######## design 1 ########
### Signal wires on met1, design 1

Bar = 20 um. Cells faint in the background.
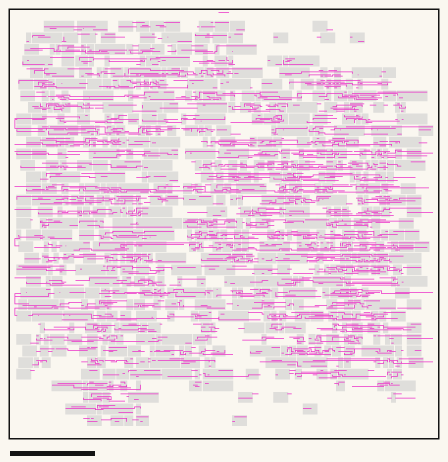
### Met2 routing, design 1

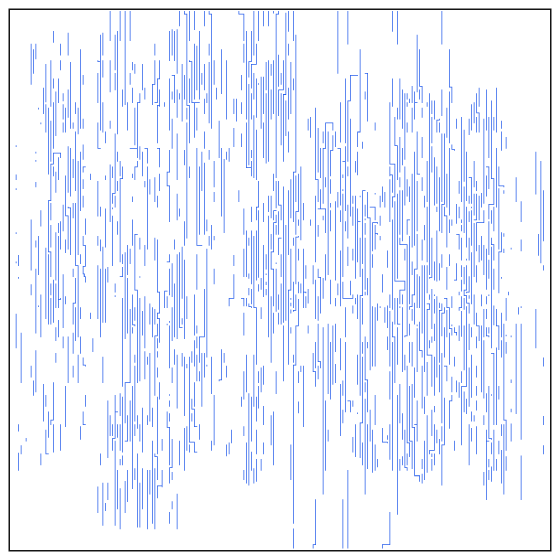
## config.mk

```make
export PLATFORM = sky130hd
export DESIGN_NAME = adc_trigger_avg
export DESIGN_NICKNAME = d
export VERILOG_FILES = /design/src/rtl/adc_trigger_avg.sv
export SDC_FILE = /design/constraint.sdc
export NUM_CORES = 1
export LEC_CHECK = 0
export CAP_MARGIN = 5
export CORE_UTILIZATION = 51
export DETAILED_ROUTE_END_ITERATION = 12
export PLACE_DENSITY = 0.8
export SLEW_MARGIN = 25
export SYNTH_ARGS = -nofsm -noshare
export SYNTH_HDL_FRONTEND = slang
export SYNTH_SLANG_ARGS = --single-unit
```

## constraint.sdc

```tcl
create_clock -name clk -period 3.8 [get_ports clk]
set_clock_uncertainty 0.1 [all_clocks]
set_input_delay 0.76 -clock clk [delete_from_list [all_inputs] [get_ports clk]]
set_output_delay 0.76 -clock clk [all_outputs]
set_load 0.01 [all_outputs]
```

## src/rtl/adc_trigger_avg.sv

```systemverilog
// Paced ADC conversion sequencer: starts conversions on a programmable period tick,
// groups 2^k conversions per acquisition and pulses trigger when a group completes.
module adc_trigger_avg #(
    parameter int DIV_WIDTH    = 32,
    parameter int CNV_WIDTH    = 2,
    parameter int MAX_AVG_LOG2 = 4,
    parameter int BUSY_TIMEOUT = 64
) (
    input  logic                 clk,
    input  logic                 reset,
    input  logic [DIV_WIDTH-1:0] divider,
    input  logic [31:0]          cfg,
    input  logic                 busy,
    input  logic                 ready,
    input  logic                 last,
    output logic                 cnv,
    output logic                 trigger,
    output logic                 active,
    output logic                 overrun,
    output logic                 timeout,
    output logic [31:0]          group_count
);

    localparam int TMR_MAX = (CNV_WIDTH > BUSY_TIMEOUT) ? CNV_WIDTH : BUSY_TIMEOUT;
    localparam int TMR_W   = $clog2(TMR_MAX + 1);
    localparam int CNT_W   = MAX_AVG_LOG2 + 1;

    typedef enum logic [2:0] {
        IDLE,
        CNV,
        WAIT_BUSY,
        WAIT_DONE,
        GAP,
        ACQ
    } state_t;

    state_t               state_q, state_d;
    logic [DIV_WIDTH-1:0] period_q, period_d;
    logic [TMR_W-1:0]     timer_q, timer_d;
    logic [CNT_W-1:0]     done_q, done_d;
    logic [3:0]           avg_q, avg_d;
    logic                 run_q, run_d;
    logic                 stop_pending_q, stop_pending_d;
    logic                 restart_q, restart_d;
    logic                 overrun_q, overrun_d;
    logic                 timeout_q, timeout_d;
    logic [31:0]          group_count_q, group_count_d;

    logic                 div_run;
    logic                 tick;
    logic                 restart_rise;
    logic                 start_group;
    logic                 group_full;
    logic                 cnv_done;
    logic                 busy_expired;
    logic [CNT_W-1:0]     group_size;
    logic                 unused_cfg;

    assign unused_cfg = ^{cfg[31:8], cfg[3:2]};

    always_comb begin
        div_run      = (divider >= DIV_WIDTH'(2));
        tick         = div_run && (period_q == '0);
        restart_rise = cfg[1] && !restart_q;
        start_group  = tick && run_q && !stop_pending_q && ready && !cfg[0];
        group_size   = CNT_W'(1) << avg_q;
        group_full   = (done_q + CNT_W'(1)) >= group_size;
        cnv_done     = (timer_q == TMR_W'(CNV_WIDTH - 1));
        busy_expired = (timer_q == TMR_W'(BUSY_TIMEOUT - 1));
    end

    always_ff @(posedge clk) begin
        if (reset) begin
            state_q <= IDLE;
        end else begin
            state_q <= state_d;
        end
    end

    // GAP deliberately ignores ready and hold so a started group is never split.
    always_comb begin
        state_d = state_q;
        case (state_q)
            IDLE: begin
                if (start_group) begin
                    state_d = CNV;
                end
            end
            CNV: begin
                if (cnv_done) begin
                    state_d = WAIT_BUSY;
                end
            end
            WAIT_BUSY: begin
                if (busy) begin
                    state_d = WAIT_DONE;
                end else if (busy_expired) begin
                    state_d = IDLE;
                end
            end
            WAIT_DONE: begin
                if (!busy) begin
                    state_d = group_full ? ACQ : GAP;
                end
            end
            GAP: begin
                if (tick) begin
                    state_d = CNV;
                end
            end
            ACQ: begin
                state_d = IDLE;
            end
            default: begin
                state_d = IDLE;
            end
        endcase
    end

    always_comb begin
        cnv     = (state_q == CNV);
        trigger = (state_q == ACQ);
        active  = (state_q != IDLE);
    end

    always_comb begin
        if (!div_run) begin
            period_d = '0;
        end else if (period_q == '0) begin
            period_d = divider - DIV_WIDTH'(1);
        end else begin
            period_d = period_q - DIV_WIDTH'(1);
        end

        // One timer serves both the cnv width and the busy timeout; it restarts on every state change.
        timer_d = '0;
        if ((state_d == state_q) && (state_q == CNV || state_q == WAIT_BUSY)) begin
            timer_d = timer_q + TMR_W'(1);
        end

        done_d = done_q;
        avg_d  = avg_q;
        if (state_q == IDLE && state_d == CNV) begin
            done_d = '0;
            avg_d  = (32'(cfg[7:4]) > MAX_AVG_LOG2) ? 4'(MAX_AVG_LOG2) : cfg[7:4];
        end else if (state_q == WAIT_DONE && !busy) begin
            done_d = done_q + CNT_W'(1);
        end

        run_d          = run_q;
        stop_pending_d = stop_pending_q || last;
        overrun_d      = overrun_q || (tick && (state_q inside {CNV, WAIT_BUSY, WAIT_DONE}));
        timeout_d      = timeout_q || (state_q == WAIT_BUSY && !busy && busy_expired);
        if (stop_pending_q && (state_q == IDLE || state_q == ACQ)) begin
            run_d          = 1'b0;
            stop_pending_d = last;
        end
        // A restart edge overrides a coincident last and clears the sticky errors.
        if (restart_rise) begin
            run_d          = 1'b1;
            stop_pending_d = 1'b0;
            overrun_d      = 1'b0;
            timeout_d      = 1'b0;
        end

        group_count_d = group_count_q;
        if (state_q == ACQ) begin
            group_count_d = group_count_q + 32'd1;
        end

        restart_d = cfg[1];
    end

    always_ff @(posedge clk) begin
        if (reset) begin
            period_q       <= '0;
            timer_q        <= '0;
            done_q         <= '0;
            avg_q          <= '0;
            run_q          <= 1'b1;
            stop_pending_q <= 1'b0;
            restart_q      <= 1'b0;
            overrun_q      <= 1'b0;
            timeout_q      <= 1'b0;
            group_count_q  <= '0;
        end else begin
            period_q       <= period_d;
            timer_q        <= timer_d;
            done_q         <= done_d;
            avg_q          <= avg_d;
            run_q          <= run_d;
            stop_pending_q <= stop_pending_d;
            restart_q      <= restart_d;
            overrun_q      <= overrun_d;
            timeout_q      <= timeout_d;
            group_count_q  <= group_count_d;
        end
    end

    assign overrun     = overrun_q;
    assign timeout     = timeout_q;
    assign group_count = group_count_q;

endmodule

```

==> job_summary.md <==
### Metrics collected by this job

| Metric | Value |
|---|---|
| Synth Instances | `599` |
| Total power | `0.003310 W` |
| Placed Instances | `792` |
| Sequential share of power | `36.0%` |
| Core area | `0.009328 mm^2` |
| Peak supply drop | `0.2928 mV` |
| Met1 wire length | `5.358 mm` |
| Top non-seq family | `simple AND/OR/NAND/NOR gates` |
| Warnings, synthesis | `0` |
| Status | `complete, no violations` |
| CTS sink count | `88` |
| Core Util at FP | `52.90%` |
| Yosys aoi share | `15.77%` |
| Yosys synthesis chip area | `0.004935 mm^2` |
| Repair and plain buffers | `85` |
| Non-clock buffer share | `14.04%` |
| Antenna-violating nets left | `0` |
| Crit Path Max Fanout | `9` |
| Final hold vios | `0` |
| Int Pwr | `0.001935 W` |
| Post-synth seq share | `35.70%` |
Notes on 'Signal wires on met1' of design 1 above:
wire length on this layer: 5360 um
main direction: horizontal
nets with wire on the layer: 655
share of all routed wire: 44%
WL final: 12.16 mm
GR Layer Usage met1: 30.30%

Notes on 'Met2 routing' of design 1 above:
longest straight run: 33.7 um
nets with wire on the layer: 630
share of all routed wire: 49%
vias: 4718
met2 Track Usage GR: 43.84%


######## design 2 ########
### Signal wires on met1, design 2

Bar = 20 um. Cells faint in the background.
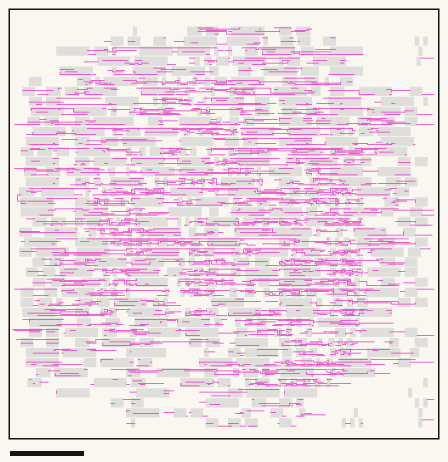
## src/rtl/loader_pkg.sv

```systemverilog
// Shared types and defaults for the serial instruction-memory loader.
package loader_pkg;

  localparam int unsigned BYTE_W  = 8;
  localparam int unsigned WORD_W  = 32;
  localparam int unsigned COUNT_W = 13;

  localparam logic [WORD_W-1:0] BASE_ADDR_DEFAULT = 32'h0000_0000;
  localparam int unsigned       MAX_WORDS_DEFAULT = 4096;

  typedef enum logic [2:0] {
    IDLE,
    HDR,
    DATA,
    WRITE,
    DONE,
    ERR
  } state_t;

  typedef struct packed {
    logic [WORD_W-1:0] addr;
    logic [WORD_W-1:0] data;
  } imem_wr_t;

  // Core stays in reset while a load is underway or has failed.
  function automatic logic holds_cpu(input state_t s);
    return (s == HDR) || (s == DATA) || (s == WRITE) || (s == ERR);
  endfunction

  function automatic logic accepts_bytes(input state_t s);
    return (s == HDR) || (s == DATA);
  endfunction

endpackage

```

## src/rtl/byte_packer.sv

```systemverilog
// Little-endian byte-to-word assembler; first byte lands in bits [7:0].
module byte_packer
  import loader_pkg::*;
(
  input  logic              clk,
  input  logic              rst_n,
  input  logic              clear,
  input  logic              take,
  input  logic [BYTE_W-1:0] data,
  output logic [WORD_W-1:0] word_c,
  output logic              full_c
);

  logic [WORD_W-1:0] shreg;
  logic [1:0]        cnt;

  // The completed word includes the byte transferring this cycle.
  assign word_c = {data, shreg[WORD_W-1:BYTE_W]};
  assign full_c = take && (cnt == 2'd3);

  always_ff @(posedge clk or negedge rst_n) begin
    if (!rst_n) begin
      shreg <= '0;
      cnt   <= '0;
    end else if (clear) begin
      shreg <= '0;
      cnt   <= '0;
    end else if (take) begin
      shreg <= word_c;
      cnt   <= cnt + 2'd1;
    end
  end

endmodule

```

## src/rtl/imem_loader.sv

```systemverilog
// Receives a length-prefixed byte stream and writes it word by word into
// instruction memory, holding the core in reset while loading.
module imem_loader
  import loader_pkg::*;
#(
  parameter logic [31:0] BASE_ADDR = BASE_ADDR_DEFAULT,
  parameter int unsigned MAX_WORDS = MAX_WORDS_DEFAULT
) (
  input  logic               clk,
  input  logic               reset_n,
  input  logic               load_start,
  input  logic               rx_valid,
  input  logic [BYTE_W-1:0]  rx_data,
  output logic               rx_ready,
  output logic               InstWrite,
  output logic [WORD_W-1:0]  WriteInst,
  output logic [WORD_W-1:0]  WriteAdress,
  output logic               cpu_hold,
  output logic               load_done,
  output logic               load_error,
  output logic [COUNT_W-1:0] words_written
);

  state_t             state, state_nx;
  logic [WORD_W-1:0]  n_words, n_words_nx;
  logic [COUNT_W-1:0] count_nx, count_inc;
  logic               done_nx, error_nx, write_nx;
  imem_wr_t           wr, wr_nx;

  logic               take, start_ok, pack_full_c;
  logic [WORD_W-1:0]  pack_word_c;

  assign take      = rx_valid && rx_ready;
  assign start_ok  = load_start && ((state == IDLE) || (state == DONE) || (state == ERR));
  assign count_inc = words_written + COUNT_W'(1);

  byte_packer u_packer (
    .clk    (clk),
    .rst_n  (reset_n),
    .clear  (start_ok),
    .take   (take),
    .data   (rx_data),
    .word_c (pack_word_c),
    .full_c (pack_full_c)
  );

  // Next-state and next-output logic.
  always_comb begin
    state_nx   = state;
    n_words_nx = n_words;
    count_nx   = words_written;
    done_nx    = load_done;
    error_nx   = load_error;
    write_nx   = 1'b0;
    wr_nx      = wr;
    unique case (state)
      IDLE, DONE, ERR: begin
        if (start_ok) begin
          state_nx = HDR;
          count_nx = '0;
          done_nx  = 1'b0;
          error_nx = 1'b0;
        end
      end
      HDR: begin
        if (pack_full_c) begin
          n_words_nx = pack_word_c;
          if (pack_word_c == '0) begin
            state_nx = DONE;
            done_nx  = 1'b1;
          end else if (pack_word_c > WORD_W'(MAX_WORDS)) begin
            state_nx = ERR;
            error_nx = 1'b1;
          end else begin
            state_nx = DATA;
          end
        end
      end
      DATA: begin
        if (pack_full_c) begin
          state_nx   = WRITE;
          write_nx   = 1'b1;
          wr_nx.data = pack_word_c;
          wr_nx.addr = BASE_ADDR + (WORD_W'(words_written) << 2);
        end
      end
      WRITE: begin
        count_nx = count_inc;
        if (WORD_W'(count_inc) == n_words) begin
          state_nx = DONE;
          done_nx  = 1'b1;
        end else begin
          state_nx = DATA;
        end
      end
      default: state_nx = IDLE;
    endcase
  end

  always_ff @(posedge clk or negedge reset_n) begin
    if (!reset_n) begin
      state         <= IDLE;
      n_words       <= '0;
      words_written <= '0;
      load_done     <= 1'b0;
      load_error    <= 1'b0;
      InstWrite     <= 1'b0;
      wr            <= '0;
      rx_ready      <= 1'b0;
      cpu_hold      <= 1'b0;
    end else begin
      state         <= state_nx;
      n_words       <= n_words_nx;
      words_written <= count_nx;
      load_done     <= done_nx;
      load_error    <= error_nx;
      InstWrite     <= write_nx;
      wr            <= wr_nx;
      rx_ready      <= accepts_bytes(state_nx);
      cpu_hold      <= holds_cpu(state_nx);
    end
  end

  assign WriteInst   = wr.data;
  assign WriteAdress = wr.addr;

endmodule

```

## config.mk

```make
export PLATFORM = sky130hd
export DESIGN_NAME = imem_loader
export DESIGN_NICKNAME = d
export VERILOG_FILES = /design/src/rtl/loader_pkg.sv /design/src/rtl/byte_packer.sv /design/src/rtl/imem_loader.sv
export SDC_FILE = /design/constraint.sdc
export NUM_CORES = 1
export LEC_CHECK = 0
export ABC_AREA = 0
export CAP_MARGIN = 20
export CELL_PAD_IN_SITES_DETAIL_PLACEMENT = 1
export CELL_PAD_IN_SITES_GLOBAL_PLACEMENT = 1
export CORE_MARGIN = 2
export CORE_UTILIZATION = 45
export DETAILED_ROUTE_END_ITERATION = 16
export PLACE_DENSITY = 0.95
export SLEW_MARGIN = 30
export SYNTH_ARGS = -nofsm -noshare
export SYNTH_HDL_FRONTEND = slang
export SYNTH_SLANG_ARGS = --single-unit
```

## constraint.sdc

```tcl
create_clock -name clk -period 4.9 [get_ports clk]
set_input_delay 0.98 -clock clk [delete_from_list [all_inputs] [get_ports clk]]
set_output_delay 0.98 -clock clk [all_outputs]
set_load 0.1 [all_outputs]
```

==> job_summary.md <==
### Metrics collected by this job

| Metric | Value |
|---|---|
| DR vias/cell | `5.550` |
| Met2 Track Usage GR | `43.35%` |
| Top non-seq family | `multiplexers` |
| P_clk | `0.00128 W` |
| Worst setup path end | `WriteInst[1]` |
| CTS tree | `done` |
| Asr flop ratio synth | `100.0%` |
| Chip area | `0.01342 mm^2` |
| NumNets Final | `574` |
| Int Pwr | `0.002481 W` |
| Comb pwr | `0.00117 W` |
| And+or+nand+nor area frac | `12.58%` |
| Repair and plain buffers | `81` |
| Tool warnings | `26` |
| DR pass1 iterations | `4` |
| P_seq | `0.00156 W` |
| CTS sink count | `124` |
| Leak | `3.116 nW` |
| Flop count | `124` |
| Setup crit start kind | `input pin` |
| Post-synth seq share | `55.11%` |
| Die width | `115.9 um` |
| Reg2reg path depth | `7` |
| Top post-synthesis cells by count | `dfrtp_1, mux2_2, nand2_1, a21oi_1` |
| Total CTS buffers | `17` |
| Crit-path most repeated cell | `buf_4` |
| Setup WS pre-CTS | `1.212 ns` |
| Comb pwr share | `29.3%` |
| Combinational share of cell area | `32.93%` |
| CTS H-tree depth | `4` |
| Switch Pwr | `0.001527 W` |
| Sequential share of power | `38.8%` |
| Largest class | `registers` |
| Area contributors post-synth | `dfrtp_1, mux2_2, nand2_1` |
| Clk latency of the worst-skew pair | `0.42 ns` |
| Crit Path Max Fanout | `28` |
| Post-Syn Area per Cell | `11.51 um^2` |
| Most frequent logic cell in the layout | `dfrtp_1` |
| Combinational Area | `0.002316 mm^2` |
| Area leader, netlist | `dfrtp_1` |
| Synth Instances | `489` |
| Non-clock buffer share | `11.24%` |
| Final setup violation count | `0` |
| Cell count in the Yosys report | `489` |
| Ratio of cells with drive above 1 in the final layout | `21.68%` |
| Netlist Area Pre-Place | `0.005630 mm^2` |
| CP arrival | `3.55 ns` |
| Initial antenna violation count | `0` |
| Core Util, Final | `58.07%` |
| DRT iter0 DRCs | `243` |
| Post-synth regs | `124` |
| Status | `complete, no violations` |
| FF-to-FF Start | `words_written[0]` |
| # Taps | `168` |
| MaxCap Viol Count | `0` |
| Pins Over Slew Limit | `0` |
| Clk pwr share | `31.9%` |
| Clk cell area share | `8.450%` |
| DRC violations left | `0` |
About 'Signal wires on met1' of design 2:
nets with wire on the layer: 508
share of all routed wire: 40%
vias: 4107
WL final: 15.38 mm


######## design 3 ########
### Signal wires on met1, design 3

Bar = 50 um. Cells faint in the background.
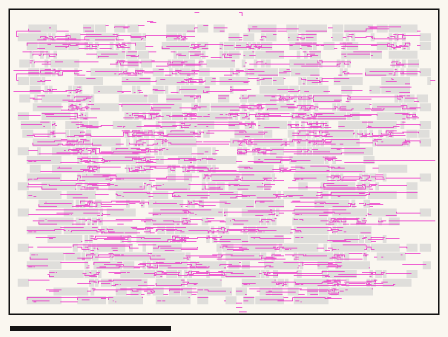
### Met2 routing, design 3

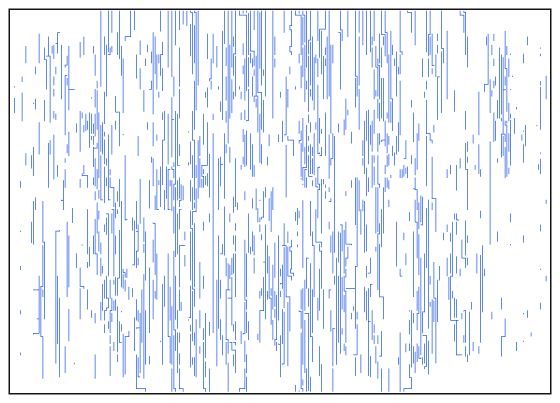
### Met3 routing, design 3

Bar = 50 um.
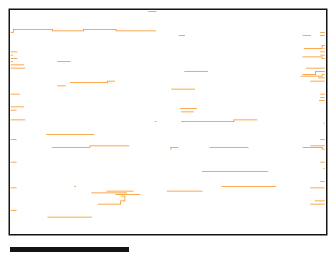
### src/rtl/csa_accum_driver.sv
// csa_accum_driver: initiator for a carry-save accumulator's operand/terminate interface.
//
// Buffers host operand beats ({last, data}) in a small FIFO, issues one accumulate pulse per
// operand, then on the batch's last operand settles, pulses terminate, waits for done,
// captures the result for the host and finally clears the accumulator for the next batch.
//
// Ports:
//   iClk, iRstN          clock, asynchronous active-low reset
//   iData/iLast/iValid   host operand stream in; oReady = FIFO not full (registered)
//   oA/oAccumulate       operand and one-cycle add request to the accumulator
//   oTerminate           one-cycle finish request to the accumulator
//   oAccRst              active-high synchronous clear to the accumulator
//   iAccReady/iAccDone   accumulator ready level and done pulse
//   iAccRes              accumulator result
//   oRes/oCount          captured batch sum and operand count
//   oResValid/iResReady  result handshake to the host
//   oErr                 sticky done-watchdog error
//
// Optional feature: define CSA_ACCUM_DRIVER_TIMEOUT_EN to bound WAIT by TIMEOUT_CYCLES cycles;
// otherwise WAIT is unbounded and oErr is tied low.

module csa_accum_driver #(
    parameter int unsigned INPUT_LENGTH   = 16,
    parameter int unsigned OUTPUT_LENGTH  = 32,
    parameter int unsigned FIFO_DEPTH     = 4,
    parameter int unsigned COUNT_WIDTH    = 8,
    parameter int unsigned TIMEOUT_CYCLES = 64
) (
    input  logic                     iClk,
    input  logic                     iRstN,
    input  logic [INPUT_LENGTH-1:0]  iData,
    input  logic                     iLast,
    input  logic                     iValid,
    output logic                     oReady,
    output logic [INPUT_LENGTH-1:0]  oA,
    output logic                     oAccumulate,
    output logic                     oTerminate,
    output logic                     oAccRst,
    input  logic                     iAccReady,
    input  logic                     iAccDone,
    input  logic [OUTPUT_LENGTH-1:0] iAccRes,
    output logic [OUTPUT_LENGTH-1:0] oRes,
    output logic [COUNT_WIDTH-1:0]   oCount,
    output logic                     oResValid,
    input  logic                     iResReady,
    output logic                     oErr
);

    localparam int unsigned PtrW  = $clog2(FIFO_DEPTH);
    localparam int unsigned FillW = PtrW + 1;

    typedef enum logic [2:0] {
        StIdle, StIssue, StSettle, StTerm, StWait, StResult, StClear
    } state_e;

    state_e state_q;

    // ---------------- operand FIFO ----------------
    logic [INPUT_LENGTH:0] mem_q [FIFO_DEPTH];
    logic [PtrW-1:0]       wr_ptr_q, rd_ptr_q;
    logic [FillW-1:0]      fill_q, fill_d;
    logic                  ready_q;
    logic                  push, pop, empty;
    logic [INPUT_LENGTH:0] head;

    assign empty = (fill_q == '0);
    assign push  = iValid && ready_q;
    assign pop   = (state_q == StIssue) && !empty && iAccReady;
    assign head  = mem_q[rd_ptr_q];

    always_comb begin
        fill_d = fill_q;
        if (push && !pop) begin
            fill_d = fill_q + FillW'(1);
        end else if (!push && pop) begin
            fill_d = fill_q - FillW'(1);
        end
    end

    always_ff @(posedge iClk or negedge iRstN) begin
        if (!iRstN) begin
            wr_ptr_q <= '0;
            rd_ptr_q <= '0;
            fill_q   <= '0;
            ready_q  <= 1'b1;
        end else begin
            if (push) wr_ptr_q <= wr_ptr_q + PtrW'(1);
            if (pop)  rd_ptr_q <= rd_ptr_q + PtrW'(1);
            fill_q  <= fill_d;
            ready_q <= (fill_d != FillW'(FIFO_DEPTH));
        end
    end

    always_ff @(posedge iClk) begin
        if (push) mem_q[wr_ptr_q] <= {iLast, iData};
    end

    // ---------------- sequencing FSM ----------------
    logic [COUNT_WIDTH-1:0]   count_q;
    logic [COUNT_WIDTH-1:0]   res_cnt_q;
    logic [OUTPUT_LENGTH-1:0] res_q;
    logic [INPUT_LENGTH-1:0]  a_q;
    logic                     acc_q, term_q, acc_rst_q, rst_pend_q, res_valid_q;

`ifdef CSA_ACCUM_DRIVER_TIMEOUT_EN
    localparam int unsigned TimerW = $clog2(TIMEOUT_CYCLES + 1);
    logic [TimerW-1:0] timer_q;
    logic              err_q;
`endif

    always_ff @(posedge iClk or negedge iRstN) begin
        if (!iRstN) begin
            state_q     <= StIdle;
            count_q     <= '0;
            res_cnt_q   <= '0;
            res_q       <= '0;
            a_q         <= '0;
            acc_q       <= 1'b0;
            term_q      <= 1'b0;
            acc_rst_q   <= 1'b1;
            rst_pend_q  <= 1'b1;
            res_valid_q <= 1'b0;
`ifdef CSA_ACCUM_DRIVER_TIMEOUT_EN
            timer_q     <= '0;
            err_q       <= 1'b0;
`endif
        end else begin
            acc_q      <= 1'b0;
            term_q     <= 1'b0;
            rst_pend_q <= 1'b0;
            // Keep the accumulator clear asserted through the first clock after reset release.
            acc_rst_q  <= rst_pend_q;
`ifdef CSA_ACCUM_DRIVER_TIMEOUT_EN
            timer_q    <= (state_q == StWait) ? timer_q + TimerW'(1) : '0;
`endif
            unique case (state_q)
                StIdle: begin
                    if (!empty && iAccReady) state_q <= StIssue;
                end
                StIssue: begin
                    if (pop) begin
                        acc_q <= 1'b1;
                        a_q   <= head[INPUT_LENGTH-1:0];
                        if (count_q != '1) count_q <= count_q + COUNT_WIDTH'(1);
                        if (head[INPUT_LENGTH]) state_q <= StSettle;
                    end
                end
                // Idle cycle so the final operand is absorbed before terminate.
                StSettle: state_q <= StTerm;
                StTerm: begin
                    term_q  <= 1'b1;
                    state_q <= StWait;
                end
                StWait: begin
                    if (iAccDone) begin
                        res_q       <= iAccRes;
                        res_cnt_q   <= count_q;
                        res_valid_q <= 1'b1;
                        state_q     <= StResult;
                    end
`ifdef CSA_ACCUM_DRIVER_TIMEOUT_EN
                    else if (timer_q == TimerW'(TIMEOUT_CYCLES - 1)) begin
                        err_q       <= 1'b1;
                        res_q       <= '0;
                        res_cnt_q   <= count_q;
                        res_valid_q <= 1'b1;
                        state_q     <= StResult;
                    end
`endif
                end
                StResult: begin
                    if (iResReady) begin
                        res_valid_q <= 1'b0;
                        count_q     <= '0;
                        acc_rst_q   <= 1'b1;
                        state_q     <= StClear;
                    end
                end
                StClear: state_q <= StIdle;
                default: state_q <= StIdle;
            endcase
        end
    end

    assign oReady      = ready_q;
    assign oA          = a_q;
    assign oAccumulate = acc_q;
    assign oTerminate  = term_q;
    assign oAccRst     = acc_rst_q;
    assign oRes        = res_q;
    assign oCount      = res_cnt_q;
    assign oResValid   = res_valid_q;
`ifdef CSA_ACCUM_DRIVER_TIMEOUT_EN
    assign oErr        = err_q;
`else
    assign oErr        = 1'b0;
`endif

endmodule

### config.mk
export PLATFORM = sky130hd
export DESIGN_NAME = csa_accum_driver
export DESIGN_NICKNAME = d
export VERILOG_FILES = /design/src/rtl/csa_accum_driver.sv
export SDC_FILE = /design/constraint.sdc
export NUM_CORES = 1
export LEC_CHECK = 0
export ABC_AREA = 1
export CAP_MARGIN = 5
export CORE_ASPECT_RATIO = 0.7
export CORE_MARGIN = 2
export CORE_UTILIZATION = 51
export CTS_CLUSTER_SIZE = 8
export DETAILED_ROUTE_END_ITERATION = 16
export PLACE_DENSITY_LB_ADDON = 0.12
export SETUP_SLACK_MARGIN = 0.3
export SYNTH_ARGS = -nofsm -noshare
export SYNTH_HDL_FRONTEND = slang
export SYNTH_SLANG_ARGS = --single-unit
### constraint.sdc
create_clock -name iClk -period 3.4 [get_ports iClk]
set_clock_uncertainty 0.05 [all_clocks]
set_input_delay 0.68 -clock iClk [delete_from_list [all_inputs] [get_ports iClk]]
set_output_delay 0.68 -clock iClk [all_outputs]
set_load 0.02 [all_outputs]
==> job_summary.md <==
### Metrics collected by this job

| Metric | Value |
|---|---|
| Status | `complete, no violations` |
| Tcrit/Tclk final | `66.76%` |
| Worst reg-to-reg setup slack | `1.45 ns` |
| Post-synth seq share | `68.42%` |
| Core area | `0.01117 mm^2` |
| Post-synth EDFFs | `68` |
| Synth Instances | `559` |
| Mux share | `0%` |
| Inverter count | `28` |
| Worst Slack Setup Final | `1.130 ns` |
| Highest metal used | `met4` |
| Critical path startpoint | `oReady` |
| Largest net degree at the start of global routing | `81` |
| Comb pwr | `0.00258 W` |
| Largest register by flop count | `mem_q` |
| Final cell count without fillers | `843` |
| Netlist Area Pre-Place | `0.005916 mm^2` |
| DR pass1 iterations | `5` |
| Combinational share of cell area | `21.21%` |
| Clk latency of the worst-skew pair | `0.41 ns` |
Notes on 'Signal wires on met1' of design 3 above:
share of all routed wire: 45%
longest straight run: 42.3 um
wire length on this layer: 5570 um
main direction: horizontal
vias: 4202
WL final: 12.47 mm

Notes on 'Met2 routing' of design 3 above:
nets with wire on the layer: 589
wire length on this layer: 6310 um
met2 Track Usage GR: 35.41%

Notes on 'Met3 routing' of design 3 above:
main direction: horizontal
wire length on this layer: 520 um
longest straight run: 27.6 um
met3 usage: 4.693%


######## design 4 ########
### Drive-strength map, design 4

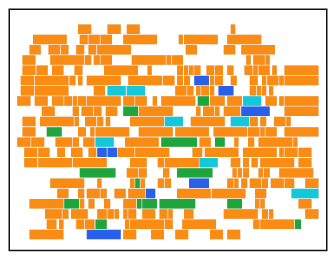
### Met3 routing, design 4

Bar = 20 um.
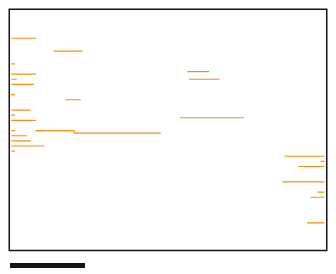
### Clock nets, design 4

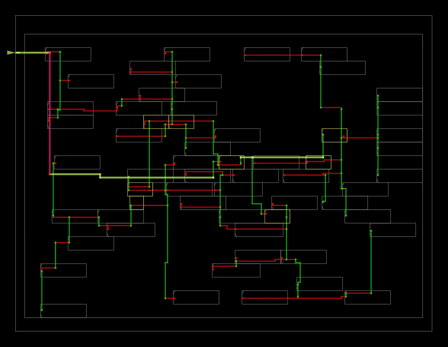
--- src/rtl/img_proc_pkg.sv ---
// Shared types for the image-processing frame controller: filter modes and
// the per-frame sequencing states.
package img_proc_pkg;

    typedef enum logic [1:0] {
        MODE_GRAY = 2'd0,
        MODE_GX   = 2'd1,
        MODE_GY   = 2'd2,
        MODE_MAG  = 2'd3
    } mode_t;

    typedef enum logic [1:0] {
        IDLE   = 2'd0,
        RUN    = 2'd1,
        DRAIN  = 2'd2,
        SWITCH = 2'd3
    } ctrl_state_t;

    // Next mode in the push-button cycle, wrapping MODE_MAG back to MODE_GRAY.
    function automatic mode_t mode_step(input mode_t m);
        logic [1:0] v;
        v = m + 2'd1;
        return mode_t'(v);
    endfunction

endpackage

--- src/rtl/img_proc_frame_ctrl_key_debounce.sv ---
// Push-button debouncer: two-flop synchroniser, stability counter and a
// one-cycle press pulse on each accepted release-to-press transition.
module key_debounce
    import img_proc_pkg::*;
#(
    parameter int DEB_CYCLES = 50000
) (
    input  logic iCLK,
    input  logic iRST,
    input  logic iKEY_n,
    output logic oPRESS
);

    localparam int            CW       = $clog2(DEB_CYCLES + 1);
    localparam logic [CW-1:0] CNT_LAST = CW'(DEB_CYCLES - 1);

    logic          sync1_q;
    logic          sync2_q;
    logic          stable_q;
    logic          press_q;
    logic [CW-1:0] cnt_q;

    always_ff @(posedge iCLK or negedge iRST) begin
        if (!iRST) begin
            sync1_q  <= 1'b1;
            sync2_q  <= 1'b1;
            stable_q <= 1'b1;
            press_q  <= 1'b0;
            cnt_q    <= '0;
        end else begin
            sync1_q <= iKEY_n;
            sync2_q <= sync1_q;
            press_q <= 1'b0;
            // Any return to the stable level restarts the qualification window.
            if (sync2_q == stable_q) begin
                cnt_q <= '0;
            end else if (cnt_q == CNT_LAST) begin
                stable_q <= sync2_q;
                cnt_q    <= '0;
                press_q  <= ~sync2_q;
            end else begin
                cnt_q <= cnt_q + CW'(1);
            end
        end
    end

    assign oPRESS = press_q;

endmodule

--- src/rtl/img_proc_frame_ctrl.sv ---
// Frame-synchronous mode controller: sequences the pipeline per frame and
// applies pending filter-mode requests only at frame boundaries.
//
//   state  | meaning
//   IDLE   | waiting for a frame to start
//   RUN    | frame active, pipeline enabled by pixel valid
//   DRAIN  | frame ended, pipeline forced on to flush the window stages
//   SWITCH | one cycle: flush pulse, pending mode applied, frame counted
module img_proc_frame_ctrl
    import img_proc_pkg::*;
#(
    parameter int DEB_CYCLES   = 50000,
    parameter int DRAIN_CYCLES = 8,
    parameter int CNT_W        = 16
) (
    input  logic             iCLK,
    input  logic             iRST,
    input  logic             iFVAL,
    input  logic             iDVAL,
    input  logic             iKEY_n,
    input  logic             iMODE_WR,
    input  logic [1:0]       iMODE_REQ,
    output logic [1:0]       oMODE,
    output logic             oEn,
    output logic             oPIPE_EN,
    output logic             oFLUSH,
    output logic             oPENDING,
    output logic             oOVERRUN,
    output logic [CNT_W-1:0] oFRAME_CNT
);

    localparam int            DW         = (DRAIN_CYCLES > 1) ? $clog2(DRAIN_CYCLES) : 1;
    localparam logic [DW-1:0] DRAIN_LOAD = DW'(DRAIN_CYCLES - 1);

    ctrl_state_t      state_q;
    mode_t            mode_q;
    mode_t            pend_mode_q;
    logic             pend_q;
    logic             en_q;
    logic             flush_q;
    logic             overrun_q;
    logic             start_pend_q;
    logic             fval_q;
    logic [DW-1:0]    drain_q;
    logic [CNT_W-1:0] frame_cnt_q;

    logic  press;
    logic  rise;
    logic  fall;
    mode_t press_base;

    key_debounce #(
        .DEB_CYCLES (DEB_CYCLES)
    ) u_deb (
        .iCLK   (iCLK),
        .iRST   (iRST),
        .iKEY_n (iKEY_n),
        .oPRESS (press)
    );

    assign rise       = iFVAL & ~fval_q;
    assign fall       = ~iFVAL & fval_q;
    assign press_base = pend_q ? pend_mode_q : mode_q;

    always_ff @(posedge iCLK or negedge iRST) begin
        if (!iRST) begin
            state_q      <= IDLE;
            mode_q       <= MODE_GRAY;
            pend_mode_q  <= MODE_GRAY;
            pend_q       <= 1'b0;
            en_q         <= 1'b0;
            flush_q      <= 1'b0;
            overrun_q    <= 1'b0;
            start_pend_q <= 1'b0;
            fval_q       <= 1'b0;
            drain_q      <= '0;
            frame_cnt_q  <= '0;
        end else begin
            fval_q  <= iFVAL;
            flush_q <= 1'b0;
            case (state_q)
                IDLE: begin
                    if (rise) state_q <= RUN;
                end
                RUN: begin
                    if (fall) begin
                        drain_q <= DRAIN_LOAD;
                        state_q <= DRAIN;
                    end
                end
                DRAIN: begin
                    if (rise) begin
                        start_pend_q <= 1'b1;
                        overrun_q    <= 1'b1;
                    end
                    if (drain_q == '0) begin
                        state_q <= SWITCH;
                        flush_q <= 1'b1;
                    end else begin
                        drain_q <= drain_q - DW'(1);
                    end
                end
                SWITCH: begin
                    if (rise) overrun_q <= 1'b1;
                    if (pend_q) begin
                        mode_q <= pend_mode_q;
                        en_q   <= (pend_mode_q == MODE_GX);
                        pend_q <= 1'b0;
                    end
                    frame_cnt_q  <= frame_cnt_q + CNT_W'(1);
                    start_pend_q <= 1'b0;
                    // A frame that started during drain/switch goes straight back to RUN.
                    state_q      <= (start_pend_q | rise) ? RUN : IDLE;
                end
                default: state_q <= IDLE;
            endcase

            // Placed after the FSM so a request in the SWITCH cycle re-arms pending.
            if (iMODE_WR) begin
                pend_mode_q <= mode_t'(iMODE_REQ);
                pend_q      <= 1'b1;
            end else if (press) begin
                pend_mode_q <= mode_step(press_base);
                pend_q      <= 1'b1;
            end
        end
    end

    assign oMODE      = mode_q;
    assign oEn        = en_q;
    assign oPIPE_EN   = ((state_q == RUN) & iDVAL) | (state_q == DRAIN);
    assign oFLUSH     = flush_q;
    assign oPENDING   = pend_q;
    assign oOVERRUN   = overrun_q;
    assign oFRAME_CNT = frame_cnt_q;

endmodule

--- config.mk ---
export PLATFORM = sky130hd
export DESIGN_NAME = img_proc_frame_ctrl
export DESIGN_NICKNAME = d
export VERILOG_FILES = /design/src/rtl/img_proc_pkg.sv /design/src/rtl/img_proc_frame_ctrl_key_debounce.sv /design/src/rtl/img_proc_frame_ctrl.sv
export SDC_FILE = /design/constraint.sdc
export NUM_CORES = 1
export LEC_CHECK = 0
export CORE_ASPECT_RATIO = 0.75
export CORE_MARGIN = 1.5
export CORE_UTILIZATION = 50
export CTS_CLUSTER_DIAMETER = 40
export CTS_CLUSTER_SIZE = 30
export DETAILED_ROUTE_END_ITERATION = 8
export PLACE_DENSITY = 0.71
export REMOVE_ABC_BUFFERS = 1
export SYNTH_ARGS = -nofsm -noshare
export SYNTH_HDL_FRONTEND = slang
export SYNTH_SLANG_ARGS = --single-unit
export TNS_END_PERCENT = 20
--- constraint.sdc ---
create_clock -name iCLK -period 2 [get_ports iCLK]
set_clock_uncertainty 0.05 [all_clocks]
set_input_delay 0.2 -clock iCLK [delete_from_list [all_inputs] [get_ports iCLK]]
set_output_delay 0.2 -clock iCLK [all_outputs]
set_load 0.005 [all_outputs]
==> job_summary.md <==
### Metrics collected by this job

| Metric | Value |
|---|---|
| Status | `complete, no violations` |
| Hold Path Depth | `1` |
| Synth Instances | `230` |
| Crit Path Max Fanout | `8` |
| Switching Share | `32.14%` |
| Sequential share of power | `46.2%` |
| Critical path startpoint | `state_q[1]` |
| Inverter count | `12` |
| Crit-path most repeated cell | `nand2_1` |
| Antenna-violating nets left | `0` |
| GRT Max-Usage Layer | `met1` |
| Non-clock buffer share | `11.51%` |
| Largest net degree at the start of global routing | `30` |
| Ratio of cells with drive above 1 in the final layout | `11.61%` |
| Core area | `0.004572 mm^2` |
| Clk pwr share | `21.5%` |
| Core Util at FP | `53.53%` |
| Met1 wire length | `2.435 mm` |
| DRT iter0 DRCs | `86` |
| Slowest-stage cell, CP | `clkdlybuf4s50_1` |
| CTS H-tree depth | `2` |
| # fillers | `368` |
| Setup Buffers After CTS | `0` |
| Root Driver | `clkbuf_8` |
About 'Drive-strength map' of design 4:
[blue] _3 and _4 cells | cells: 8
[cyan] _6 and larger | cells: 8
[orange] _0 and _1 cells | cells: 236
[green] _2 cells | cells: 15
Finished Cell Area: 0.002957 mm^2
Repair and plain buffers: 34
Worst Slack Setup Final: 0.07880 ns
Area Overhead vs Synth: 20.81%

About 'Met3 routing' of design 4:
share of all routed wire: 3.6%
longest straight run: 22.8 um
wire length on this layer: 164 um
nets with wire on the layer: 26
main direction: horizontal
vias: 1762
met3 usage: 4.325%
WL final: 4.508 mm

About 'Clock nets' of design 4:
P_clk: 0.000644 W
CTS sink count: 51


######## design 5 ########
--- src/rtl/spi_pkg.sv ---
// Shared SPI definitions: FSM states, frame size and the idle transmit byte
// used by both the SPI master and the slave endpoint.
package spi_pkg;

  typedef enum logic [0:0] {
    IDLE  = 1'b0,
    SHIFT = 1'b1
  } state_e;

  localparam int unsigned SPI_BITS = 8;
  localparam int unsigned SPI_CNT_W = $clog2(SPI_BITS);
  localparam logic [SPI_BITS-1:0] SPI_DEFAULT_TX = 8'hFF;

  // True when the counter points at the last bit of a frame.
  function automatic logic is_last_bit(input logic [SPI_CNT_W-1:0] cnt);
    return cnt == SPI_CNT_W'(SPI_BITS - 1);
  endfunction

endpackage

--- src/rtl/spi_pin_sync.sv ---
// Multi-flop synchroniser for one asynchronous SPI pin, with rising/falling
// edge strobes taken from the last two synchroniser stages.
module spi_pin_sync #(
  parameter int SYNC_STAGES = 2
) (
  input  logic clock_in,
  input  logic rs,
  input  logic pin,
  output logic level,
  output logic rise,
  output logic fall
);

  // sync_r[SYNC_STAGES-1] is the synchronised level; the top flop holds its previous value.
  logic [SYNC_STAGES:0] sync_r;

  // Shift the raw pin through the synchroniser chain.
  always_ff @(posedge clock_in) begin
    if (rs) begin
      sync_r <= '0;
    end else begin
      sync_r <= {sync_r[SYNC_STAGES-1:0], pin};
    end
  end

  assign level = sync_r[SYNC_STAGES-1];
  assign rise  = sync_r[SYNC_STAGES-1] & ~sync_r[SYNC_STAGES];
  assign fall  = ~sync_r[SYNC_STAGES-1] & sync_r[SYNC_STAGES];

endmodule

--- src/rtl/spi_slave_if.sv ---
// SPI mode-0 slave endpoint: oversampled pins, byte deserialiser with rx
// strobe, and a one-entry tx buffer feeding the miso serialiser.
module spi_slave_if
  import spi_pkg::*;
#(
  parameter int               SYNC_STAGES = 2,
  parameter logic [SPI_BITS-1:0] DEFAULT_TX = SPI_DEFAULT_TX
) (
  input  logic                clock_in,
  input  logic                rs,
  input  logic                sclk,
  input  logic                mosi,
  input  logic                cs_in,
  output logic                miso,
  input  logic [SPI_BITS-1:0] tx_data,
  input  logic                tx_valid,
  output logic                tx_ready,
  output logic [SPI_BITS-1:0] rx_data,
  output logic                rx_valid,
  output logic                tx_underrun,
  output logic                busy
);

  logic sclk_lvl_s, sclk_rise_s, sclk_fall_s;
  logic mosi_lvl_s, mosi_rise_s, mosi_fall_s;
  logic cs_lvl_s, cs_rise_s, cs_fall_s;
  logic unused_pins_s;

  state_e                state_r, state_nxt_s;
  logic                  busy_r;
  logic                  start_s, abort_s, load_s, shift_s, sample_s;
  logic [SPI_BITS-1:0]   load_byte_s;
  logic                  load_default_s;
  logic [SPI_BITS-1:0]   buf_r, tx_shift_r, rx_shift_r, rx_data_r;
  logic                  tx_ready_r, miso_r, underrun_r, rx_valid_r, byte_done_r;
  logic [SPI_CNT_W-1:0]  bit_cnt_r;

  spi_pin_sync #(.SYNC_STAGES(SYNC_STAGES)) u_sync_sclk (
    .clock_in(clock_in), .rs(rs), .pin(sclk),
    .level(sclk_lvl_s), .rise(sclk_rise_s), .fall(sclk_fall_s)
  );
  spi_pin_sync #(.SYNC_STAGES(SYNC_STAGES)) u_sync_mosi (
    .clock_in(clock_in), .rs(rs), .pin(mosi),
    .level(mosi_lvl_s), .rise(mosi_rise_s), .fall(mosi_fall_s)
  );
  spi_pin_sync #(.SYNC_STAGES(SYNC_STAGES)) u_sync_cs (
    .clock_in(clock_in), .rs(rs), .pin(cs_in),
    .level(cs_lvl_s), .rise(cs_rise_s), .fall(cs_fall_s)
  );

  assign unused_pins_s = ^{sclk_lvl_s, mosi_rise_s, mosi_fall_s, cs_lvl_s};

  // State register and registered busy flag.
  always_ff @(posedge clock_in) begin
    if (rs) begin
      state_r <= IDLE;
      busy_r  <= 1'b0;
    end else begin
      state_r <= state_nxt_s;
      busy_r  <= (state_nxt_s == SHIFT);
    end
  end

  // Next-state logic: cs low opens a transfer window, cs high closes it.
  always_comb begin
    state_nxt_s = state_r;
    case (state_r)
      IDLE:    if (cs_fall_s) state_nxt_s = SHIFT; else state_nxt_s = IDLE;
      SHIFT:   if (cs_rise_s) state_nxt_s = IDLE;  else state_nxt_s = SHIFT;
      default: state_nxt_s = IDLE;
    endcase
  end

  // Datapath strobes; cs rise wins over any coincident sclk edge.
  always_comb begin
    start_s  = 1'b0;
    abort_s  = 1'b0;
    load_s   = 1'b0;
    shift_s  = 1'b0;
    sample_s = 1'b0;
    case (state_r)
      IDLE: begin
        start_s = cs_fall_s;
        load_s  = cs_fall_s;
      end
      SHIFT: begin
        if (cs_rise_s) begin
          abort_s = 1'b1;
        end else begin
          sample_s = sclk_rise_s;
          load_s   = sclk_fall_s & byte_done_r;
          shift_s  = sclk_fall_s & ~byte_done_r;
        end
      end
      default: abort_s = 1'b1;
    endcase
  end

  // Next tx byte: buffered byte first, then a same-cycle bypass, else the idle pattern.
  always_comb begin
    load_default_s = 1'b0;
    if (!tx_ready_r) begin
      load_byte_s = buf_r;
    end else if (tx_valid) begin
      load_byte_s = tx_data;
    end else begin
      load_byte_s    = DEFAULT_TX;
      load_default_s = 1'b1;
    end
  end

  // One-entry tx buffer; a write that coincides with a load goes straight to the shifter.
  always_ff @(posedge clock_in) begin
    if (rs) begin
      buf_r      <= '0;
      tx_ready_r <= 1'b1;
    end else if (load_s && !tx_ready_r) begin
      tx_ready_r <= 1'b1;
    end else if (tx_valid && tx_ready_r && !load_s) begin
      buf_r      <= tx_data;
      tx_ready_r <= 1'b0;
    end
  end

  // Tx serialiser: miso changes only on load, sclk fall, or transfer end.
  always_ff @(posedge clock_in) begin
    if (rs) begin
      tx_shift_r <= '0;
      miso_r     <= 1'b0;
      underrun_r <= 1'b0;
    end else begin
      underrun_r <= load_s & load_default_s;
      if (abort_s) begin
        miso_r <= 1'b0;
      end else if (load_s) begin
        tx_shift_r <= load_byte_s;
        miso_r     <= load_byte_s[SPI_BITS-1];
      end else if (shift_s) begin
        tx_shift_r <= {tx_shift_r[SPI_BITS-2:0], 1'b0};
        miso_r     <= tx_shift_r[SPI_BITS-2];
      end
    end
  end

  // Rx deserialiser and bit counter; partial bytes are dropped on cs rise.
  always_ff @(posedge clock_in) begin
    if (rs) begin
      rx_shift_r  <= '0;
      rx_data_r   <= '0;
      rx_valid_r  <= 1'b0;
      bit_cnt_r   <= '0;
      byte_done_r <= 1'b0;
    end else begin
      rx_valid_r <= 1'b0;
      if (abort_s || start_s) begin
        rx_shift_r  <= '0;
        bit_cnt_r   <= '0;
        byte_done_r <= 1'b0;
      end else if (sample_s) begin
        rx_shift_r <= {rx_shift_r[SPI_BITS-2:0], mosi_lvl_s};
        if (is_last_bit(bit_cnt_r)) begin
          rx_data_r   <= {rx_shift_r[SPI_BITS-2:0], mosi_lvl_s};
          rx_valid_r  <= 1'b1;
          bit_cnt_r   <= '0;
          byte_done_r <= 1'b1;
        end else begin
          bit_cnt_r <= bit_cnt_r + SPI_CNT_W'(1);
        end
      end else if (load_s) begin
        byte_done_r <= 1'b0;
      end
    end
  end

  assign miso        = miso_r;
  assign tx_ready    = tx_ready_r;
  assign rx_data     = rx_data_r;
  assign rx_valid    = rx_valid_r;
  assign tx_underrun = underrun_r;
  assign busy        = busy_r;

endmodule

--- config.mk ---
export PLATFORM = sky130hd
export DESIGN_NAME = spi_slave_if
export DESIGN_NICKNAME = d
export VERILOG_FILES = /design/src/rtl/spi_pkg.sv /design/src/rtl/spi_pin_sync.sv /design/src/rtl/spi_slave_if.sv
export SDC_FILE = /design/constraint.sdc
export NUM_CORES = 1
export LEC_CHECK = 0
export CAP_MARGIN = 10
export CORE_MARGIN = 2
export CORE_UTILIZATION = 48
export CTS_BUF_LIST = sky130_fd_sc_hd__clkbuf_4 sky130_fd_sc_hd__clkbuf_8 sky130_fd_sc_hd__clkbuf_16
export DETAILED_ROUTE_END_ITERATION = 10
export PLACE_DENSITY = 0.85
export REMOVE_ABC_BUFFERS = 1
export SYNTH_ARGS = -nofsm -noshare
export SYNTH_HDL_FRONTEND = slang
export SYNTH_SLANG_ARGS = --single-unit
--- constraint.sdc ---
create_clock -name clock_in -period 1.4 [get_ports clock_in]
set_input_delay 0.35 -clock clock_in [delete_from_list [all_inputs] [get_ports clock_in]]
set_output_delay 0.35 -clock clock_in [all_outputs]
set_load 0.01 [all_outputs]
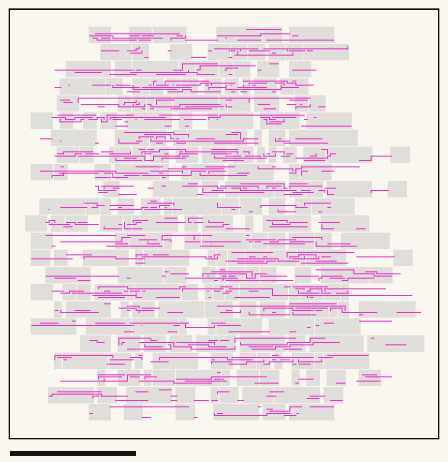
*Signal wires on met1, design 5*
Bar = 20 um. Cells faint in the background.
share of all routed wire: 45%
nets with wire on the layer: 237
main direction: horizontal
wire length on this layer: 1960 um
vias: 1585
GR Layer Usage met1: 25.70%
WL final: 4.384 mm

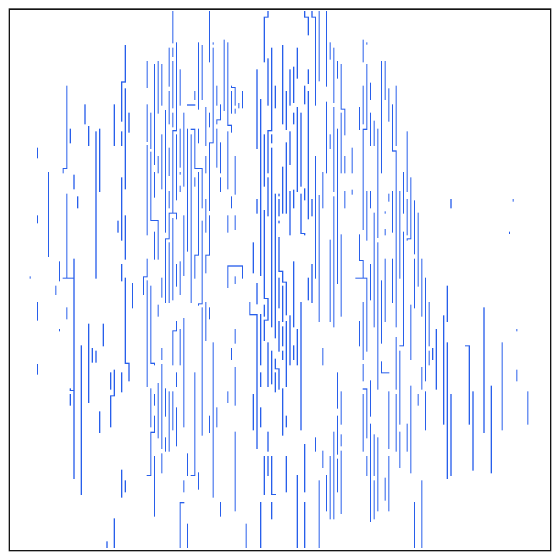
*Met2 routing, design 5*
share of all routed wire: 49%
nets with wire on the layer: 233
longest straight run: 27.5 um
met2 Track Usage GR: 32.72%

==> job_summary.md <==
### Metrics collected by this job

| Metric | Value |
|---|---|
| Status | `complete, but fails checks` |
| Failing checks | `setup timing` |
| CP arrival | `1.68 ns` |
| Slew HR | `82.60%` |
| Final setup violation count | `6` |
| Area Overhead vs Synth | `35.27%` |
| Combinational Gates | `132` |
| Flop count | `47` |
| Post-synth regs | `47` |
| Yosys synthesis chip area | `0.001958 mm^2` |
| Worst Slack Setup Final | `-0.03930 ns` |
| Asr flop ratio synth | `0%` |
| Most frequent logic cell in the layout | `dfxtp_1` |
| Total power | `0.002644 W` |
| Die width | `67.87 um` |
| Non-clock buffer share | `18.80%` |
| Cell Area, Placed | `0.002400 mm^2` |
| Repair and plain buffers | `55` |
| CTS H-tree depth | `2` |
| GRT Util Overall | `20.73%` |
| Pins Over Slew Limit | `0` |
| Top cells excl fill/tap | `dfxtp_1, nor2_1, mux2i_1, buf_4, nand2b_1` |
| FF-to-FF Start | `u_sync_cs.sync_r[2]` |
| Combinational Area | `0.001018 mm^2` |
| Antenna-violating nets left | `0` |
| Count leader, synth | `dfxtp_1` |
| Met3 Wirelength | `138 um` |
| NumNets Final | `260` |
| Tcrit/Tclk final | `102.8%` |
| Initial antenna violation count | `0` |
| Overflow after GRT | `0` |
| Power per cell area | `998.4 mW/mm^2` |
| And+or+nand+nor area frac | `22.17%` |
| CTS sink count | `47` |
| Max-area cell share | `48.05%` |
| Leak | `1.166 nW` |
| Top non-seq family | `simple AND/OR/NAND/NOR gates` |
| Switching Share | `22.30%` |
| Vias in the first global route | `1537` |
| Critical path startpoint | `u_sync_cs.sync_r[2]` |
| Final cell count without fillers | `294` |
| FP Rows | `23` |
| Main synth FF type | `dfxtp_1` |
| DR WL/cell | `14.91 um` |
| Buf/Inv on CP | `1` |
| RSZ-0062 raised after global routing | `true` |
| Post-synth seq share | `48.05%` |
| Slowest-stage cell, CP | `dfxtp_2` |
| CP required | `1.64 ns` |
| Reg area | `952.2 um^2` |
| Comb pwr share | `9.9%` |
| Inverter count | `3` |
| Met1 wire length | `1.963 mm` |
| Setup crit start kind | `register` |
| Core area | `0.003971 mm^2` |
| # fillers | `313` |
| Area contributors post-synth | `dfxtp_1, mux2i_1, nand2b_1` |
| Worst Path Class, Setup | `reg -> reg` |
| Post-route setup TNS | `-0.1470 ns` |
| Setup Skew | `0.004597 ns` |
| Cell count in the Yosys report | `194` |
| Hold Path Depth | `1` |
| Clk cell area share | `4.015%` |
| Top cell family by delay on the critical path | `simple AND/OR/NAND/NOR gates` |
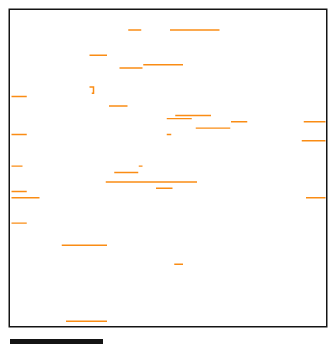
*Met3 routing, design 5*
Bar = 20 um.
wire length on this layer: 139 um
main direction: horizontal
share of all routed wire: 3.2%
met3 usage: 4.441%


######## design 6 ########
**config.mk**
```make
export PLATFORM = sky130hd
export DESIGN_NAME = pipe_hazard_ctrl_flat
export DESIGN_NICKNAME = d
export VERILOG_FILES = /design/src/rtl/pipe_hazard_ctrl_if.sv /design/src/rtl/pipe_hazard_ctrl.sv /design/src/flat_wrapper.sv
export SDC_FILE = /design/constraint.sdc
export NUM_CORES = 1
export LEC_CHECK = 0
export CAP_MARGIN = 5
export CORE_ASPECT_RATIO = 1.4
export CORE_MARGIN = 2
export CORE_UTILIZATION = 48
export DETAILED_ROUTE_END_ITERATION = 16
export HOLD_SLACK_MARGIN = 0.03
export PLACE_DENSITY_LB_ADDON = 0.3
export SETUP_SLACK_MARGIN = 0.15
export SYNTH_ARGS = -nofsm -noshare
export SYNTH_HDL_FRONTEND = slang
export SYNTH_SLANG_ARGS = --single-unit
```
**constraint.sdc**
```tcl
create_clock -name clk -period 2.4 [get_ports clk]
set_input_delay 0.48 -clock clk [delete_from_list [all_inputs] [get_ports clk]]
set_output_delay 0.48 -clock clk [all_outputs]
set_load 0.02 [all_outputs]
```
**src/rtl/pipe_hazard_ctrl_if.sv**
```systemverilog
// pipe_hazard_ctrl_if: hazard requests in, per-stage write-enable/flush controls out.
interface pipe_hazard_ctrl_if;
    logic        lw_stall;
    logic        branch_taken;
    logic        jump_id;
    logic        md_req;
    logic        mem_wait;
    logic        pc_write;
    logic        if_id_write;
    logic        if_id_flush;
    logic        id_ex_write;
    logic        id_ex_flush;
    logic        ex_mem_write;
    logic        ex_mem_flush;
    logic        md_busy;
    logic [15:0] stall_cnt;
    modport master (
        output lw_stall, branch_taken, jump_id, md_req, mem_wait,
        input  pc_write, if_id_write, if_id_flush, id_ex_write, id_ex_flush,
               ex_mem_write, ex_mem_flush, md_busy, stall_cnt
    );
    modport slave (
        input  lw_stall, branch_taken, jump_id, md_req, mem_wait,
        output pc_write, if_id_write, if_id_flush, id_ex_write, id_ex_flush,
               ex_mem_write, ex_mem_flush, md_busy, stall_cnt
    );
endinterface

```
**src/rtl/pipe_hazard_ctrl.sv**
```systemverilog
// pipe_hazard_ctrl: prioritised stall/flush scheduler with mul/div sequencing
// and a saturating stall-cycle counter.
module pipe_hazard_ctrl #(
    parameter int MD_LATENCY = 32,
    parameter int CNT_W      = 6
) (
    input logic               clk,
    input logic               rst_n,
    pipe_hazard_ctrl_if.slave hz
);
    typedef enum logic {RUN, MD_WAIT} state_t;
    state_t           state_q, state_d;
    logic [CNT_W-1:0] cnt_q, cnt_d;
    logic [15:0]      stall_cnt_q, stall_cnt_d;
    logic             md_freeze, md_release;
    logic             pc_w, if_id_w, if_id_f, id_ex_w, id_ex_f, ex_mem_w, ex_mem_f, busy;
    always_comb begin
        md_freeze  = (state_q == RUN && hz.md_req) || (state_q == MD_WAIT && cnt_q != '0);
        md_release = state_q == MD_WAIT && cnt_q == '0;
        busy       = state_q == MD_WAIT || (hz.md_req && !hz.mem_wait);
        pc_w       = 1'b1;
        if_id_w    = 1'b1;
        id_ex_w    = 1'b1;
        ex_mem_w   = 1'b1;
        if_id_f    = 1'b0;
        id_ex_f    = 1'b0;
        ex_mem_f   = 1'b0;
        if (hz.mem_wait) begin
            pc_w     = 1'b0;
            if_id_w  = 1'b0;
            id_ex_w  = 1'b0;
            ex_mem_w = 1'b0;
        end else if (md_freeze) begin
            pc_w     = 1'b0;
            if_id_w  = 1'b0;
            id_ex_w  = 1'b0;
            ex_mem_f = 1'b1;
        end else if (md_release) begin
            pc_w = 1'b1;
        end else if (hz.branch_taken) begin
            if_id_f = 1'b1;
            id_ex_f = 1'b1;
        end else if (hz.lw_stall) begin
            pc_w    = 1'b0;
            if_id_w = 1'b0;
            id_ex_f = 1'b1;
        end else if (hz.jump_id) begin
            if_id_f = 1'b1;
        end
    end
    // the counter keeps draining during a memory wait; only the release waits for it
    always_comb begin
        state_d     = state_q;
        cnt_d       = cnt_q;
        stall_cnt_d = (!pc_w && stall_cnt_q != 16'hFFFF) ? stall_cnt_q + 16'd1 : stall_cnt_q;
        if (state_q == RUN) begin
            if (hz.md_req && !hz.mem_wait) begin
                state_d = MD_WAIT;
                cnt_d   = CNT_W'(MD_LATENCY - 2);
            end
        end else if (cnt_q != '0) begin
            cnt_d = cnt_q - CNT_W'(1);
        end else if (!hz.mem_wait) begin
            state_d = RUN;
        end
    end
    always_ff @(posedge clk or negedge rst_n) begin
        if (!rst_n) begin
            state_q     <= RUN;
            cnt_q       <= '0;
            stall_cnt_q <= '0;
        end else begin
            state_q     <= state_d;
            cnt_q       <= cnt_d;
            stall_cnt_q <= stall_cnt_d;
        end
    end
    assign hz.pc_write     = rst_n & pc_w;
    assign hz.if_id_write  = rst_n & if_id_w;
    assign hz.if_id_flush  = rst_n & if_id_f;
    assign hz.id_ex_write  = rst_n & id_ex_w;
    assign hz.id_ex_flush  = rst_n & id_ex_f;
    assign hz.ex_mem_write = rst_n & ex_mem_w;
    assign hz.ex_mem_flush = rst_n & ex_mem_f;
    assign hz.md_busy      = rst_n & busy;
    assign hz.stall_cnt    = stall_cnt_q;
endmodule

```
**src/flat_wrapper.sv**
```systemverilog
// flat-port wrapper written by rule: the top's interface ports become plain ports
module pipe_hazard_ctrl_flat 
#(
    parameter int MD_LATENCY = 32,
    parameter int CNT_W      = 6
)
  (clk, rst_n, hz_lw_stall, hz_branch_taken, hz_jump_id, hz_md_req, hz_mem_wait, hz_pc_write, hz_if_id_write, hz_if_id_flush, hz_id_ex_write, hz_id_ex_flush, hz_ex_mem_write, hz_ex_mem_flush, hz_md_busy, hz_stall_cnt);
  pipe_hazard_ctrl_if hz_i ();
  input logic clk;
  input logic rst_n;
  input wire logic [$bits(hz_i.lw_stall)-1:0] hz_lw_stall;
  input wire logic [$bits(hz_i.branch_taken)-1:0] hz_branch_taken;
  input wire logic [$bits(hz_i.jump_id)-1:0] hz_jump_id;
  input wire logic [$bits(hz_i.md_req)-1:0] hz_md_req;
  input wire logic [$bits(hz_i.mem_wait)-1:0] hz_mem_wait;
  output wire logic [$bits(hz_i.pc_write)-1:0] hz_pc_write;
  output wire logic [$bits(hz_i.if_id_write)-1:0] hz_if_id_write;
  output wire logic [$bits(hz_i.if_id_flush)-1:0] hz_if_id_flush;
  output wire logic [$bits(hz_i.id_ex_write)-1:0] hz_id_ex_write;
  output wire logic [$bits(hz_i.id_ex_flush)-1:0] hz_id_ex_flush;
  output wire logic [$bits(hz_i.ex_mem_write)-1:0] hz_ex_mem_write;
  output wire logic [$bits(hz_i.ex_mem_flush)-1:0] hz_ex_mem_flush;
  output wire logic [$bits(hz_i.md_busy)-1:0] hz_md_busy;
  output wire logic [$bits(hz_i.stall_cnt)-1:0] hz_stall_cnt;
  assign hz_i.lw_stall = hz_lw_stall;
  assign hz_i.branch_taken = hz_branch_taken;
  assign hz_i.jump_id = hz_jump_id;
  assign hz_i.md_req = hz_md_req;
  assign hz_i.mem_wait = hz_mem_wait;
  assign hz_pc_write = hz_i.pc_write;
  assign hz_if_id_write = hz_i.if_id_write;
  assign hz_if_id_flush = hz_i.if_id_flush;
  assign hz_id_ex_write = hz_i.id_ex_write;
  assign hz_id_ex_flush = hz_i.id_ex_flush;
  assign hz_ex_mem_write = hz_i.ex_mem_write;
  assign hz_ex_mem_flush = hz_i.ex_mem_flush;
  assign hz_md_busy = hz_i.md_busy;
  assign hz_stall_cnt = hz_i.stall_cnt;
  pipe_hazard_ctrl #(.MD_LATENCY(MD_LATENCY), .CNT_W(CNT_W)) u_core (.clk(clk), .rst_n(rst_n), .hz(hz_i));
endmodule
```
==> job_summary.md <==
### Metrics collected by this job

| Metric | Value |
|---|---|
| Status | `complete, no violations` |
| Comb pwr | `0.000689 W` |
| Power per cell area | `920.5 mW/mm^2` |
| # Taps | `36` |
| Top non-seq family | `simple AND/OR/NAND/NOR gates` |
| GR Layer Usage met1 | `24.14%` |
| Met3 usage | `2.747%` |
| Leak | `0.7127 nW` |
| Total power | `0.001548 W` |
| Fraction of area in registers | `34.23%` |
| Slew HR | `76.11%` |
| NumNets Final | `183` |
| DR vias/cell | `5.303` |
| Total CTS buffers | `3` |
| DRC violations left | `0` |
| Number of clock buffers in the layout | `4` |
| DR pass1 iterations | `4` |
| Mux share | `2.637%` |
| Die Y | `65.13 um` |
| Clk pwr share | `11.5%` |
| Largest net degree at the start of global routing | `24` |
| Setup WS pre-CTS | `-0.2077 ns` |
| CTS sink count | `23` |
| Switching Share | `40.42%` |
| Count leader, synth | `dfrtp_1` |
| MaxCap Viol Count | `0` |
| CTS H-tree depth | `1` |
| First-pass GRT wire length | `4.533 mm` |
| Largest class | `logic gates` |
| Setup Skew | `0.002578 ns` |
| Hold Path Depth | `1` |
| Post-synth regs | `23` |
| Post-synth seq share | `44.92%` |
| Combinational Gates | `99` |
| Vias in the first global route | `1070` |
| Warnings, synthesis | `0` |
| Post-synth EDFFs | `0` |
| CTS max path bufs | `2` |
| # fillers | `224` |
| GRT Max-Usage Layer | `met2` |
| Combinational share of cell area | `39.21%` |
| Placed Instances | `203` |
| Peak supply drop | `0.7461 mV` |
| Top cells excl fill/tap | `dfrtp_1, clkdlybuf4s50_1, nor2_1` |
| Non-clock buffer share | `21.43%` |
| Fmax | `448.5 MHz` |
| Reg area | `575.6 um^2` |
| And+or+nand+nor area frac | `27.15%` |
| Cell Area, Placed | `0.001678 mm^2` |
| Top post-synthesis cells by count | `dfrtp_1, nor2_1, nand3_1, xnor2_1, nand2_1` |
| Top cell family by delay on the critical path | `simple AND/OR/NAND/NOR gates` |
| FP Rows | `22` |
| Highest metal used | `met4` |
| Final min period | `2.230 ns` |
| Core Util, Final | `64.99%` |
| Core area | `0.002587 mm^2` |
| Finished Cell Area | `0.001682 mm^2` |
| Adder share | `2.930%` |
| Yosys aoi share | `7.129%` |
| Post-CTS Resized | `18` |
| DP HPWL | `2.103 mm` |
| DR WL/cell | `13.49 um` |
| Die width | `47.67 um` |
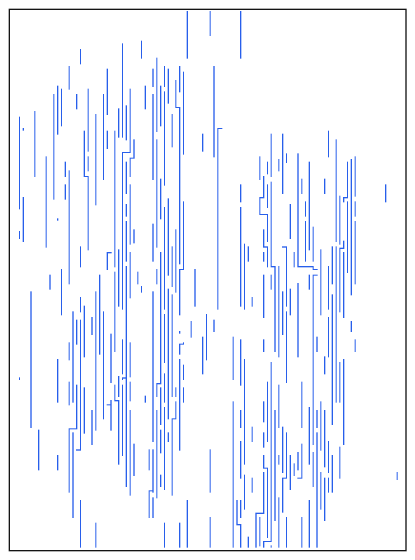
*Met2 routing, design 6*
wire length on this layer: 1510 um
nets with wire on the layer: 159
share of all routed wire: 54%
longest straight run: 26.5 um
main direction: vertical
WL final: 2.805 mm
vias: 1103
met2 Track Usage GR: 33.28%

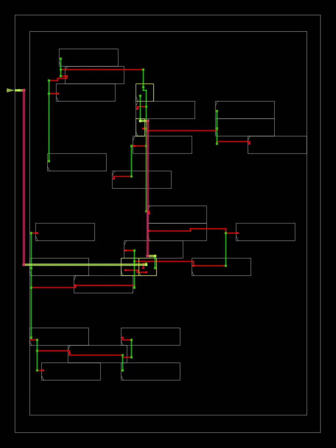
*Clock nets, design 6*
flop count: 23
P_clk: 0.000178 W


######## design 7 ########
**src/rtl/game_timer_gen.sv**
```systemverilog
// Game-pacing timer: divides clk into a programmable half-period toggle plus tick,
// counts half-periods, stops on limit or error. Optional runtime period load: GAME_TIMER_PERIOD_LD_EN.
module game_timer_gen #(
  parameter int HALF_PERIOD = 75000000,
  parameter int CNT_W       = 32,
  parameter int MAX_HALVES  = 30,
  parameter int IDX_W       = 5,
  parameter int ERR_W       = 3,
  parameter int ERR_LIMIT   = 3
) (
  input  logic             clk,
  input  logic             rst,
  input  logic             en,
  input  logic             restart,
  input  logic [ERR_W-1:0] wrong_time,
  input  logic [CNT_W-1:0] period_in,
  input  logic             period_ld,
  output logic             clk_out,
  output logic             tick,
  output logic [IDX_W-1:0] half_cnt,
  output logic             running,
  output logic             done,
  output logic             done_err
);

  typedef enum logic [1:0] {IDLE, RUN, PAUSE, DONE} state_t;

  state_t           state;
  logic [CNT_W-1:0] cnt;
  logic [CNT_W-1:0] period;
  logic [CNT_W-1:0] period_eff;
  logic             err_hit;
  logic             wrap;
  logic             last_half;

  assign err_hit    = wrong_time >= ERR_W'(ERR_LIMIT);
  assign period_eff = (period == '0) ? CNT_W'(1) : period;
  assign wrap       = (cnt == period_eff - CNT_W'(1));
  assign last_half  = (half_cnt + IDX_W'(1)) == IDX_W'(MAX_HALVES);

`ifdef GAME_TIMER_PERIOD_LD_EN
  logic [CNT_W-1:0] period_pend;

  // While counting, a new period waits in period_pend and takes over at the next wrap
  // so the half-period in flight keeps its original length.
  always_ff @(posedge clk) begin
    if (rst) begin
      period      <= CNT_W'(HALF_PERIOD);
      period_pend <= CNT_W'(HALF_PERIOD);
    end else begin
      if (period_ld) begin
        period_pend <= period_in;
      end
      if (period_ld && (restart || state == IDLE || state == DONE)) begin
        period <= period_in;
      end else if (!restart && state == RUN && !err_hit && wrap) begin
        period <= period_pend;
      end
    end
  end
`else
  logic unused_period;
  assign unused_period = ^{period_in, period_ld};
  assign period        = CNT_W'(HALF_PERIOD);
`endif

  always_ff @(posedge clk) begin
    if (rst || restart) begin
      state    <= IDLE;
      cnt      <= '0;
      clk_out  <= 1'b0;
      tick     <= 1'b0;
      half_cnt <= '0;
      running  <= 1'b0;
      done     <= 1'b0;
      done_err <= 1'b0;
    end else begin
      tick <= 1'b0;
      case (state)
        IDLE: begin
          if (en) begin
            if (err_hit) begin
              state    <= DONE;
              done     <= 1'b1;
              done_err <= 1'b1;
            end else begin
              state   <= RUN;
              running <= 1'b1;
            end
          end
        end
        RUN: begin
          // Error takes priority over a coincident wrap: nothing advances.
          if (err_hit) begin
            state    <= DONE;
            cnt      <= '0;
            running  <= 1'b0;
            done     <= 1'b1;
            done_err <= 1'b1;
          end else begin
            if (wrap) begin
              cnt      <= '0;
              clk_out  <= ~clk_out;
              tick     <= 1'b1;
              half_cnt <= half_cnt + IDX_W'(1);
            end else begin
              cnt <= cnt + CNT_W'(1);
            end
            if (wrap && last_half) begin
              state   <= DONE;
              running <= 1'b0;
              done    <= 1'b1;
            end else if (!en) begin
              state   <= PAUSE;
              running <= 1'b0;
            end
          end
        end
        PAUSE: begin
          if (err_hit) begin
            state    <= DONE;
            cnt      <= '0;
            done     <= 1'b1;
            done_err <= 1'b1;
          end else if (en) begin
            state   <= RUN;
            running <= 1'b1;
          end
        end
        DONE: begin
          cnt <= '0;
        end
        default: begin
          state <= IDLE;
        end
      endcase
    end
  end

endmodule

```
**config.mk**
```make
export PLATFORM = sky130hd
export DESIGN_NAME = game_timer_gen
export DESIGN_NICKNAME = d
export VERILOG_FILES = /design/src/rtl/game_timer_gen.sv
export SDC_FILE = /design/constraint.sdc
export NUM_CORES = 1
export LEC_CHECK = 0
export CAP_MARGIN = 30
export CORE_MARGIN = 2
export CORE_UTILIZATION = 45
export DETAILED_ROUTE_END_ITERATION = 6
export PLACE_DENSITY_LB_ADDON = 0.12
export SLEW_MARGIN = 10
export SYNTH_ARGS = -nofsm -noshare
export SYNTH_HDL_FRONTEND = slang
export SYNTH_SLANG_ARGS = --single-unit
```
**constraint.sdc**
```tcl
create_clock -name clk -period 2.24 [get_ports clk]
set_clock_uncertainty 0.05 [all_clocks]
set_input_delay 0.448 -clock clk [delete_from_list [all_inputs] [get_ports clk]]
set_output_delay 0.448 -clock clk [all_outputs]
set_load 0.01 [all_outputs]
```
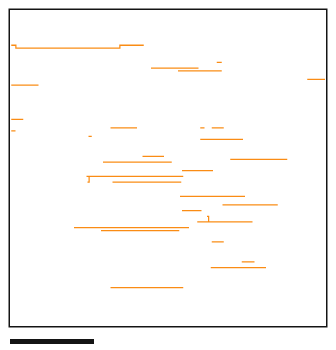
*Met3 routing, design 7*
Bar = 20 um.
wire length on this layer: 296 um
main direction: horizontal
nets with wire on the layer: 22
share of all routed wire: 5.3%
WL final: 5.597 mm
vias: 2249
met3 usage: 3.968%

==> job_summary.md <==
### Metrics collected by this job

| Metric | Value |
|---|---|
| Status | `complete, no violations` |
| Slowest-stage cell, CP | `or4_4` |
| Cell count in the Yosys report | `289` |
| Adder share | `1.637%` |
| Distinct cells, synth | `48` |
| Tcrit/Tclk final | `95.54%` |
| Comb pwr share | `5.9%` |
| Chip area | `0.005684 mm^2` |
| Yosys xor share | `2.291%` |
| Final hold vios | `0` |
| CP required | `2.38 ns` |
| Placed Instances | `384` |
| WHS Endpoint | `done_err` |
| DR vias/cell | `5.737` |
| Worst reg-to-reg setup slack | `0.1 ns` |
| Most frequent logic cell in the layout | `dfxtp_1` |
| Root Driver | `clkbuf_8` |
| Reg2reg path depth | `7` |
| MaxCap Viol Count | `0` |
| Biggest regs | `cnt x32, half_cnt x5, state x2` |
| Post-route setup TNS | `0 ns` |
| Final cell count without fillers | `392` |
| Yosys synthesis chip area | `0.002293 mm^2` |
| Area leader, netlist | `dfxtp_1` |
| Count leader, synth | `dfxtp_1` |
| CP arrival | `2.28 ns` |
| RSZ-0062 raised after global routing | `false` |
| Die Y | `75.39 um` |
| Initial antenna violation count | `0` |
| Worst R2R End | `cnt[22]` |
| Core Util at FP | `47.61%` |
| Largest net degree at the start of global routing | `17` |
| And+or+nand+nor area frac | `31.70%` |
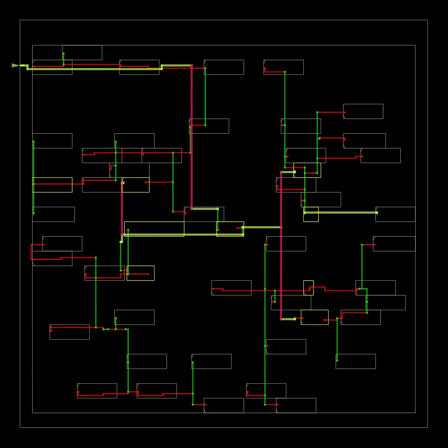
*Clock nets, design 7*
flop count: 44
CTS sink count: 44
clk latency of the worst-skew pair: 0.30 ns
number of clock buffers in the layout: 5
P_clk: 0.000618 W


######## design 8 ########
===== config.mk =====
export PLATFORM = sky130hd
export DESIGN_NAME = l2_cache_control
export DESIGN_NICKNAME = d
export VERILOG_FILES = /design/src/rtl/l2_cache_control_pkg.sv /design/src/rtl/l2_cache_control_sat_counter.sv /design/src/rtl/l2_cache_control.sv
export SDC_FILE = /design/constraint.sdc
export NUM_CORES = 1
export LEC_CHECK = 0
export CAP_MARGIN = 10
export CORE_MARGIN = 1
export CORE_UTILIZATION = 40
export CTS_CLUSTER_SIZE = 28
export DETAILED_ROUTE_END_ITERATION = 12
export PLACE_DENSITY = 0.67
export SLEW_MARGIN = 20
export SYNTH_ARGS = -nofsm -noshare
export SYNTH_HDL_FRONTEND = slang
export SYNTH_SLANG_ARGS = --single-unit

===== constraint.sdc =====
create_clock -name clk -period 1.91 [get_ports clk]
set_input_delay 0.4775 -clock clk [delete_from_list [all_inputs] [get_ports clk]]
set_output_delay 0.4775 -clock clk [all_outputs]
set_load 0.05 [all_outputs]

===== src/rtl/l2_cache_control_pkg.sv =====
// Shared types for the 2-way write-back L2 cache controller.
package l2_cache_control_pkg;

  typedef enum logic [1:0] {
    IDLE      = 2'd0,
    WRITEBACK = 2'd1,
    FETCH     = 2'd2
  } lc3b_l2_state_t;

  localparam int unsigned L2_CNT_WIDTH_DEFAULT = 16;

endpackage


===== src/rtl/l2_cache_control_sat_counter.sv =====
// Saturating event counter: increments on inc, holds at all-ones.
module sat_counter #(
  parameter int unsigned WIDTH = 16
) (
  input  logic             clk,
  input  logic             reset_n,
  input  logic             inc,
  output logic [WIDTH-1:0] count
);

  logic [WIDTH-1:0] r_count;
  logic             w_full;

  assign w_full = &r_count;
  assign count  = r_count;

  // Count register with saturation at all-ones
  always_ff @(posedge clk or negedge reset_n) begin
    if (!reset_n) begin
      r_count <= '0;
    end else if (inc && !w_full) begin
      r_count <= r_count + {{(WIDTH-1){1'b0}}, 1'b1};
    end else begin
      r_count <= r_count;
    end
  end

endmodule


===== src/rtl/l2_cache_control.sv =====
// Control FSM for the 2-way write-back L2: serves hits in IDLE, writes back
// dirty victims, fills lines from physical memory, and counts hits/misses/writebacks.
module l2_cache_control
  import l2_cache_control_pkg::*;
#(
  parameter int unsigned CNT_WIDTH = L2_CNT_WIDTH_DEFAULT
) (
  input  logic                 clk,
  input  logic                 reset_n,
  input  logic                 mem_read,
  input  logic                 mem_write,
  output logic                 mem_resp,
  output logic                 pmem_read,
  output logic                 pmem_write,
  input  logic                 pmem_resp,
  input  logic                 hit,
  input  logic                 lru,
  input  logic                 valid0,
  input  logic                 valid1,
  input  logic                 dirty0,
  input  logic                 dirty1,
  output logic                 pmem_addressmux_sel,
  output logic                 datawritemux_sel,
  output logic                 valid0_write,
  output logic                 valid1_write,
  output logic                 dirty0_write,
  output logic                 dirty1_write,
  output logic                 tag0_write,
  output logic                 tag1_write,
  output logic                 data0_write,
  output logic                 data1_write,
  output logic                 valid0_in,
  output logic                 valid1_in,
  output logic                 dirty0_in,
  output logic                 dirty1_in,
  output logic                 lru_write,
  output logic [CNT_WIDTH-1:0] hit_count,
  output logic [CNT_WIDTH-1:0] miss_count,
  output logic [CNT_WIDTH-1:0] wb_count
);

  lc3b_l2_state_t r_state;
  lc3b_l2_state_t w_next;
  logic           w_req;
  logic           w_vdirty;
  logic           w_hit_inc;
  logic           w_miss_inc;
  logic           w_wb_inc;

  assign w_req    = mem_read | mem_write;
  assign w_vdirty = lru ? (dirty1 & valid1) : (dirty0 & valid0);

  assign w_hit_inc  = (r_state == IDLE) & w_req & hit;
  assign w_miss_inc = (r_state == IDLE) & w_req & ~hit;
  assign w_wb_inc   = (r_state == WRITEBACK) & pmem_resp;

  // State register
  always_ff @(posedge clk or negedge reset_n) begin
    if (!reset_n) begin
      r_state <= IDLE;
    end else begin
      r_state <= w_next;
    end
  end

  // Next-state logic; a dropped request still lets the pmem transfer and fill finish
  always_comb begin
    w_next = r_state;
    case (r_state)
      IDLE: begin
        if (w_req && !hit) begin
          w_next = w_vdirty ? WRITEBACK : FETCH;
        end else begin
          w_next = IDLE;
        end
      end
      WRITEBACK: begin
        if (pmem_resp) begin
          w_next = FETCH;
        end else begin
          w_next = WRITEBACK;
        end
      end
      FETCH: begin
        if (pmem_resp) begin
          w_next = IDLE;
        end else begin
          w_next = FETCH;
        end
      end
      default: w_next = IDLE;
    endcase
  end

  // Output decode; the fill writes only the victim way, on the pmem_resp cycle
  always_comb begin
    mem_resp            = 1'b0;
    pmem_read           = 1'b0;
    pmem_write          = 1'b0;
    pmem_addressmux_sel = 1'b0;
    datawritemux_sel    = 1'b0;
    valid0_write        = 1'b0;
    valid1_write        = 1'b0;
    dirty0_write        = 1'b0;
    dirty1_write        = 1'b0;
    tag0_write          = 1'b0;
    tag1_write          = 1'b0;
    data0_write         = 1'b0;
    data1_write         = 1'b0;
    valid0_in           = 1'b0;
    valid1_in           = 1'b0;
    dirty0_in           = 1'b0;
    dirty1_in           = 1'b0;
    lru_write           = 1'b0;
    case (r_state)
      IDLE: begin
        if (w_req && hit) begin
          mem_resp  = 1'b1;
          lru_write = 1'b1;
        end else begin
          mem_resp  = 1'b0;
        end
      end
      WRITEBACK: begin
        pmem_addressmux_sel = 1'b1;
        pmem_write          = 1'b1;
      end
      FETCH: begin
        pmem_read        = 1'b1;
        datawritemux_sel = 1'b1;
        if (pmem_resp && lru) begin
          data1_write  = 1'b1;
          tag1_write   = 1'b1;
          valid1_write = 1'b1;
          valid1_in    = 1'b1;
          dirty1_write = 1'b1;
        end else if (pmem_resp) begin
          data0_write  = 1'b1;
          tag0_write   = 1'b1;
          valid0_write = 1'b1;
          valid0_in    = 1'b1;
          dirty0_write = 1'b1;
        end else begin
          data0_write  = 1'b0;
        end
      end
      default: begin
        mem_resp = 1'b0;
      end
    endcase
  end

  sat_counter #(.WIDTH(CNT_WIDTH)) u_hit_cnt (
    .clk     (clk),
    .reset_n (reset_n),
    .inc     (w_hit_inc),
    .count   (hit_count)
  );

  sat_counter #(.WIDTH(CNT_WIDTH)) u_miss_cnt (
    .clk     (clk),
    .reset_n (reset_n),
    .inc     (w_miss_inc),
    .count   (miss_count)
  );

  sat_counter #(.WIDTH(CNT_WIDTH)) u_wb_cnt (
    .clk     (clk),
    .reset_n (reset_n),
    .inc     (w_wb_inc),
    .count   (wb_count)
  );

endmodule


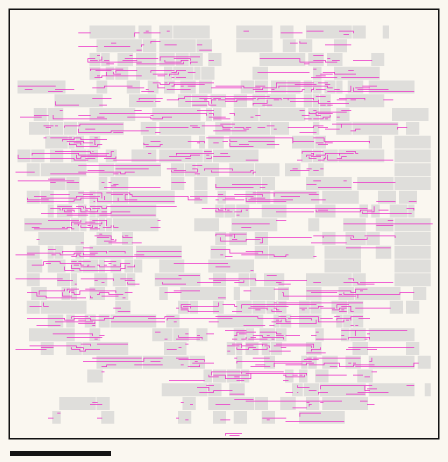
*Signal wires on met1, design 8*
Bar = 20 um. Cells faint in the background.
main direction: horizontal
nets with wire on the layer: 289
wire length on this layer: 2650 um
share of all routed wire: 45%
vias: 2252
WL final: 5.839 mm

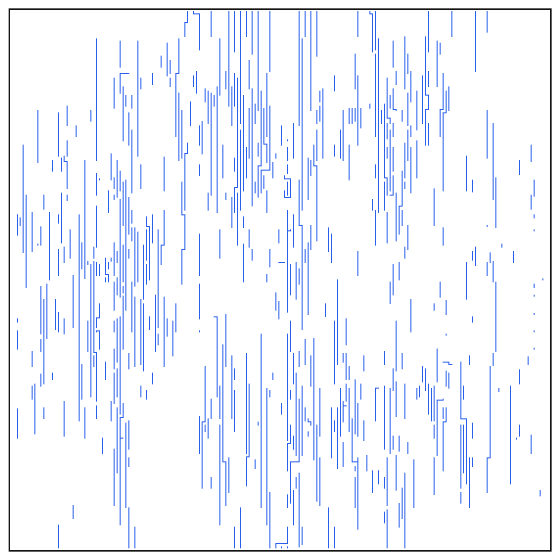
*Met2 routing, design 8*
wire length on this layer: 2770 um
nets with wire on the layer: 328
main direction: vertical
longest straight run: 32.3 um
met2 Track Usage GR: 28.90%

==> job_summary.md <==
### Metrics collected by this job

| Metric | Value |
|---|---|
| Placed Instances | `413` |
| Vias in the first global route | `2138` |
| Yosys synthesis chip area | `0.002729 mm^2` |
| Repair and plain buffers | `100` |
| Failing checks | `DRC` |
| CTS H-tree depth | `2` |
| Tcrit/Tclk final | `95.04%` |
| Top non-seq family | `simple AND/OR/NAND/NOR gates` |
| Most frequent logic cell in the layout | `buf_4` |
| DRC violations left | `8` |
| Post-CTS Resized | `7` |
| Mux share | `3.255%` |
| P_seq | `0.00145 W` |
| Setup Buffers After CTS | `2` |
| Synth Instances | `256` |
| Warnings, synthesis | `0` |
| Netlist Area Pre-Place | `0.002729 mm^2` |
| Post-synth EDFFs | `0` |
| # Taps | `77` |
| Flop count | `50` |
| Power per cell area | `1000 mW/mm^2` |
| Distinct cells, synth | `50` |
| Yosys aoi share | `6.098%` |
| CP arrival | `1.34 ns` |
| Cell Area, Placed | `0.003730 mm^2` |
| Setup crit start kind | `register` |
| Top cells excl fill/tap | `buf_4, dfrtp_1, nand3_1, xnor2_1, buf_12` |
| Comb pwr | `0.00176 W` |
| Worst-path clk slew | `0.09 ns` |
| # diodes | `0` |
| Asr flop ratio synth | `100.0%` |
| Hold Crit Class | `in -> async` |
| Met3 Wirelength | `337 um` |
| Post-CTS Hold Fix Bufs | `0` |
| Setup WS pre-CTS | `-0.2100 ns` |
| Non-clock buffer share | `26.14%` |
| First-pass GRT wire length | `10.07 mm` |
| RSZ-0062 raised after global routing | `false` |
| Buf/Inv on CP | `1` |
| Chip area | `0.007156 mm^2` |
| Total CTS buffers | `5` |
| Hold WS | `0.1490 ns` |
| Sequential share of power | `37.7%` |
| Slowest-stage cell, CP | `dfrtp_1` |
| Final hold vios | `0` |
| Main synth FF type | `dfrtp_1` |
| Combinational share of cell area | `35.96%` |
| Int Pwr | `0.002215 W` |
| Die width | `84.60 um` |
| Final Wtd Congestion | `0.8186` |
| Final setup violation count | `0` |
| Clk latency of the worst-skew pair | `0.30 ns` |
| Highest metal used | `met4` |
| Status | `complete, but fails checks` |
| GRT Util Overall | `17.54%` |
| IO Port Bufs | `74` |
| DR pass1 iterations | `8` |
| Initial antenna violation count | `0` |
| Fmax | `550.9 MHz` |
| Switch Pwr | `0.001635 W` |
| Reg2reg path depth | `5` |

######## design 9 ########
## src/rtl/vga_tile_timing.sv

```systemverilog
`default_nettype none
// ============================================================================
// Module      : vga_tile_timing
// Description : VGA raster timing with tile-grid decode, line/frame strobes
//               and pipeline-aligned copies of sync/active.
// Revision    : 1.0 - initial release
// ============================================================================
module vga_tile_timing #(
    parameter int   H_ACTIVE   = 640,
    parameter int   H_FP       = 16,
    parameter int   H_SYNC     = 96,
    parameter int   H_BP       = 48,
    parameter int   V_ACTIVE   = 480,
    parameter int   V_FP       = 10,
    parameter int   V_SYNC     = 2,
    parameter int   V_BP       = 33,
    parameter logic SYNC_POL   = 1'b0,
    parameter int   CW         = 10,
    parameter int   TILE_LOG2  = 5,
    parameter int   PIPE_DELAY = 2,
    parameter int   FRAME_W    = 8
) (
    input  logic                  clk,
    input  logic                  rst,
    input  logic                  ena,
    output logic [CW-1:0]         x,
    output logic [CW-1:0]         y,
    output logic                  active,
    output logic                  hsync,
    output logic                  vsync,
    output logic [CW-TILE_LOG2-1:0] tile_x,
    output logic [CW-TILE_LOG2-1:0] tile_y,
    output logic [TILE_LOG2-1:0]  sub_x,
    output logic [TILE_LOG2-1:0]  sub_y,
    output logic                  line_start,
    output logic                  frame_start,
    output logic [FRAME_W-1:0]    frame_count,
    output logic                  hsync_d,
    output logic                  vsync_d,
    output logic                  active_d
);

    localparam int c_H_TOTAL = H_ACTIVE + H_FP + H_SYNC + H_BP;
    localparam int c_V_TOTAL = V_ACTIVE + V_FP + V_SYNC + V_BP;

    localparam logic [CW-1:0] c_H_LAST   = CW'(c_H_TOTAL - 1);
    localparam logic [CW-1:0] c_V_LAST   = CW'(c_V_TOTAL - 1);
    localparam logic [CW-1:0] c_H_ACT    = CW'(H_ACTIVE);
    localparam logic [CW-1:0] c_V_ACT    = CW'(V_ACTIVE);
    localparam logic [CW-1:0] c_HS_BEG   = CW'(H_ACTIVE + H_FP);
    localparam logic [CW-1:0] c_HS_END   = CW'(H_ACTIVE + H_FP + H_SYNC);
    localparam logic [CW-1:0] c_VS_BEG   = CW'(V_ACTIVE + V_FP);
    localparam logic [CW-1:0] c_VS_END   = CW'(V_ACTIVE + V_FP + V_SYNC);
    localparam logic          c_SYNC_ON  = SYNC_POL;
    localparam logic          c_SYNC_OFF = ~SYNC_POL;
    // Packed as {hsync, active, vsync}; idle value used by reset and delay line
    localparam logic [2:0]    c_SIG_IDLE = {c_SYNC_OFF, 1'b0, c_SYNC_OFF};

    logic [CW-1:0]      r_x;
    logic [CW-1:0]      r_y;
    logic               r_active;
    logic               r_hsync;
    logic               r_vsync;
    logic               r_line_start;
    logic               r_frame_start;
    logic [FRAME_W-1:0] r_frame_count;

    logic [CW-1:0]      w_x_next;
    logic [CW-1:0]      w_y_next;
    logic               w_x_wrap;
    logic               w_frame_wrap;
    logic               w_active_next;
    logic               w_hsync_next;
    logic               w_vsync_next;
    logic [2:0]         w_sig;
    logic [2:0]         w_sig_d;

    // Decodes are computed from the next position so the registered flags
    // always describe the x/y registered on the same edge.
    always_comb begin
        w_x_wrap     = (r_x == c_H_LAST);
        w_frame_wrap = w_x_wrap && (r_y == c_V_LAST);
        w_x_next     = w_x_wrap ? '0 : r_x + CW'(1);
        w_y_next     = r_y;
        if (w_x_wrap) begin
            w_y_next = (r_y == c_V_LAST) ? '0 : r_y + CW'(1);
        end
        w_active_next = (w_x_next < c_H_ACT) && (w_y_next < c_V_ACT);
        w_hsync_next  = ((w_x_next >= c_HS_BEG) && (w_x_next < c_HS_END))
                        ? c_SYNC_ON : c_SYNC_OFF;
        w_vsync_next  = ((w_y_next >= c_VS_BEG) && (w_y_next < c_VS_END))
                        ? c_SYNC_ON : c_SYNC_OFF;
    end

    always_ff @(posedge clk or posedge rst) begin
        if (rst) begin
            r_x           <= c_H_LAST;
            r_y           <= c_V_LAST;
            r_active      <= 1'b0;
            r_hsync       <= c_SYNC_OFF;
            r_vsync       <= c_SYNC_OFF;
            r_line_start  <= 1'b0;
            r_frame_start <= 1'b0;
            r_frame_count <= '0;
        end else begin
            // Strobes are single-cycle even when ena stays low afterwards
            r_line_start  <= 1'b0;
            r_frame_start <= 1'b0;
            if (ena) begin
                r_x           <= w_x_next;
                r_y           <= w_y_next;
                r_active      <= w_active_next;
                r_hsync       <= w_hsync_next;
                r_vsync       <= w_vsync_next;
                r_line_start  <= w_x_wrap;
                r_frame_start <= w_frame_wrap;
                if (w_frame_wrap) begin
                    r_frame_count <= r_frame_count + FRAME_W'(1);
                end
            end
        end
    end

    assign w_sig = {r_hsync, r_active, r_vsync};

    generate
        if (PIPE_DELAY == 0) begin : g_no_delay
            assign w_sig_d = w_sig;
        end else begin : g_delay
            logic [2:0] r_pipe [PIPE_DELAY];

            always_ff @(posedge clk or posedge rst) begin
                if (rst) begin
                    for (int i = 0; i < PIPE_DELAY; i++) begin
                        r_pipe[i] <= c_SIG_IDLE;
                    end
                end else if (ena) begin
                    r_pipe[0] <= w_sig;
                    for (int i = 1; i < PIPE_DELAY; i++) begin
                        r_pipe[i] <= r_pipe[i-1];
                    end
                end
            end

            assign w_sig_d = r_pipe[PIPE_DELAY-1];
        end
    endgenerate

    assign x           = r_x;
    assign y           = r_y;
    assign active      = r_active;
    assign hsync       = r_hsync;
    assign vsync       = r_vsync;
    assign tile_x      = r_x[CW-1:TILE_LOG2];
    assign tile_y      = r_y[CW-1:TILE_LOG2];
    assign sub_x       = r_x[TILE_LOG2-1:0];
    assign sub_y       = r_y[TILE_LOG2-1:0];
    assign line_start  = r_line_start;
    assign frame_start = r_frame_start;
    assign frame_count = r_frame_count;
    assign hsync_d     = w_sig_d[2];
    assign active_d    = w_sig_d[1];
    assign vsync_d     = w_sig_d[0];

endmodule
`default_nettype wire

```

## config.mk

```make
export PLATFORM = sky130hd
export DESIGN_NAME = vga_tile_timing
export DESIGN_NICKNAME = d
export VERILOG_FILES = /design/src/rtl/vga_tile_timing.sv
export SDC_FILE = /design/constraint.sdc
export NUM_CORES = 1
export LEC_CHECK = 0
export CAP_MARGIN = 10
export CELL_PAD_IN_SITES_DETAIL_PLACEMENT = 0
export CELL_PAD_IN_SITES_GLOBAL_PLACEMENT = 2
export CORE_ASPECT_RATIO = 1.2
export CORE_MARGIN = 3
export CORE_UTILIZATION = 30
export DETAILED_ROUTE_END_ITERATION = 16
export PLACE_DENSITY_LB_ADDON = 0.1
export SLEW_MARGIN = 20
export SYNTH_ARGS = -nofsm -noshare
export SYNTH_HDL_FRONTEND = slang
export SYNTH_SLANG_ARGS = --single-unit
```

## constraint.sdc

```tcl
create_clock -name clk -period 2.5 [get_ports clk]
set_clock_uncertainty 0.1 [all_clocks]
set_input_delay 0.75 -clock clk [delete_from_list [all_inputs] [get_ports clk]]
set_output_delay 0.75 -clock clk [all_outputs]
set_load 0.01 [all_outputs]
```

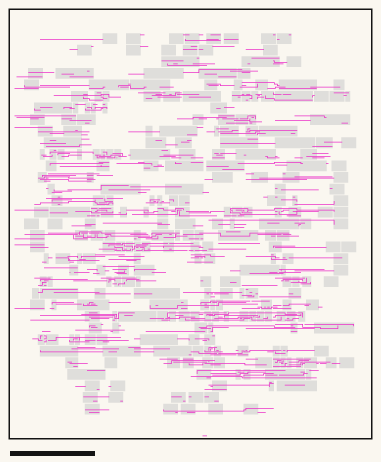
*Signal wires on met1, design 9*
Bar = 20 um. Cells faint in the background.
longest straight run: 29.4 um
nets with wire on the layer: 252
share of all routed wire: 44%
wire length on this layer: 2580 um
WL final: 5.850 mm
GR Layer Usage met1: 17.86%
vias: 1873

==> job_summary.md <==
### Metrics collected by this job

| Metric | Value |
|---|---|
| Initial antenna violation count | `0` |
| Tcrit/Tclk final | `96.76%` |
| Area Overhead vs Synth | `35.83%` |
| Post-route setup TNS | `0 ns` |
| RSZ-0062 raised after global routing | `false` |
| Clk pwr share | `26.7%` |
| Worst R2R End | `vsync` |
| Pins Over Slew Limit | `0` |
| CP required | `1.65 ns` |
| Antenna-violating nets left | `0` |
| Top non-seq family | `simple AND/OR/NAND/NOR gates` |
| Worst Path Class, Setup | `reg -> out` |
| Switch Pwr | `0.0006053 W` |
| Top Consumer | `registers` |
| Combinational share of cell area | `33.47%` |
| Yosys aoi share | `11.48%` |
| # fillers | `730` |
| Largest class | `logic gates` |
| Slowest-stage cell, CP | `dfstp_2` |
| WHS Endpoint | `frame_count[7]` |
| Clk cell area share | `3.710%` |
| Asr flop ratio synth | `100.0%` |
| Total CTS buffers | `5` |
| Switching Share | `30.15%` |
| Worst reg-to-reg setup slack | `0.19 ns` |
| Overflow after GRT | `0` |
| Hold Path Depth | `1` |
| DRT iter0 DRCs | `128` |
| Setup Buffers After CTS | `0` |
| Buf/Inv on CP | `2` |
| First-pass GRT wire length | `9.508 mm` |
| Ratio of cells with drive above 1 in the final layout | `22.22%` |
| Post-Syn Area per Cell | `9.932 um^2` |
| DR vias/cell | `4.995` |
| And+or+nand+nor area frac | `19.15%` |
| Number of clock buffers in the layout | `5` |
| Post-synth EDFFs | `0` |
| Post-Syn Nets | `232` |
| Power per cell area | `661.4 mW/mm^2` |
| Met3 usage | `3.025%` |
| Post-synth regs | `39` |
| Finished Cell Area | `0.003035 mm^2` |
| Core Util at FP | `31.84%` |
| Post-CTS Hold Fix Bufs | `0` |
| Comb pwr | `0.000663 W` |
| Highest metal used | `met4` |
| Combinational Gates | `150` |
| IO Port Bufs | `58` |
| Worst Slack Setup Final | `0.08100 ns` |
| Clk latency of the worst-skew pair | `0.29 ns` |
| Critical path startpoint | `x[8]` |
| Max-area cell share | `25.76%` |
| Post-CTS Resized | `0` |
| CTS max path bufs | `2` |
| Crit Path Max Fanout | `7` |
| Status | `complete, no violations` |
| Critical path cell sequence | `buf_4 -> clkdlybuf4s50_1` |
| Count leader, synth | `dfrtp_1` |
| Final hold vios | `0` |
| Stages on worst setup path | `2` |
| CTS sink count | `39` |
| DR WL/cell | `15.60 um` |
| DP HPWL | `4.262 mm` |
| Setup WS pre-CTS | `0.1159 ns` |
| Worst setup path end | `tile_x[3]` |
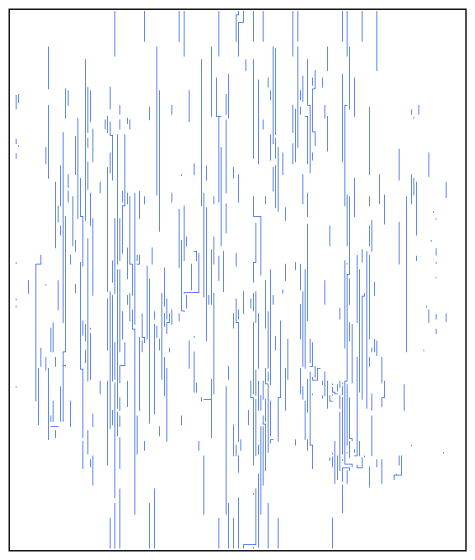
*Met2 routing, design 9*
share of all routed wire: 50%
longest straight run: 35.4 um
met2 Track Usage GR: 23.81%


######## design 10 ########
### Signal wires on met1, design 10

Bar = 100 um. Cells faint in the background.
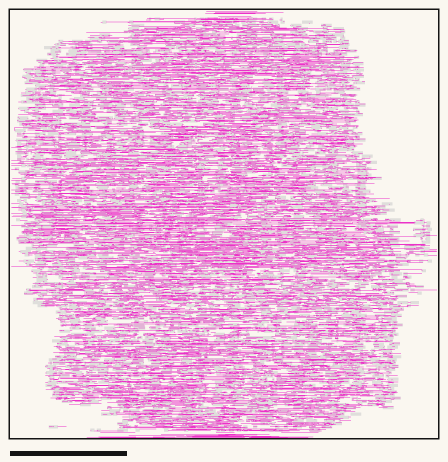
### Met2 routing, design 10

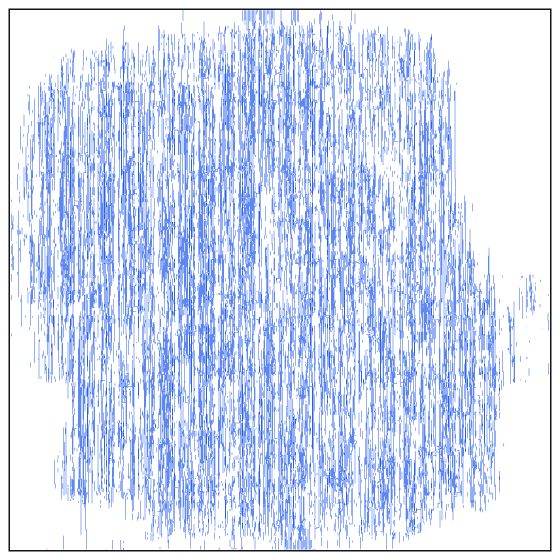
### Met3 routing, design 10

Bar = 100 um.
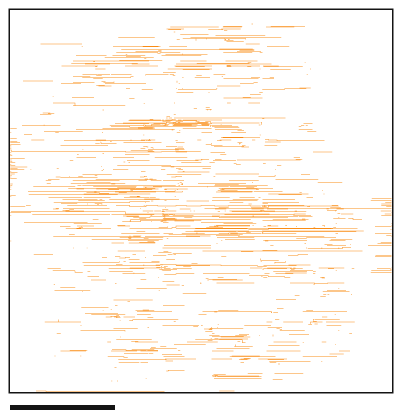
## config.mk

```make
export PLATFORM = sky130hd
export DESIGN_NAME = mips_operand_stage_flat
export DESIGN_NICKNAME = d
export VERILOG_FILES = /design/src/rtl/mips_pkg.sv /design/src/rtl/mips_operand_stage_if.sv /design/src/rtl/mips_regfile.sv /design/src/rtl/mips_operand_stage.sv /design/src/flat_wrapper.sv
export SDC_FILE = /design/constraint.sdc
export NUM_CORES = 2
export LEC_CHECK = 0
export ABC_AREA = 0
export CAP_MARGIN = 20
export CORE_MARGIN = 4
export CORE_UTILIZATION = 45
export DETAILED_ROUTE_END_ITERATION = 8
export GPL_ROUTABILITY_DRIVEN = 0
export SLEW_MARGIN = 20
export SYNTH_ARGS = -nofsm -noshare
export SYNTH_HDL_FRONTEND = slang
export SYNTH_SLANG_ARGS = --single-unit
export TNS_END_PERCENT = 1
```

## constraint.sdc

```tcl
create_clock -name clock -period 80.1 [get_ports clock]
set_input_delay 16.02 -clock clock [delete_from_list [all_inputs] [get_ports clock]]
set_output_delay 16.02 -clock clock [all_outputs]
set_load 0.01 [all_outputs]
```

## src/rtl/mips_pkg.sv

```systemverilog
`default_nettype none
// ============================================================================
// Module   : mips_pkg
// Brief    : Shared widths, types, ULA opcodes and helpers for the MIPS
//            operand stage.
// Revision : 1.0
// ============================================================================
package mips_pkg;

    localparam int DATA_W   = 32;
    localparam int ADDR_W   = 5;
    localparam int NUM_REGS = 1 << ADDR_W;
    localparam int OP_W     = 4;

    typedef logic [DATA_W-1:0] data_t;
    typedef logic [ADDR_W-1:0] addr_t;
    typedef logic [OP_W-1:0]   ula_op_t;

    localparam ula_op_t ULA_AND  = 4'b0000;
    localparam ula_op_t ULA_OR   = 4'b0001;
    localparam ula_op_t ULA_ADD  = 4'b0010;
    localparam ula_op_t ULA_ADDU = 4'b0011;
    localparam ula_op_t ULA_SUB  = 4'b0100;
    localparam ula_op_t ULA_SUBU = 4'b0101;
    localparam ula_op_t ULA_SLT  = 4'b0110;
    localparam ula_op_t ULA_SLTU = 4'b0111;

    localparam addr_t REG_ZERO = '0;

    function automatic data_t sign_ext16(input logic [15:0] v);
        return {{(DATA_W-16){v[15]}}, v};
    endfunction

endpackage
`default_nettype wire

```

## src/rtl/mips_operand_stage_if.sv

```systemverilog
`default_nettype none
// ============================================================================
// Module   : mips_operand_stage_if
// Brief    : Decode-side, write-back and ULA-side signals of the operand stage.
// Revision : 1.0
// ============================================================================
interface mips_operand_stage_if;
    import mips_pkg::*;

    logic    in_valid;
    logic    in_ready;
    addr_t   rs_addr;
    addr_t   rt_addr;
    logic [15:0] imm;
    logic    use_imm;
    ula_op_t ula_op_in;
    logic    flush;
    logic    wr_en;
    addr_t   wr_addr;
    data_t   wr_data;
    logic    out_valid;
    logic    out_ready;
    data_t   A;
    data_t   B;
    ula_op_t ULAopcode;

    modport master (
        output in_valid, rs_addr, rt_addr, imm, use_imm, ula_op_in, flush,
               wr_en, wr_addr, wr_data, out_ready,
        input  in_ready, out_valid, A, B, ULAopcode
    );

    modport slave (
        input  in_valid, rs_addr, rt_addr, imm, use_imm, ula_op_in, flush,
               wr_en, wr_addr, wr_data, out_ready,
        output in_ready, out_valid, A, B, ULAopcode
    );

endinterface
`default_nettype wire

```

## src/rtl/mips_regfile.sv

```systemverilog
`default_nettype none
// ============================================================================
// Module   : mips_regfile
// Brief    : 32x32 2R/1W register file, reg[0] hard zero, write-through reads.
// Revision : 1.0
// ============================================================================
module mips_regfile
    import mips_pkg::*;
(
    input  wire logic  clock,
    input  wire logic  reset,
    input  wire addr_t rd_addr_a_i,
    input  wire addr_t rd_addr_b_i,
    output data_t      rd_data_a_o,
    output data_t      rd_data_b_o,
    input  wire logic  wr_en_i,
    input  wire addr_t wr_addr_i,
    input  wire data_t wr_data_i
);

    data_t mem_q [NUM_REGS];

    always_ff @(posedge clock or posedge reset) begin
        if (reset) begin
            for (int i = 0; i < NUM_REGS; i++) begin
                mem_q[i] <= '0;
            end
        end else if (wr_en_i && (wr_addr_i != REG_ZERO)) begin
            mem_q[wr_addr_i] <= wr_data_i;
        end
    end

    // A write in flight is forwarded so decode sees it in the same cycle.
    always_comb begin
        rd_data_a_o = '0;
        rd_data_b_o = '0;
        if (rd_addr_a_i != REG_ZERO) begin
            rd_data_a_o = (wr_en_i && (wr_addr_i == rd_addr_a_i)) ? wr_data_i : mem_q[rd_addr_a_i];
        end
        if (rd_addr_b_i != REG_ZERO) begin
            rd_data_b_o = (wr_en_i && (wr_addr_i == rd_addr_b_i)) ? wr_data_i : mem_q[rd_addr_b_i];
        end
    end

endmodule
`default_nettype wire

```

## src/rtl/mips_operand_stage.sv

```systemverilog
`default_nettype none
// ============================================================================
// Module   : mips_operand_stage
// Brief    : Operand fetch for the ULA with a one-entry ID/EX valid/ready buffer.
// Revision : 1.0
// ============================================================================
module mips_operand_stage
    import mips_pkg::*;
(
    input  wire logic          clock,
    input  wire logic          reset,
    mips_operand_stage_if.slave bus
);

    data_t   w_rd_a;
    data_t   w_rd_b;
    logic    w_in_ready;
    logic    w_accept;

    logic    out_valid_q, out_valid_d;
    data_t   a_q, a_d;
    data_t   b_q, b_d;
    ula_op_t op_q, op_d;
    addr_t   rs_q, rs_d;
    addr_t   rt_q, rt_d;
    logic    use_imm_q, use_imm_d;

    mips_regfile u_regfile (
        .clock       (clock),
        .reset       (reset),
        .rd_addr_a_i (bus.rs_addr),
        .rd_addr_b_i (bus.rt_addr),
        .rd_data_a_o (w_rd_a),
        .rd_data_b_o (w_rd_b),
        .wr_en_i     (bus.wr_en),
        .wr_addr_i   (bus.wr_addr),
        .wr_data_i   (bus.wr_data)
    );

    assign w_in_ready = !bus.flush && (!out_valid_q || bus.out_ready);
    assign w_accept   = bus.in_valid && w_in_ready;

    always_comb begin
        out_valid_d = out_valid_q;
        a_d         = a_q;
        b_d         = b_q;
        op_d        = op_q;
        rs_d        = rs_q;
        rt_d        = rt_q;
        use_imm_d   = use_imm_q;
        if (bus.flush) begin
            out_valid_d = 1'b0;
        end else if (w_accept) begin
            out_valid_d = 1'b1;
            a_d         = w_rd_a;
            b_d         = bus.use_imm ? sign_ext16(bus.imm) : w_rd_b;
            op_d        = bus.ula_op_in;
            rs_d        = bus.rs_addr;
            rt_d        = bus.rt_addr;
            use_imm_d   = bus.use_imm;
        end else if (out_valid_q && bus.out_ready) begin
            out_valid_d = 1'b0;
        end else if (out_valid_q) begin
            // Held entry tracks late write-backs to its source registers.
            if (bus.wr_en && (bus.wr_addr == rs_q) && (rs_q != REG_ZERO)) begin
                a_d = bus.wr_data;
            end
            if (bus.wr_en && (bus.wr_addr == rt_q) && (rt_q != REG_ZERO) && !use_imm_q) begin
                b_d = bus.wr_data;
            end
        end
    end

    always_ff @(posedge clock or posedge reset) begin
        if (reset) begin
            out_valid_q <= 1'b0;
            a_q         <= '0;
            b_q         <= '0;
            op_q        <= ULA_AND;
            rs_q        <= REG_ZERO;
            rt_q        <= REG_ZERO;
            use_imm_q   <= 1'b0;
        end else begin
            out_valid_q <= out_valid_d;
            a_q         <= a_d;
            b_q         <= b_d;
            op_q        <= op_d;
            rs_q        <= rs_d;
            rt_q        <= rt_d;
            use_imm_q   <= use_imm_d;
        end
    end

    assign bus.in_ready  = w_in_ready;
    assign bus.out_valid = out_valid_q;
    assign bus.A         = a_q;
    assign bus.B         = b_q;
    assign bus.ULAopcode = op_q;

endmodule
`default_nettype wire

```

## src/flat_wrapper.sv

```systemverilog
// flat-port wrapper written by rule: the top's interface ports become plain ports
module mips_operand_stage_flat import mips_pkg::*;
  (clock, reset, bus_in_valid, bus_rs_addr, bus_rt_addr, bus_imm, bus_use_imm, bus_ula_op_in, bus_flush, bus_wr_en, bus_wr_addr, bus_wr_data, bus_out_ready, bus_in_ready, bus_out_valid, bus_A, bus_B, bus_ULAopcode);
  mips_operand_stage_if bus_i ();
  input  wire logic clock;
  input  wire logic reset;
  input wire logic [$bits(bus_i.in_valid)-1:0] bus_in_valid;
  input wire logic [$bits(bus_i.rs_addr)-1:0] bus_rs_addr;
  input wire logic [$bits(bus_i.rt_addr)-1:0] bus_rt_addr;
  input wire logic [$bits(bus_i.imm)-1:0] bus_imm;
  input wire logic [$bits(bus_i.use_imm)-1:0] bus_use_imm;
  input wire logic [$bits(bus_i.ula_op_in)-1:0] bus_ula_op_in;
  input wire logic [$bits(bus_i.flush)-1:0] bus_flush;
  input wire logic [$bits(bus_i.wr_en)-1:0] bus_wr_en;
  input wire logic [$bits(bus_i.wr_addr)-1:0] bus_wr_addr;
  input wire logic [$bits(bus_i.wr_data)-1:0] bus_wr_data;
  input wire logic [$bits(bus_i.out_ready)-1:0] bus_out_ready;
  output wire logic [$bits(bus_i.in_ready)-1:0] bus_in_ready;
  output wire logic [$bits(bus_i.out_valid)-1:0] bus_out_valid;
  output wire logic [$bits(bus_i.A)-1:0] bus_A;
  output wire logic [$bits(bus_i.B)-1:0] bus_B;
  output wire logic [$bits(bus_i.ULAopcode)-1:0] bus_ULAopcode;
  assign bus_i.in_valid = bus_in_valid;
  assign bus_i.rs_addr = bus_rs_addr;
  assign bus_i.rt_addr = bus_rt_addr;
  assign bus_i.imm = bus_imm;
  assign bus_i.use_imm = bus_use_imm;
  assign bus_i.ula_op_in = bus_ula_op_in;
  assign bus_i.flush = bus_flush;
  assign bus_i.wr_en = bus_wr_en;
  assign bus_i.wr_addr = bus_wr_addr;
  assign bus_i.wr_data = bus_wr_data;
  assign bus_i.out_ready = bus_out_ready;
  assign bus_in_ready = bus_i.in_ready;
  assign bus_out_valid = bus_i.out_valid;
  assign bus_A = bus_i.A;
  assign bus_B = bus_i.B;
  assign bus_ULAopcode = bus_i.ULAopcode;
  mips_operand_stage u_core (.clock(clock), .reset(reset), .bus(bus_i));
endmodule
```

==> job_summary.md <==
### Metrics collected by this job

| Metric | Value |
|---|---|
| Yosys xor share | `0.2895%` |
| Area Overhead vs Synth | `11.28%` |
| Highest metal used | `met5` |
| IO Port Bufs | `143` |
| Largest class | `logic gates` |
| Peak supply drop | `0.02187 mV` |
| DR pass1 iterations | `7` |
| Asr flop ratio synth | `100.0%` |
| Core Util at FP | `45.54%` |
| Clk pwr share | `34.8%` |
| Synth Instances | `4127` |
| Die Y | `365.4 um` |
| Repair and plain buffers | `226` |
| Adder share | `0%` |
| Critical path startpoint | `bus_out_ready` |
| Post-synth regs | `1104` |
| WHS Endpoint | `u_core.u_regfile.mem_q[1012]` |
| Comb pwr share | `19.6%` |
| Fmax | `30.09 MHz` |
| Final hold vios | `0` |
| Top cells excl fill/tap | `dfrtp_1, mux2_2, mux4_2` |
| Leak | `27.23 nW` |
| Antenna-violating nets left | `0` |
| GRT Max-Usage Layer | `met2` |
| Worst Path Class, Setup | `in -> out` |
| Core area | `0.1262 mm^2` |
| # fillers | `10760` |
| Netlist Area Pre-Place | `0.05748 mm^2` |
| Post-route setup TNS | `0 ns` |
| Status | `complete, no violations` |
| FP Rows | `130` |
| Post-synth seq share | `48.06%` |
| # diodes | `9` |
| P_clk | `0.000567 W` |
| Slew HR | `19.81%` |
| Most frequent logic cell in the layout | `dfrtp_1` |
| Critical path cell sequence | `clkdlybuf4s50_1 -> nor2b_1 -> nor2_1 -> clkdlybuf4s50_1` |
About 'Signal wires on met1' of design 10:
main direction: horizontal
wire length on this layer: 81.6 mm
longest straight run: 135 um
share of all routed wire: 43%
GR Layer Usage met1: 40.78%
WL final: 188.1 mm
vias: 38030

About 'Met2 routing' of design 10:
main direction: vertical
nets with wire on the layer: 3571
met2 Track Usage GR: 42.75%

About 'Met3 routing' of design 10:
wire length on this layer: 16000 um
longest straight run: 179 um
nets with wire on the layer: 379
main direction: horizontal
share of all routed wire: 8.5%
met3 usage: 7.235%


######## design 11 ########
### Signal wires on met1, design 11

Bar = 20 um. Cells faint in the background.
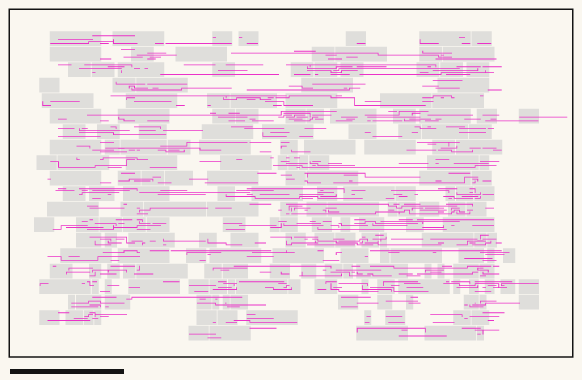
## src/rtl/bit_serializer.sv

```systemverilog
// Word-to-bit serializer: a small FIFO of WIDTH-bit words shifted out MSB-first, paced by shift_en_i.
// Optional trailing even-parity bit per word when SER_PARITY_EN is defined.
module bit_serializer #(
  parameter int WIDTH = 8,
  parameter int DEPTH = 4
) (
  input  logic                       clk,
  input  logic                       reset,
  input  logic [WIDTH-1:0]           word_in_i,
  input  logic                       word_valid_i,
  output logic                       word_ready_o,
  input  logic                       shift_en_i,
  output logic                       bit_out_o,
  output logic                       bit_valid_o,
  output logic [$clog2(DEPTH+1)-1:0] fifo_count_o,
  output logic                       busy_o
);

  localparam int PW = $clog2(DEPTH);
  localparam int CW = $clog2(DEPTH + 1);
  localparam int BW = $clog2(WIDTH);

`ifdef SER_PARITY_EN
  typedef enum logic [1:0] {S_IDLE, S_SHIFT, S_PARITY} state_t;
`else
  typedef enum logic {S_IDLE, S_SHIFT} state_t;
`endif

  logic [WIDTH-1:0] mem_q [DEPTH];
  logic [PW-1:0]    wr_ptr_q, rd_ptr_q;
  logic [CW-1:0]    count_q, count_d;
  state_t           state_q, state_d;
  logic [WIDTH-1:0] shreg_q, shreg_d;
  logic [BW-1:0]    bit_cnt_q, bit_cnt_d;
  logic             bit_out_q, bit_out_d;
  logic             bit_valid_q, bit_valid_d;
  logic             push, pop, word_end;
`ifdef SER_PARITY_EN
  logic             par_q, par_d;
`endif

  // Ready looks only at the registered count, so a same-cycle pop never frees a slot early.
  assign word_ready_o = (count_q < CW'(DEPTH));
  assign push         = word_valid_i & word_ready_o;

  always_comb begin
    state_d     = state_q;
    shreg_d     = shreg_q;
    bit_cnt_d   = bit_cnt_q;
    bit_out_d   = bit_out_q;
    bit_valid_d = 1'b0;
    pop         = 1'b0;
    word_end    = 1'b0;
`ifdef SER_PARITY_EN
    par_d       = par_q;
`endif
    case (state_q)
      S_IDLE: begin
        if (count_q != '0) begin
          pop       = 1'b1;
          shreg_d   = mem_q[rd_ptr_q];
          bit_cnt_d = BW'(WIDTH - 1);
`ifdef SER_PARITY_EN
          par_d     = ^mem_q[rd_ptr_q];
`endif
          state_d   = S_SHIFT;
        end
      end
      S_SHIFT: begin
        if (shift_en_i) begin
          bit_out_d   = shreg_q[WIDTH-1];
          bit_valid_d = 1'b1;
          shreg_d     = shreg_q << 1;
          bit_cnt_d   = bit_cnt_q - BW'(1);
          if (bit_cnt_q == '0) begin
`ifdef SER_PARITY_EN
            state_d = S_PARITY;
`else
            word_end = 1'b1;
`endif
          end
        end
      end
`ifdef SER_PARITY_EN
      S_PARITY: begin
        if (shift_en_i) begin
          bit_out_d   = par_q;
          bit_valid_d = 1'b1;
          word_end    = 1'b1;
        end
      end
`endif
      default: state_d = S_IDLE;
    endcase

    // Reloading on the final slot keeps back-to-back words bubble-free.
    if (word_end) begin
      if (count_q != '0) begin
        pop       = 1'b1;
        shreg_d   = mem_q[rd_ptr_q];
        bit_cnt_d = BW'(WIDTH - 1);
`ifdef SER_PARITY_EN
        par_d     = ^mem_q[rd_ptr_q];
`endif
        state_d   = S_SHIFT;
      end else begin
        state_d = S_IDLE;
      end
    end
  end

  always_comb begin
    count_d = count_q;
    if (push && !pop)      count_d = count_q + CW'(1);
    else if (!push && pop) count_d = count_q - CW'(1);
  end

  always_ff @(posedge clk or posedge reset) begin
    if (reset) begin
      for (int i = 0; i < DEPTH; i++) mem_q[i] <= '0;
      wr_ptr_q    <= '0;
      rd_ptr_q    <= '0;
      count_q     <= '0;
      state_q     <= S_IDLE;
      shreg_q     <= '0;
      bit_cnt_q   <= '0;
      bit_out_q   <= 1'b0;
      bit_valid_q <= 1'b0;
`ifdef SER_PARITY_EN
      par_q       <= 1'b0;
`endif
    end else begin
      if (push) begin
        mem_q[wr_ptr_q] <= word_in_i;
        wr_ptr_q        <= wr_ptr_q + PW'(1);
      end
      if (pop) rd_ptr_q <= rd_ptr_q + PW'(1);
      count_q     <= count_d;
      state_q     <= state_d;
      shreg_q     <= shreg_d;
      bit_cnt_q   <= bit_cnt_d;
      bit_out_q   <= bit_out_d;
      bit_valid_q <= bit_valid_d;
`ifdef SER_PARITY_EN
      par_q       <= par_d;
`endif
    end
  end

  assign bit_out_o    = bit_out_q;
  assign bit_valid_o  = bit_valid_q;
  assign fifo_count_o = count_q;
  assign busy_o       = (state_q != S_IDLE);

endmodule
```

## config.mk

```make
export PLATFORM = sky130hd
export DESIGN_NAME = bit_serializer
export DESIGN_NICKNAME = d
export VERILOG_FILES = /design/src/rtl/bit_serializer.sv
export SDC_FILE = /design/constraint.sdc
export NUM_CORES = 1
export LEC_CHECK = 0
export ABC_CLOCK_PERIOD_IN_PS = 2910
export CAP_MARGIN = 40
export CELL_PAD_IN_SITES_DETAIL_PLACEMENT = 0
export CELL_PAD_IN_SITES_GLOBAL_PLACEMENT = 1
export CORE_ASPECT_RATIO = 0.6
export CORE_MARGIN = 2
export CORE_UTILIZATION = 48
export CTS_CLUSTER_SIZE = 14
export DETAILED_ROUTE_END_ITERATION = 7
export PLACE_DENSITY_LB_ADDON = 0.1
export SLEW_MARGIN = 25
export SYNTH_ARGS = -nofsm -noshare
export SYNTH_HDL_FRONTEND = slang
export SYNTH_SLANG_ARGS = --single-unit
```

## constraint.sdc

```tcl
create_clock -name clk -period 2.91 [get_ports clk]
set_input_delay 0.4365 -clock clk [delete_from_list [all_inputs] [get_ports clk]]
set_output_delay 0.4365 -clock clk [all_outputs]
set_load 0.05 [all_outputs]
```

==> job_summary.md <==
### Metrics collected by this job

| Metric | Value |
|---|---|
| Status | `complete, no violations` |
| Post-synth regs | `53` |
| CTS sink count | `53` |
| Root Driver | `clkbuf_8` |
| Ratio of cells with drive above 1 in the final layout | `30.29%` |
| # diodes | `0` |
| MaxCap Viol Count | `0` |
| Number of clock buffers in the layout | `5` |
| Total power | `0.003163 W` |
| Crit-path max cell delay | `0.38 ns` |
| # Taps | `66` |
| Cell Area, Placed | `0.002824 mm^2` |
| Hold WS | `0.4583 ns` |
| Cell count in the Yosys report | `186` |
| FF-to-FF Start | `bit_cnt_q[0]` |
| NumNets Final | `228` |
Notes on 'Signal wires on met1' of design 11 above:
wire length on this layer: 2310 um
nets with wire on the layer: 200
vias: 1573
WL final: 5.028 mm
GR Layer Usage met1: 24.29%


######## design 12 ########
**src/rtl/mult_div_pkg.sv**
```systemverilog
// Shared definitions for the lab arithmetic unit (multiplier and divider).
// State encodings and the default operand width live here.
package mult_div_pkg;

    typedef enum logic [1:0] {
        START_S   = 2'd0,
        ADD_S     = 2'd1,
        SHIFT_DEC = 2'd2,
        END1      = 2'd3
    } state_t;

    localparam int W_DEF = 3;

endpackage

```
**src/rtl/contador_dec.sv**
```systemverilog
// Loadable down counter with a zero flag.
// Shared by the multiplier and the divider iteration control.
module contador_dec #(
    parameter int           N    = 2,
    parameter logic [N-1:0] LOAD = '0
) (
    input  logic clk,
    input  logic rst_n,
    input  logic init,
    input  logic sh_dc,
    output logic z
);

    logic [N-1:0] cnt_q;
    logic [N-1:0] cnt_d;

    always_comb begin
        cnt_d = cnt_q;
        if (init) begin
            cnt_d = LOAD;
        end else if (sh_dc && (cnt_q != '0)) begin
            cnt_d = cnt_q - N'(1);
        end
    end

    always_ff @(posedge clk or negedge rst_n) begin
        if (!rst_n) begin
            cnt_q <= '0;
        end else begin
            cnt_q <= cnt_d;
        end
    end

    assign z = (cnt_q == '0);

endmodule

```
**src/rtl/multiplicador.sv**
```systemverilog
// Sequential shift-and-add unsigned multiplier, one multiplier bit per two
// cycles, with a START/DONE level handshake.
module multiplicador
    import mult_div_pkg::*;
#(
    parameter int W = W_DEF
) (
    input  logic           clk,
    input  logic           RST_N,
    input  logic [W-1:0]   portA,
    input  logic [W-1:0]   portB,
    input  logic           START,
    output logic [2*W-1:0] PP,
    output logic           DONE
);

    localparam int            CW      = $clog2(W + 1);
    localparam logic [CW-1:0] CT_LOAD = CW'(W);

    state_t         state_q, state_d;
    logic [W-1:0]   md_q, md_d;
    logic [W-1:0]   mr_q, mr_d;
    logic [W:0]     a_q, a_d;
    logic [2*W-1:0] pp_q, pp_d;
    logic           done_q, done_d;

    logic           ld, add, shf;
    logic           ct_init, ct_dec, ct_z;
    logic [2*W:0]   sh;

    // ct steps down on leaving ADD_S, so SHIFT_DEC sees the updated count
    contador_dec #(
        .N    (CW),
        .LOAD (CT_LOAD)
    ) u_ct (
        .clk   (clk),
        .rst_n (RST_N),
        .init  (ct_init),
        .sh_dc (ct_dec),
        .z     (ct_z)
    );

    assign sh = {1'b0, a_q, mr_q[W-1:1]};

    always_comb begin
        state_d = state_q;
        done_d  = done_q;
        pp_d    = pp_q;
        ld      = 1'b0;
        add     = 1'b0;
        shf     = 1'b0;
        ct_init = 1'b0;
        ct_dec  = 1'b0;
        unique case (state_q)
            START_S: begin
                done_d = 1'b0;
                if (START) begin
                    ld      = 1'b1;
                    ct_init = 1'b1;
                    state_d = ADD_S;
                end
            end
            ADD_S: begin
                add     = 1'b1;
                ct_dec  = 1'b1;
                state_d = SHIFT_DEC;
            end
            SHIFT_DEC: begin
                shf = 1'b1;
                if (ct_z) begin
                    pp_d    = sh[2*W-1:0];
                    done_d  = 1'b1;
                    state_d = END1;
                end else begin
                    state_d = ADD_S;
                end
            end
            END1: begin
                if (!START) begin
                    done_d  = 1'b0;
                    state_d = START_S;
                end
            end
            default: state_d = START_S;
        endcase
    end

    always_comb begin
        md_d = md_q;
        mr_d = mr_q;
        a_d  = a_q;
        if (ld) begin
            md_d = portA;
            mr_d = portB;
            a_d  = '0;
        end else if (add) begin
            if (mr_q[0]) begin
                a_d = a_q + {1'b0, md_q};
            end
        end else if (shf) begin
            a_d  = sh[2*W:W];
            mr_d = sh[W-1:0];
        end
    end

    always_ff @(posedge clk or negedge RST_N) begin
        if (!RST_N) begin
            state_q <= START_S;
            md_q    <= '0;
            mr_q    <= '0;
            a_q     <= '0;
            pp_q    <= '0;
            done_q  <= 1'b0;
        end else begin
            state_q <= state_d;
            md_q    <= md_d;
            mr_q    <= mr_d;
            a_q     <= a_d;
            pp_q    <= pp_d;
            done_q  <= done_d;
        end
    end

    assign PP   = pp_q;
    assign DONE = done_q;

endmodule

```
**config.mk**
```make
export PLATFORM = sky130hd
export DESIGN_NAME = multiplicador
export DESIGN_NICKNAME = d
export VERILOG_FILES = /design/src/rtl/mult_div_pkg.sv /design/src/rtl/contador_dec.sv /design/src/rtl/multiplicador.sv
export SDC_FILE = /design/constraint.sdc
export NUM_CORES = 1
export LEC_CHECK = 0
export CAP_MARGIN = 20
export CELL_PAD_IN_SITES_DETAIL_PLACEMENT = 2
export CELL_PAD_IN_SITES_GLOBAL_PLACEMENT = 2
export CORE_MARGIN = 2
export CORE_UTILIZATION = 30
export CTS_BUF_LIST = sky130_fd_sc_hd__clkbuf_4 sky130_fd_sc_hd__clkbuf_8
export DETAILED_ROUTE_END_ITERATION = 8
export GPL_TIMING_DRIVEN = 0
export PLACE_DENSITY = 0.68
export SKIP_LAST_GASP = 1
export SYNTH_ARGS = -nofsm -noshare
export SYNTH_HDL_FRONTEND = slang
export SYNTH_SLANG_ARGS = --single-unit
```
**constraint.sdc**
```tcl
create_clock -name clk -period 3.8 [get_ports clk]
set_input_delay 0.95 -clock clk [delete_from_list [all_inputs] [get_ports clk]]
set_output_delay 0.95 -clock clk [all_outputs]
set_load 0.03 [all_outputs]
```
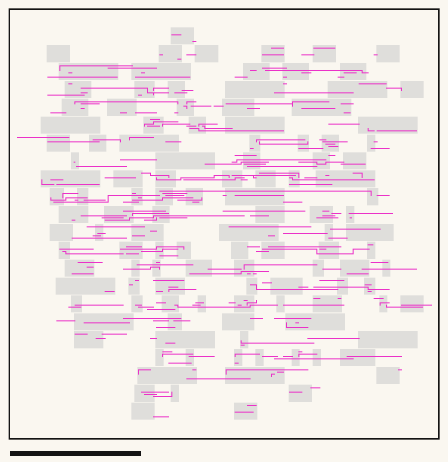
*Signal wires on met1, design 12*
Bar = 20 um. Cells faint in the background.
share of all routed wire: 41%
main direction: horizontal
nets with wire on the layer: 124
GR Layer Usage met1: 16.83%
vias: 818
WL final: 2.664 mm

==> job_summary.md <==
### Metrics collected by this job

| Metric | Value |
|---|---|
| Slew HR | `74.39%` |
| CTS H-tree depth | `1` |
| Switch Pwr | `0.0005139 W` |
| Placed Instances | `164` |
| Status | `complete, no violations` |
| Post-Syn Area per Cell | `11.10 um^2` |
| Int Pwr | `0.0007098 W` |
| Antenna-violating nets left | `0` |
| Top cells excl fill/tap | `dfrtp_1, clkdlybuf4s50_1, nand2_1` |
| Clk pwr share | `12.8%` |
| Worst reg-to-reg setup slack | `2.17 ns` |
| Cell Area, Placed | `0.001331 mm^2` |
| Worst-margin pin slew | `0.3807 ns` |
| Comb pwr | `0.000658 W` |
| Final min period | `2.251 ns` |
| Setup WS pre-CTS | `1.573 ns` |
| Post-synth seq share | `46.88%` |
| Count leader, synth | `dfrtp_1` |
| Ratio of cells with drive above 1 in the final layout | `11.57%` |
| WHS Endpoint | `md_q[2]` |
| Met1 wire length | `1.088 mm` |
| Highest metal used | `met4` |
| Top non-seq family | `AND-OR/OR-AND gates` |
| DR WL met2 | `1.448 mm` |
| Combinational Area | `543.0 um^2` |
| Core Util, Final | `38.40%` |
| Top Consumer | `combinational cells` |
| Hold WS | `0.4968 ns` |
| Area Overhead vs Synth | `24.44%` |
| DRC violations left | `0` |
| Buf/Inv on CP | `1` |
| Critical path startpoint | `PP[1]` |
| Post-CTS Hold Fix Bufs | `0` |
| Largest class | `logic gates` |
| Final Wtd Congestion | `0.7476` |
| Switching Share | `41.99%` |
| Slowest-stage cell, CP | `clkdlybuf4s50_1` |
| Die width | `65.13 um` |
| Post-CTS Resized | `0` |
| Repair and plain buffers | `18` |
| # Taps | `48` |
| Total CTS buffers | `3` |
| I/O pin count | `16` |
| Clk latency of the worst-skew pair | `0.26 ns` |
| Hold Path Depth | `2` |
| Die Y | `65.13 um` |
| Clk cell area share | `3.498%` |
| Power per cell area | `877.1 mW/mm^2` |
| Final cell count without fillers | `169` |
| Sequential share of power | `33.4%` |
| Worst Path Class, Setup | `reg -> out` |
| Tcrit/Tclk final | `59.24%` |
| DR vias/cell | `4.840` |
| Yosys synthesis chip area | `0.001121 mm^2` |
| Vias in the first global route | `966` |
| Mux share | `8.594%` |
| Pins Over Slew Limit | `0` |
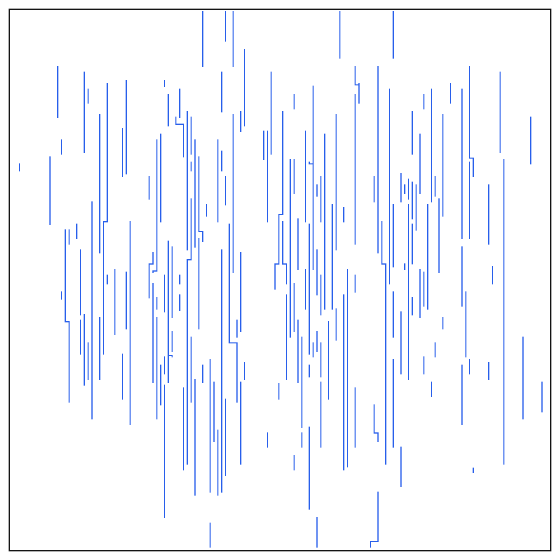
*Met2 routing, design 12*
wire length on this layer: 1450 um
share of all routed wire: 54%
nets with wire on the layer: 126
met2 Track Usage GR: 27.19%



==> screenshots <==
Met2 routing.
Plate I
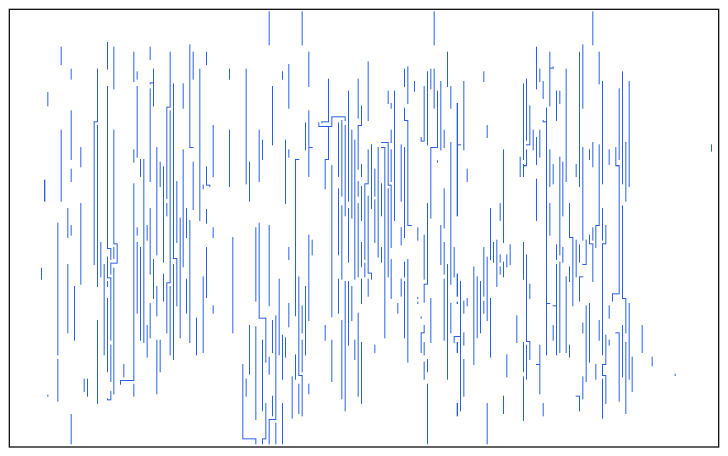
Plate II
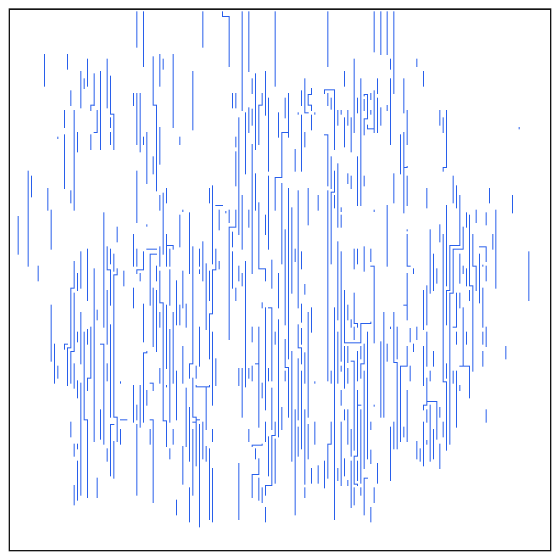
Plate III
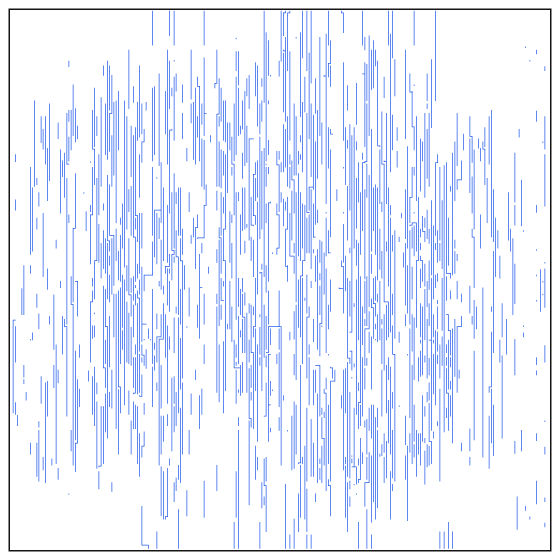
Plate IV
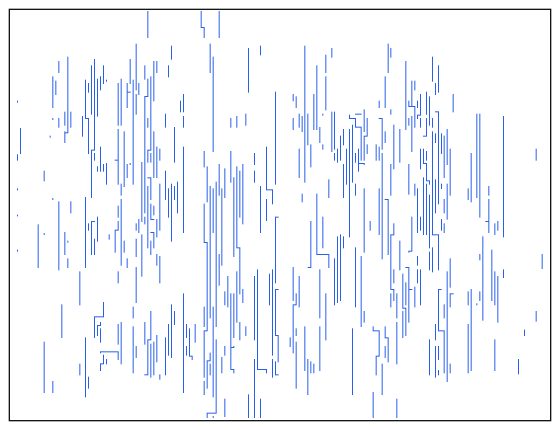
- Plate III = design 2
- Plate I = design 11
- Plate IV = design 4
- Plate II = design 7


==> notes/layouts.md <==
Pictures saved along the way, in no particular order.

Clock nets.
picture 1
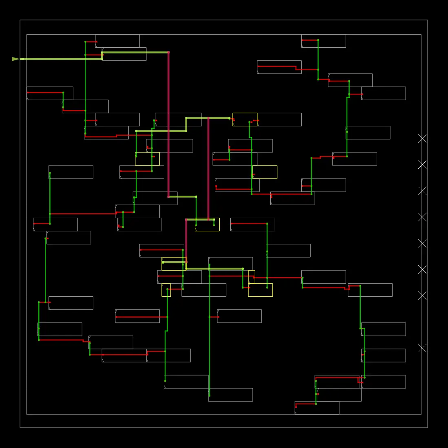
picture 2
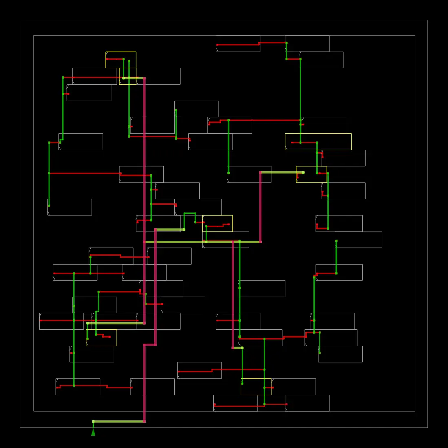
picture 3
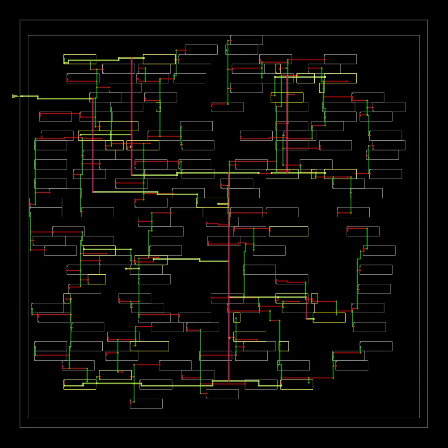
picture 4
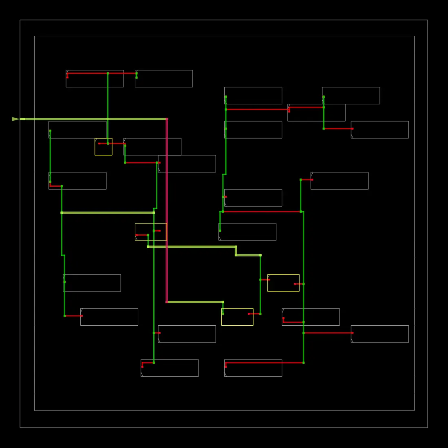
picture 5
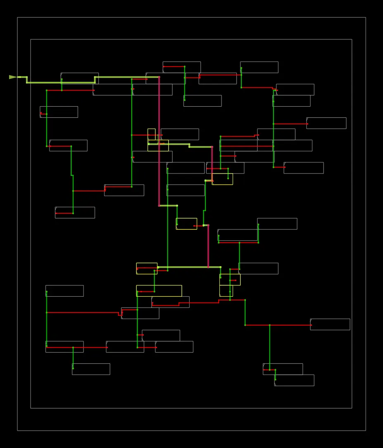
picture 6
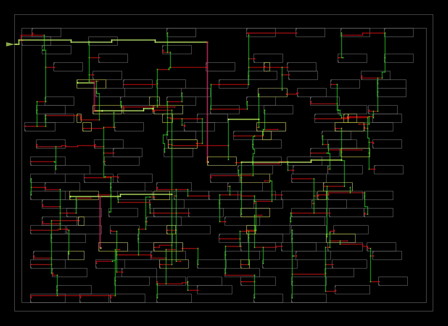
design 9 -> picture 5
design 12 -> picture 4
design 5 -> picture 2
design 8 -> picture 1
design 3 -> picture 6
design 2 -> picture 3
Of these, fewest sequential cells: picture 4

Power and IR drop assume default switching activity.
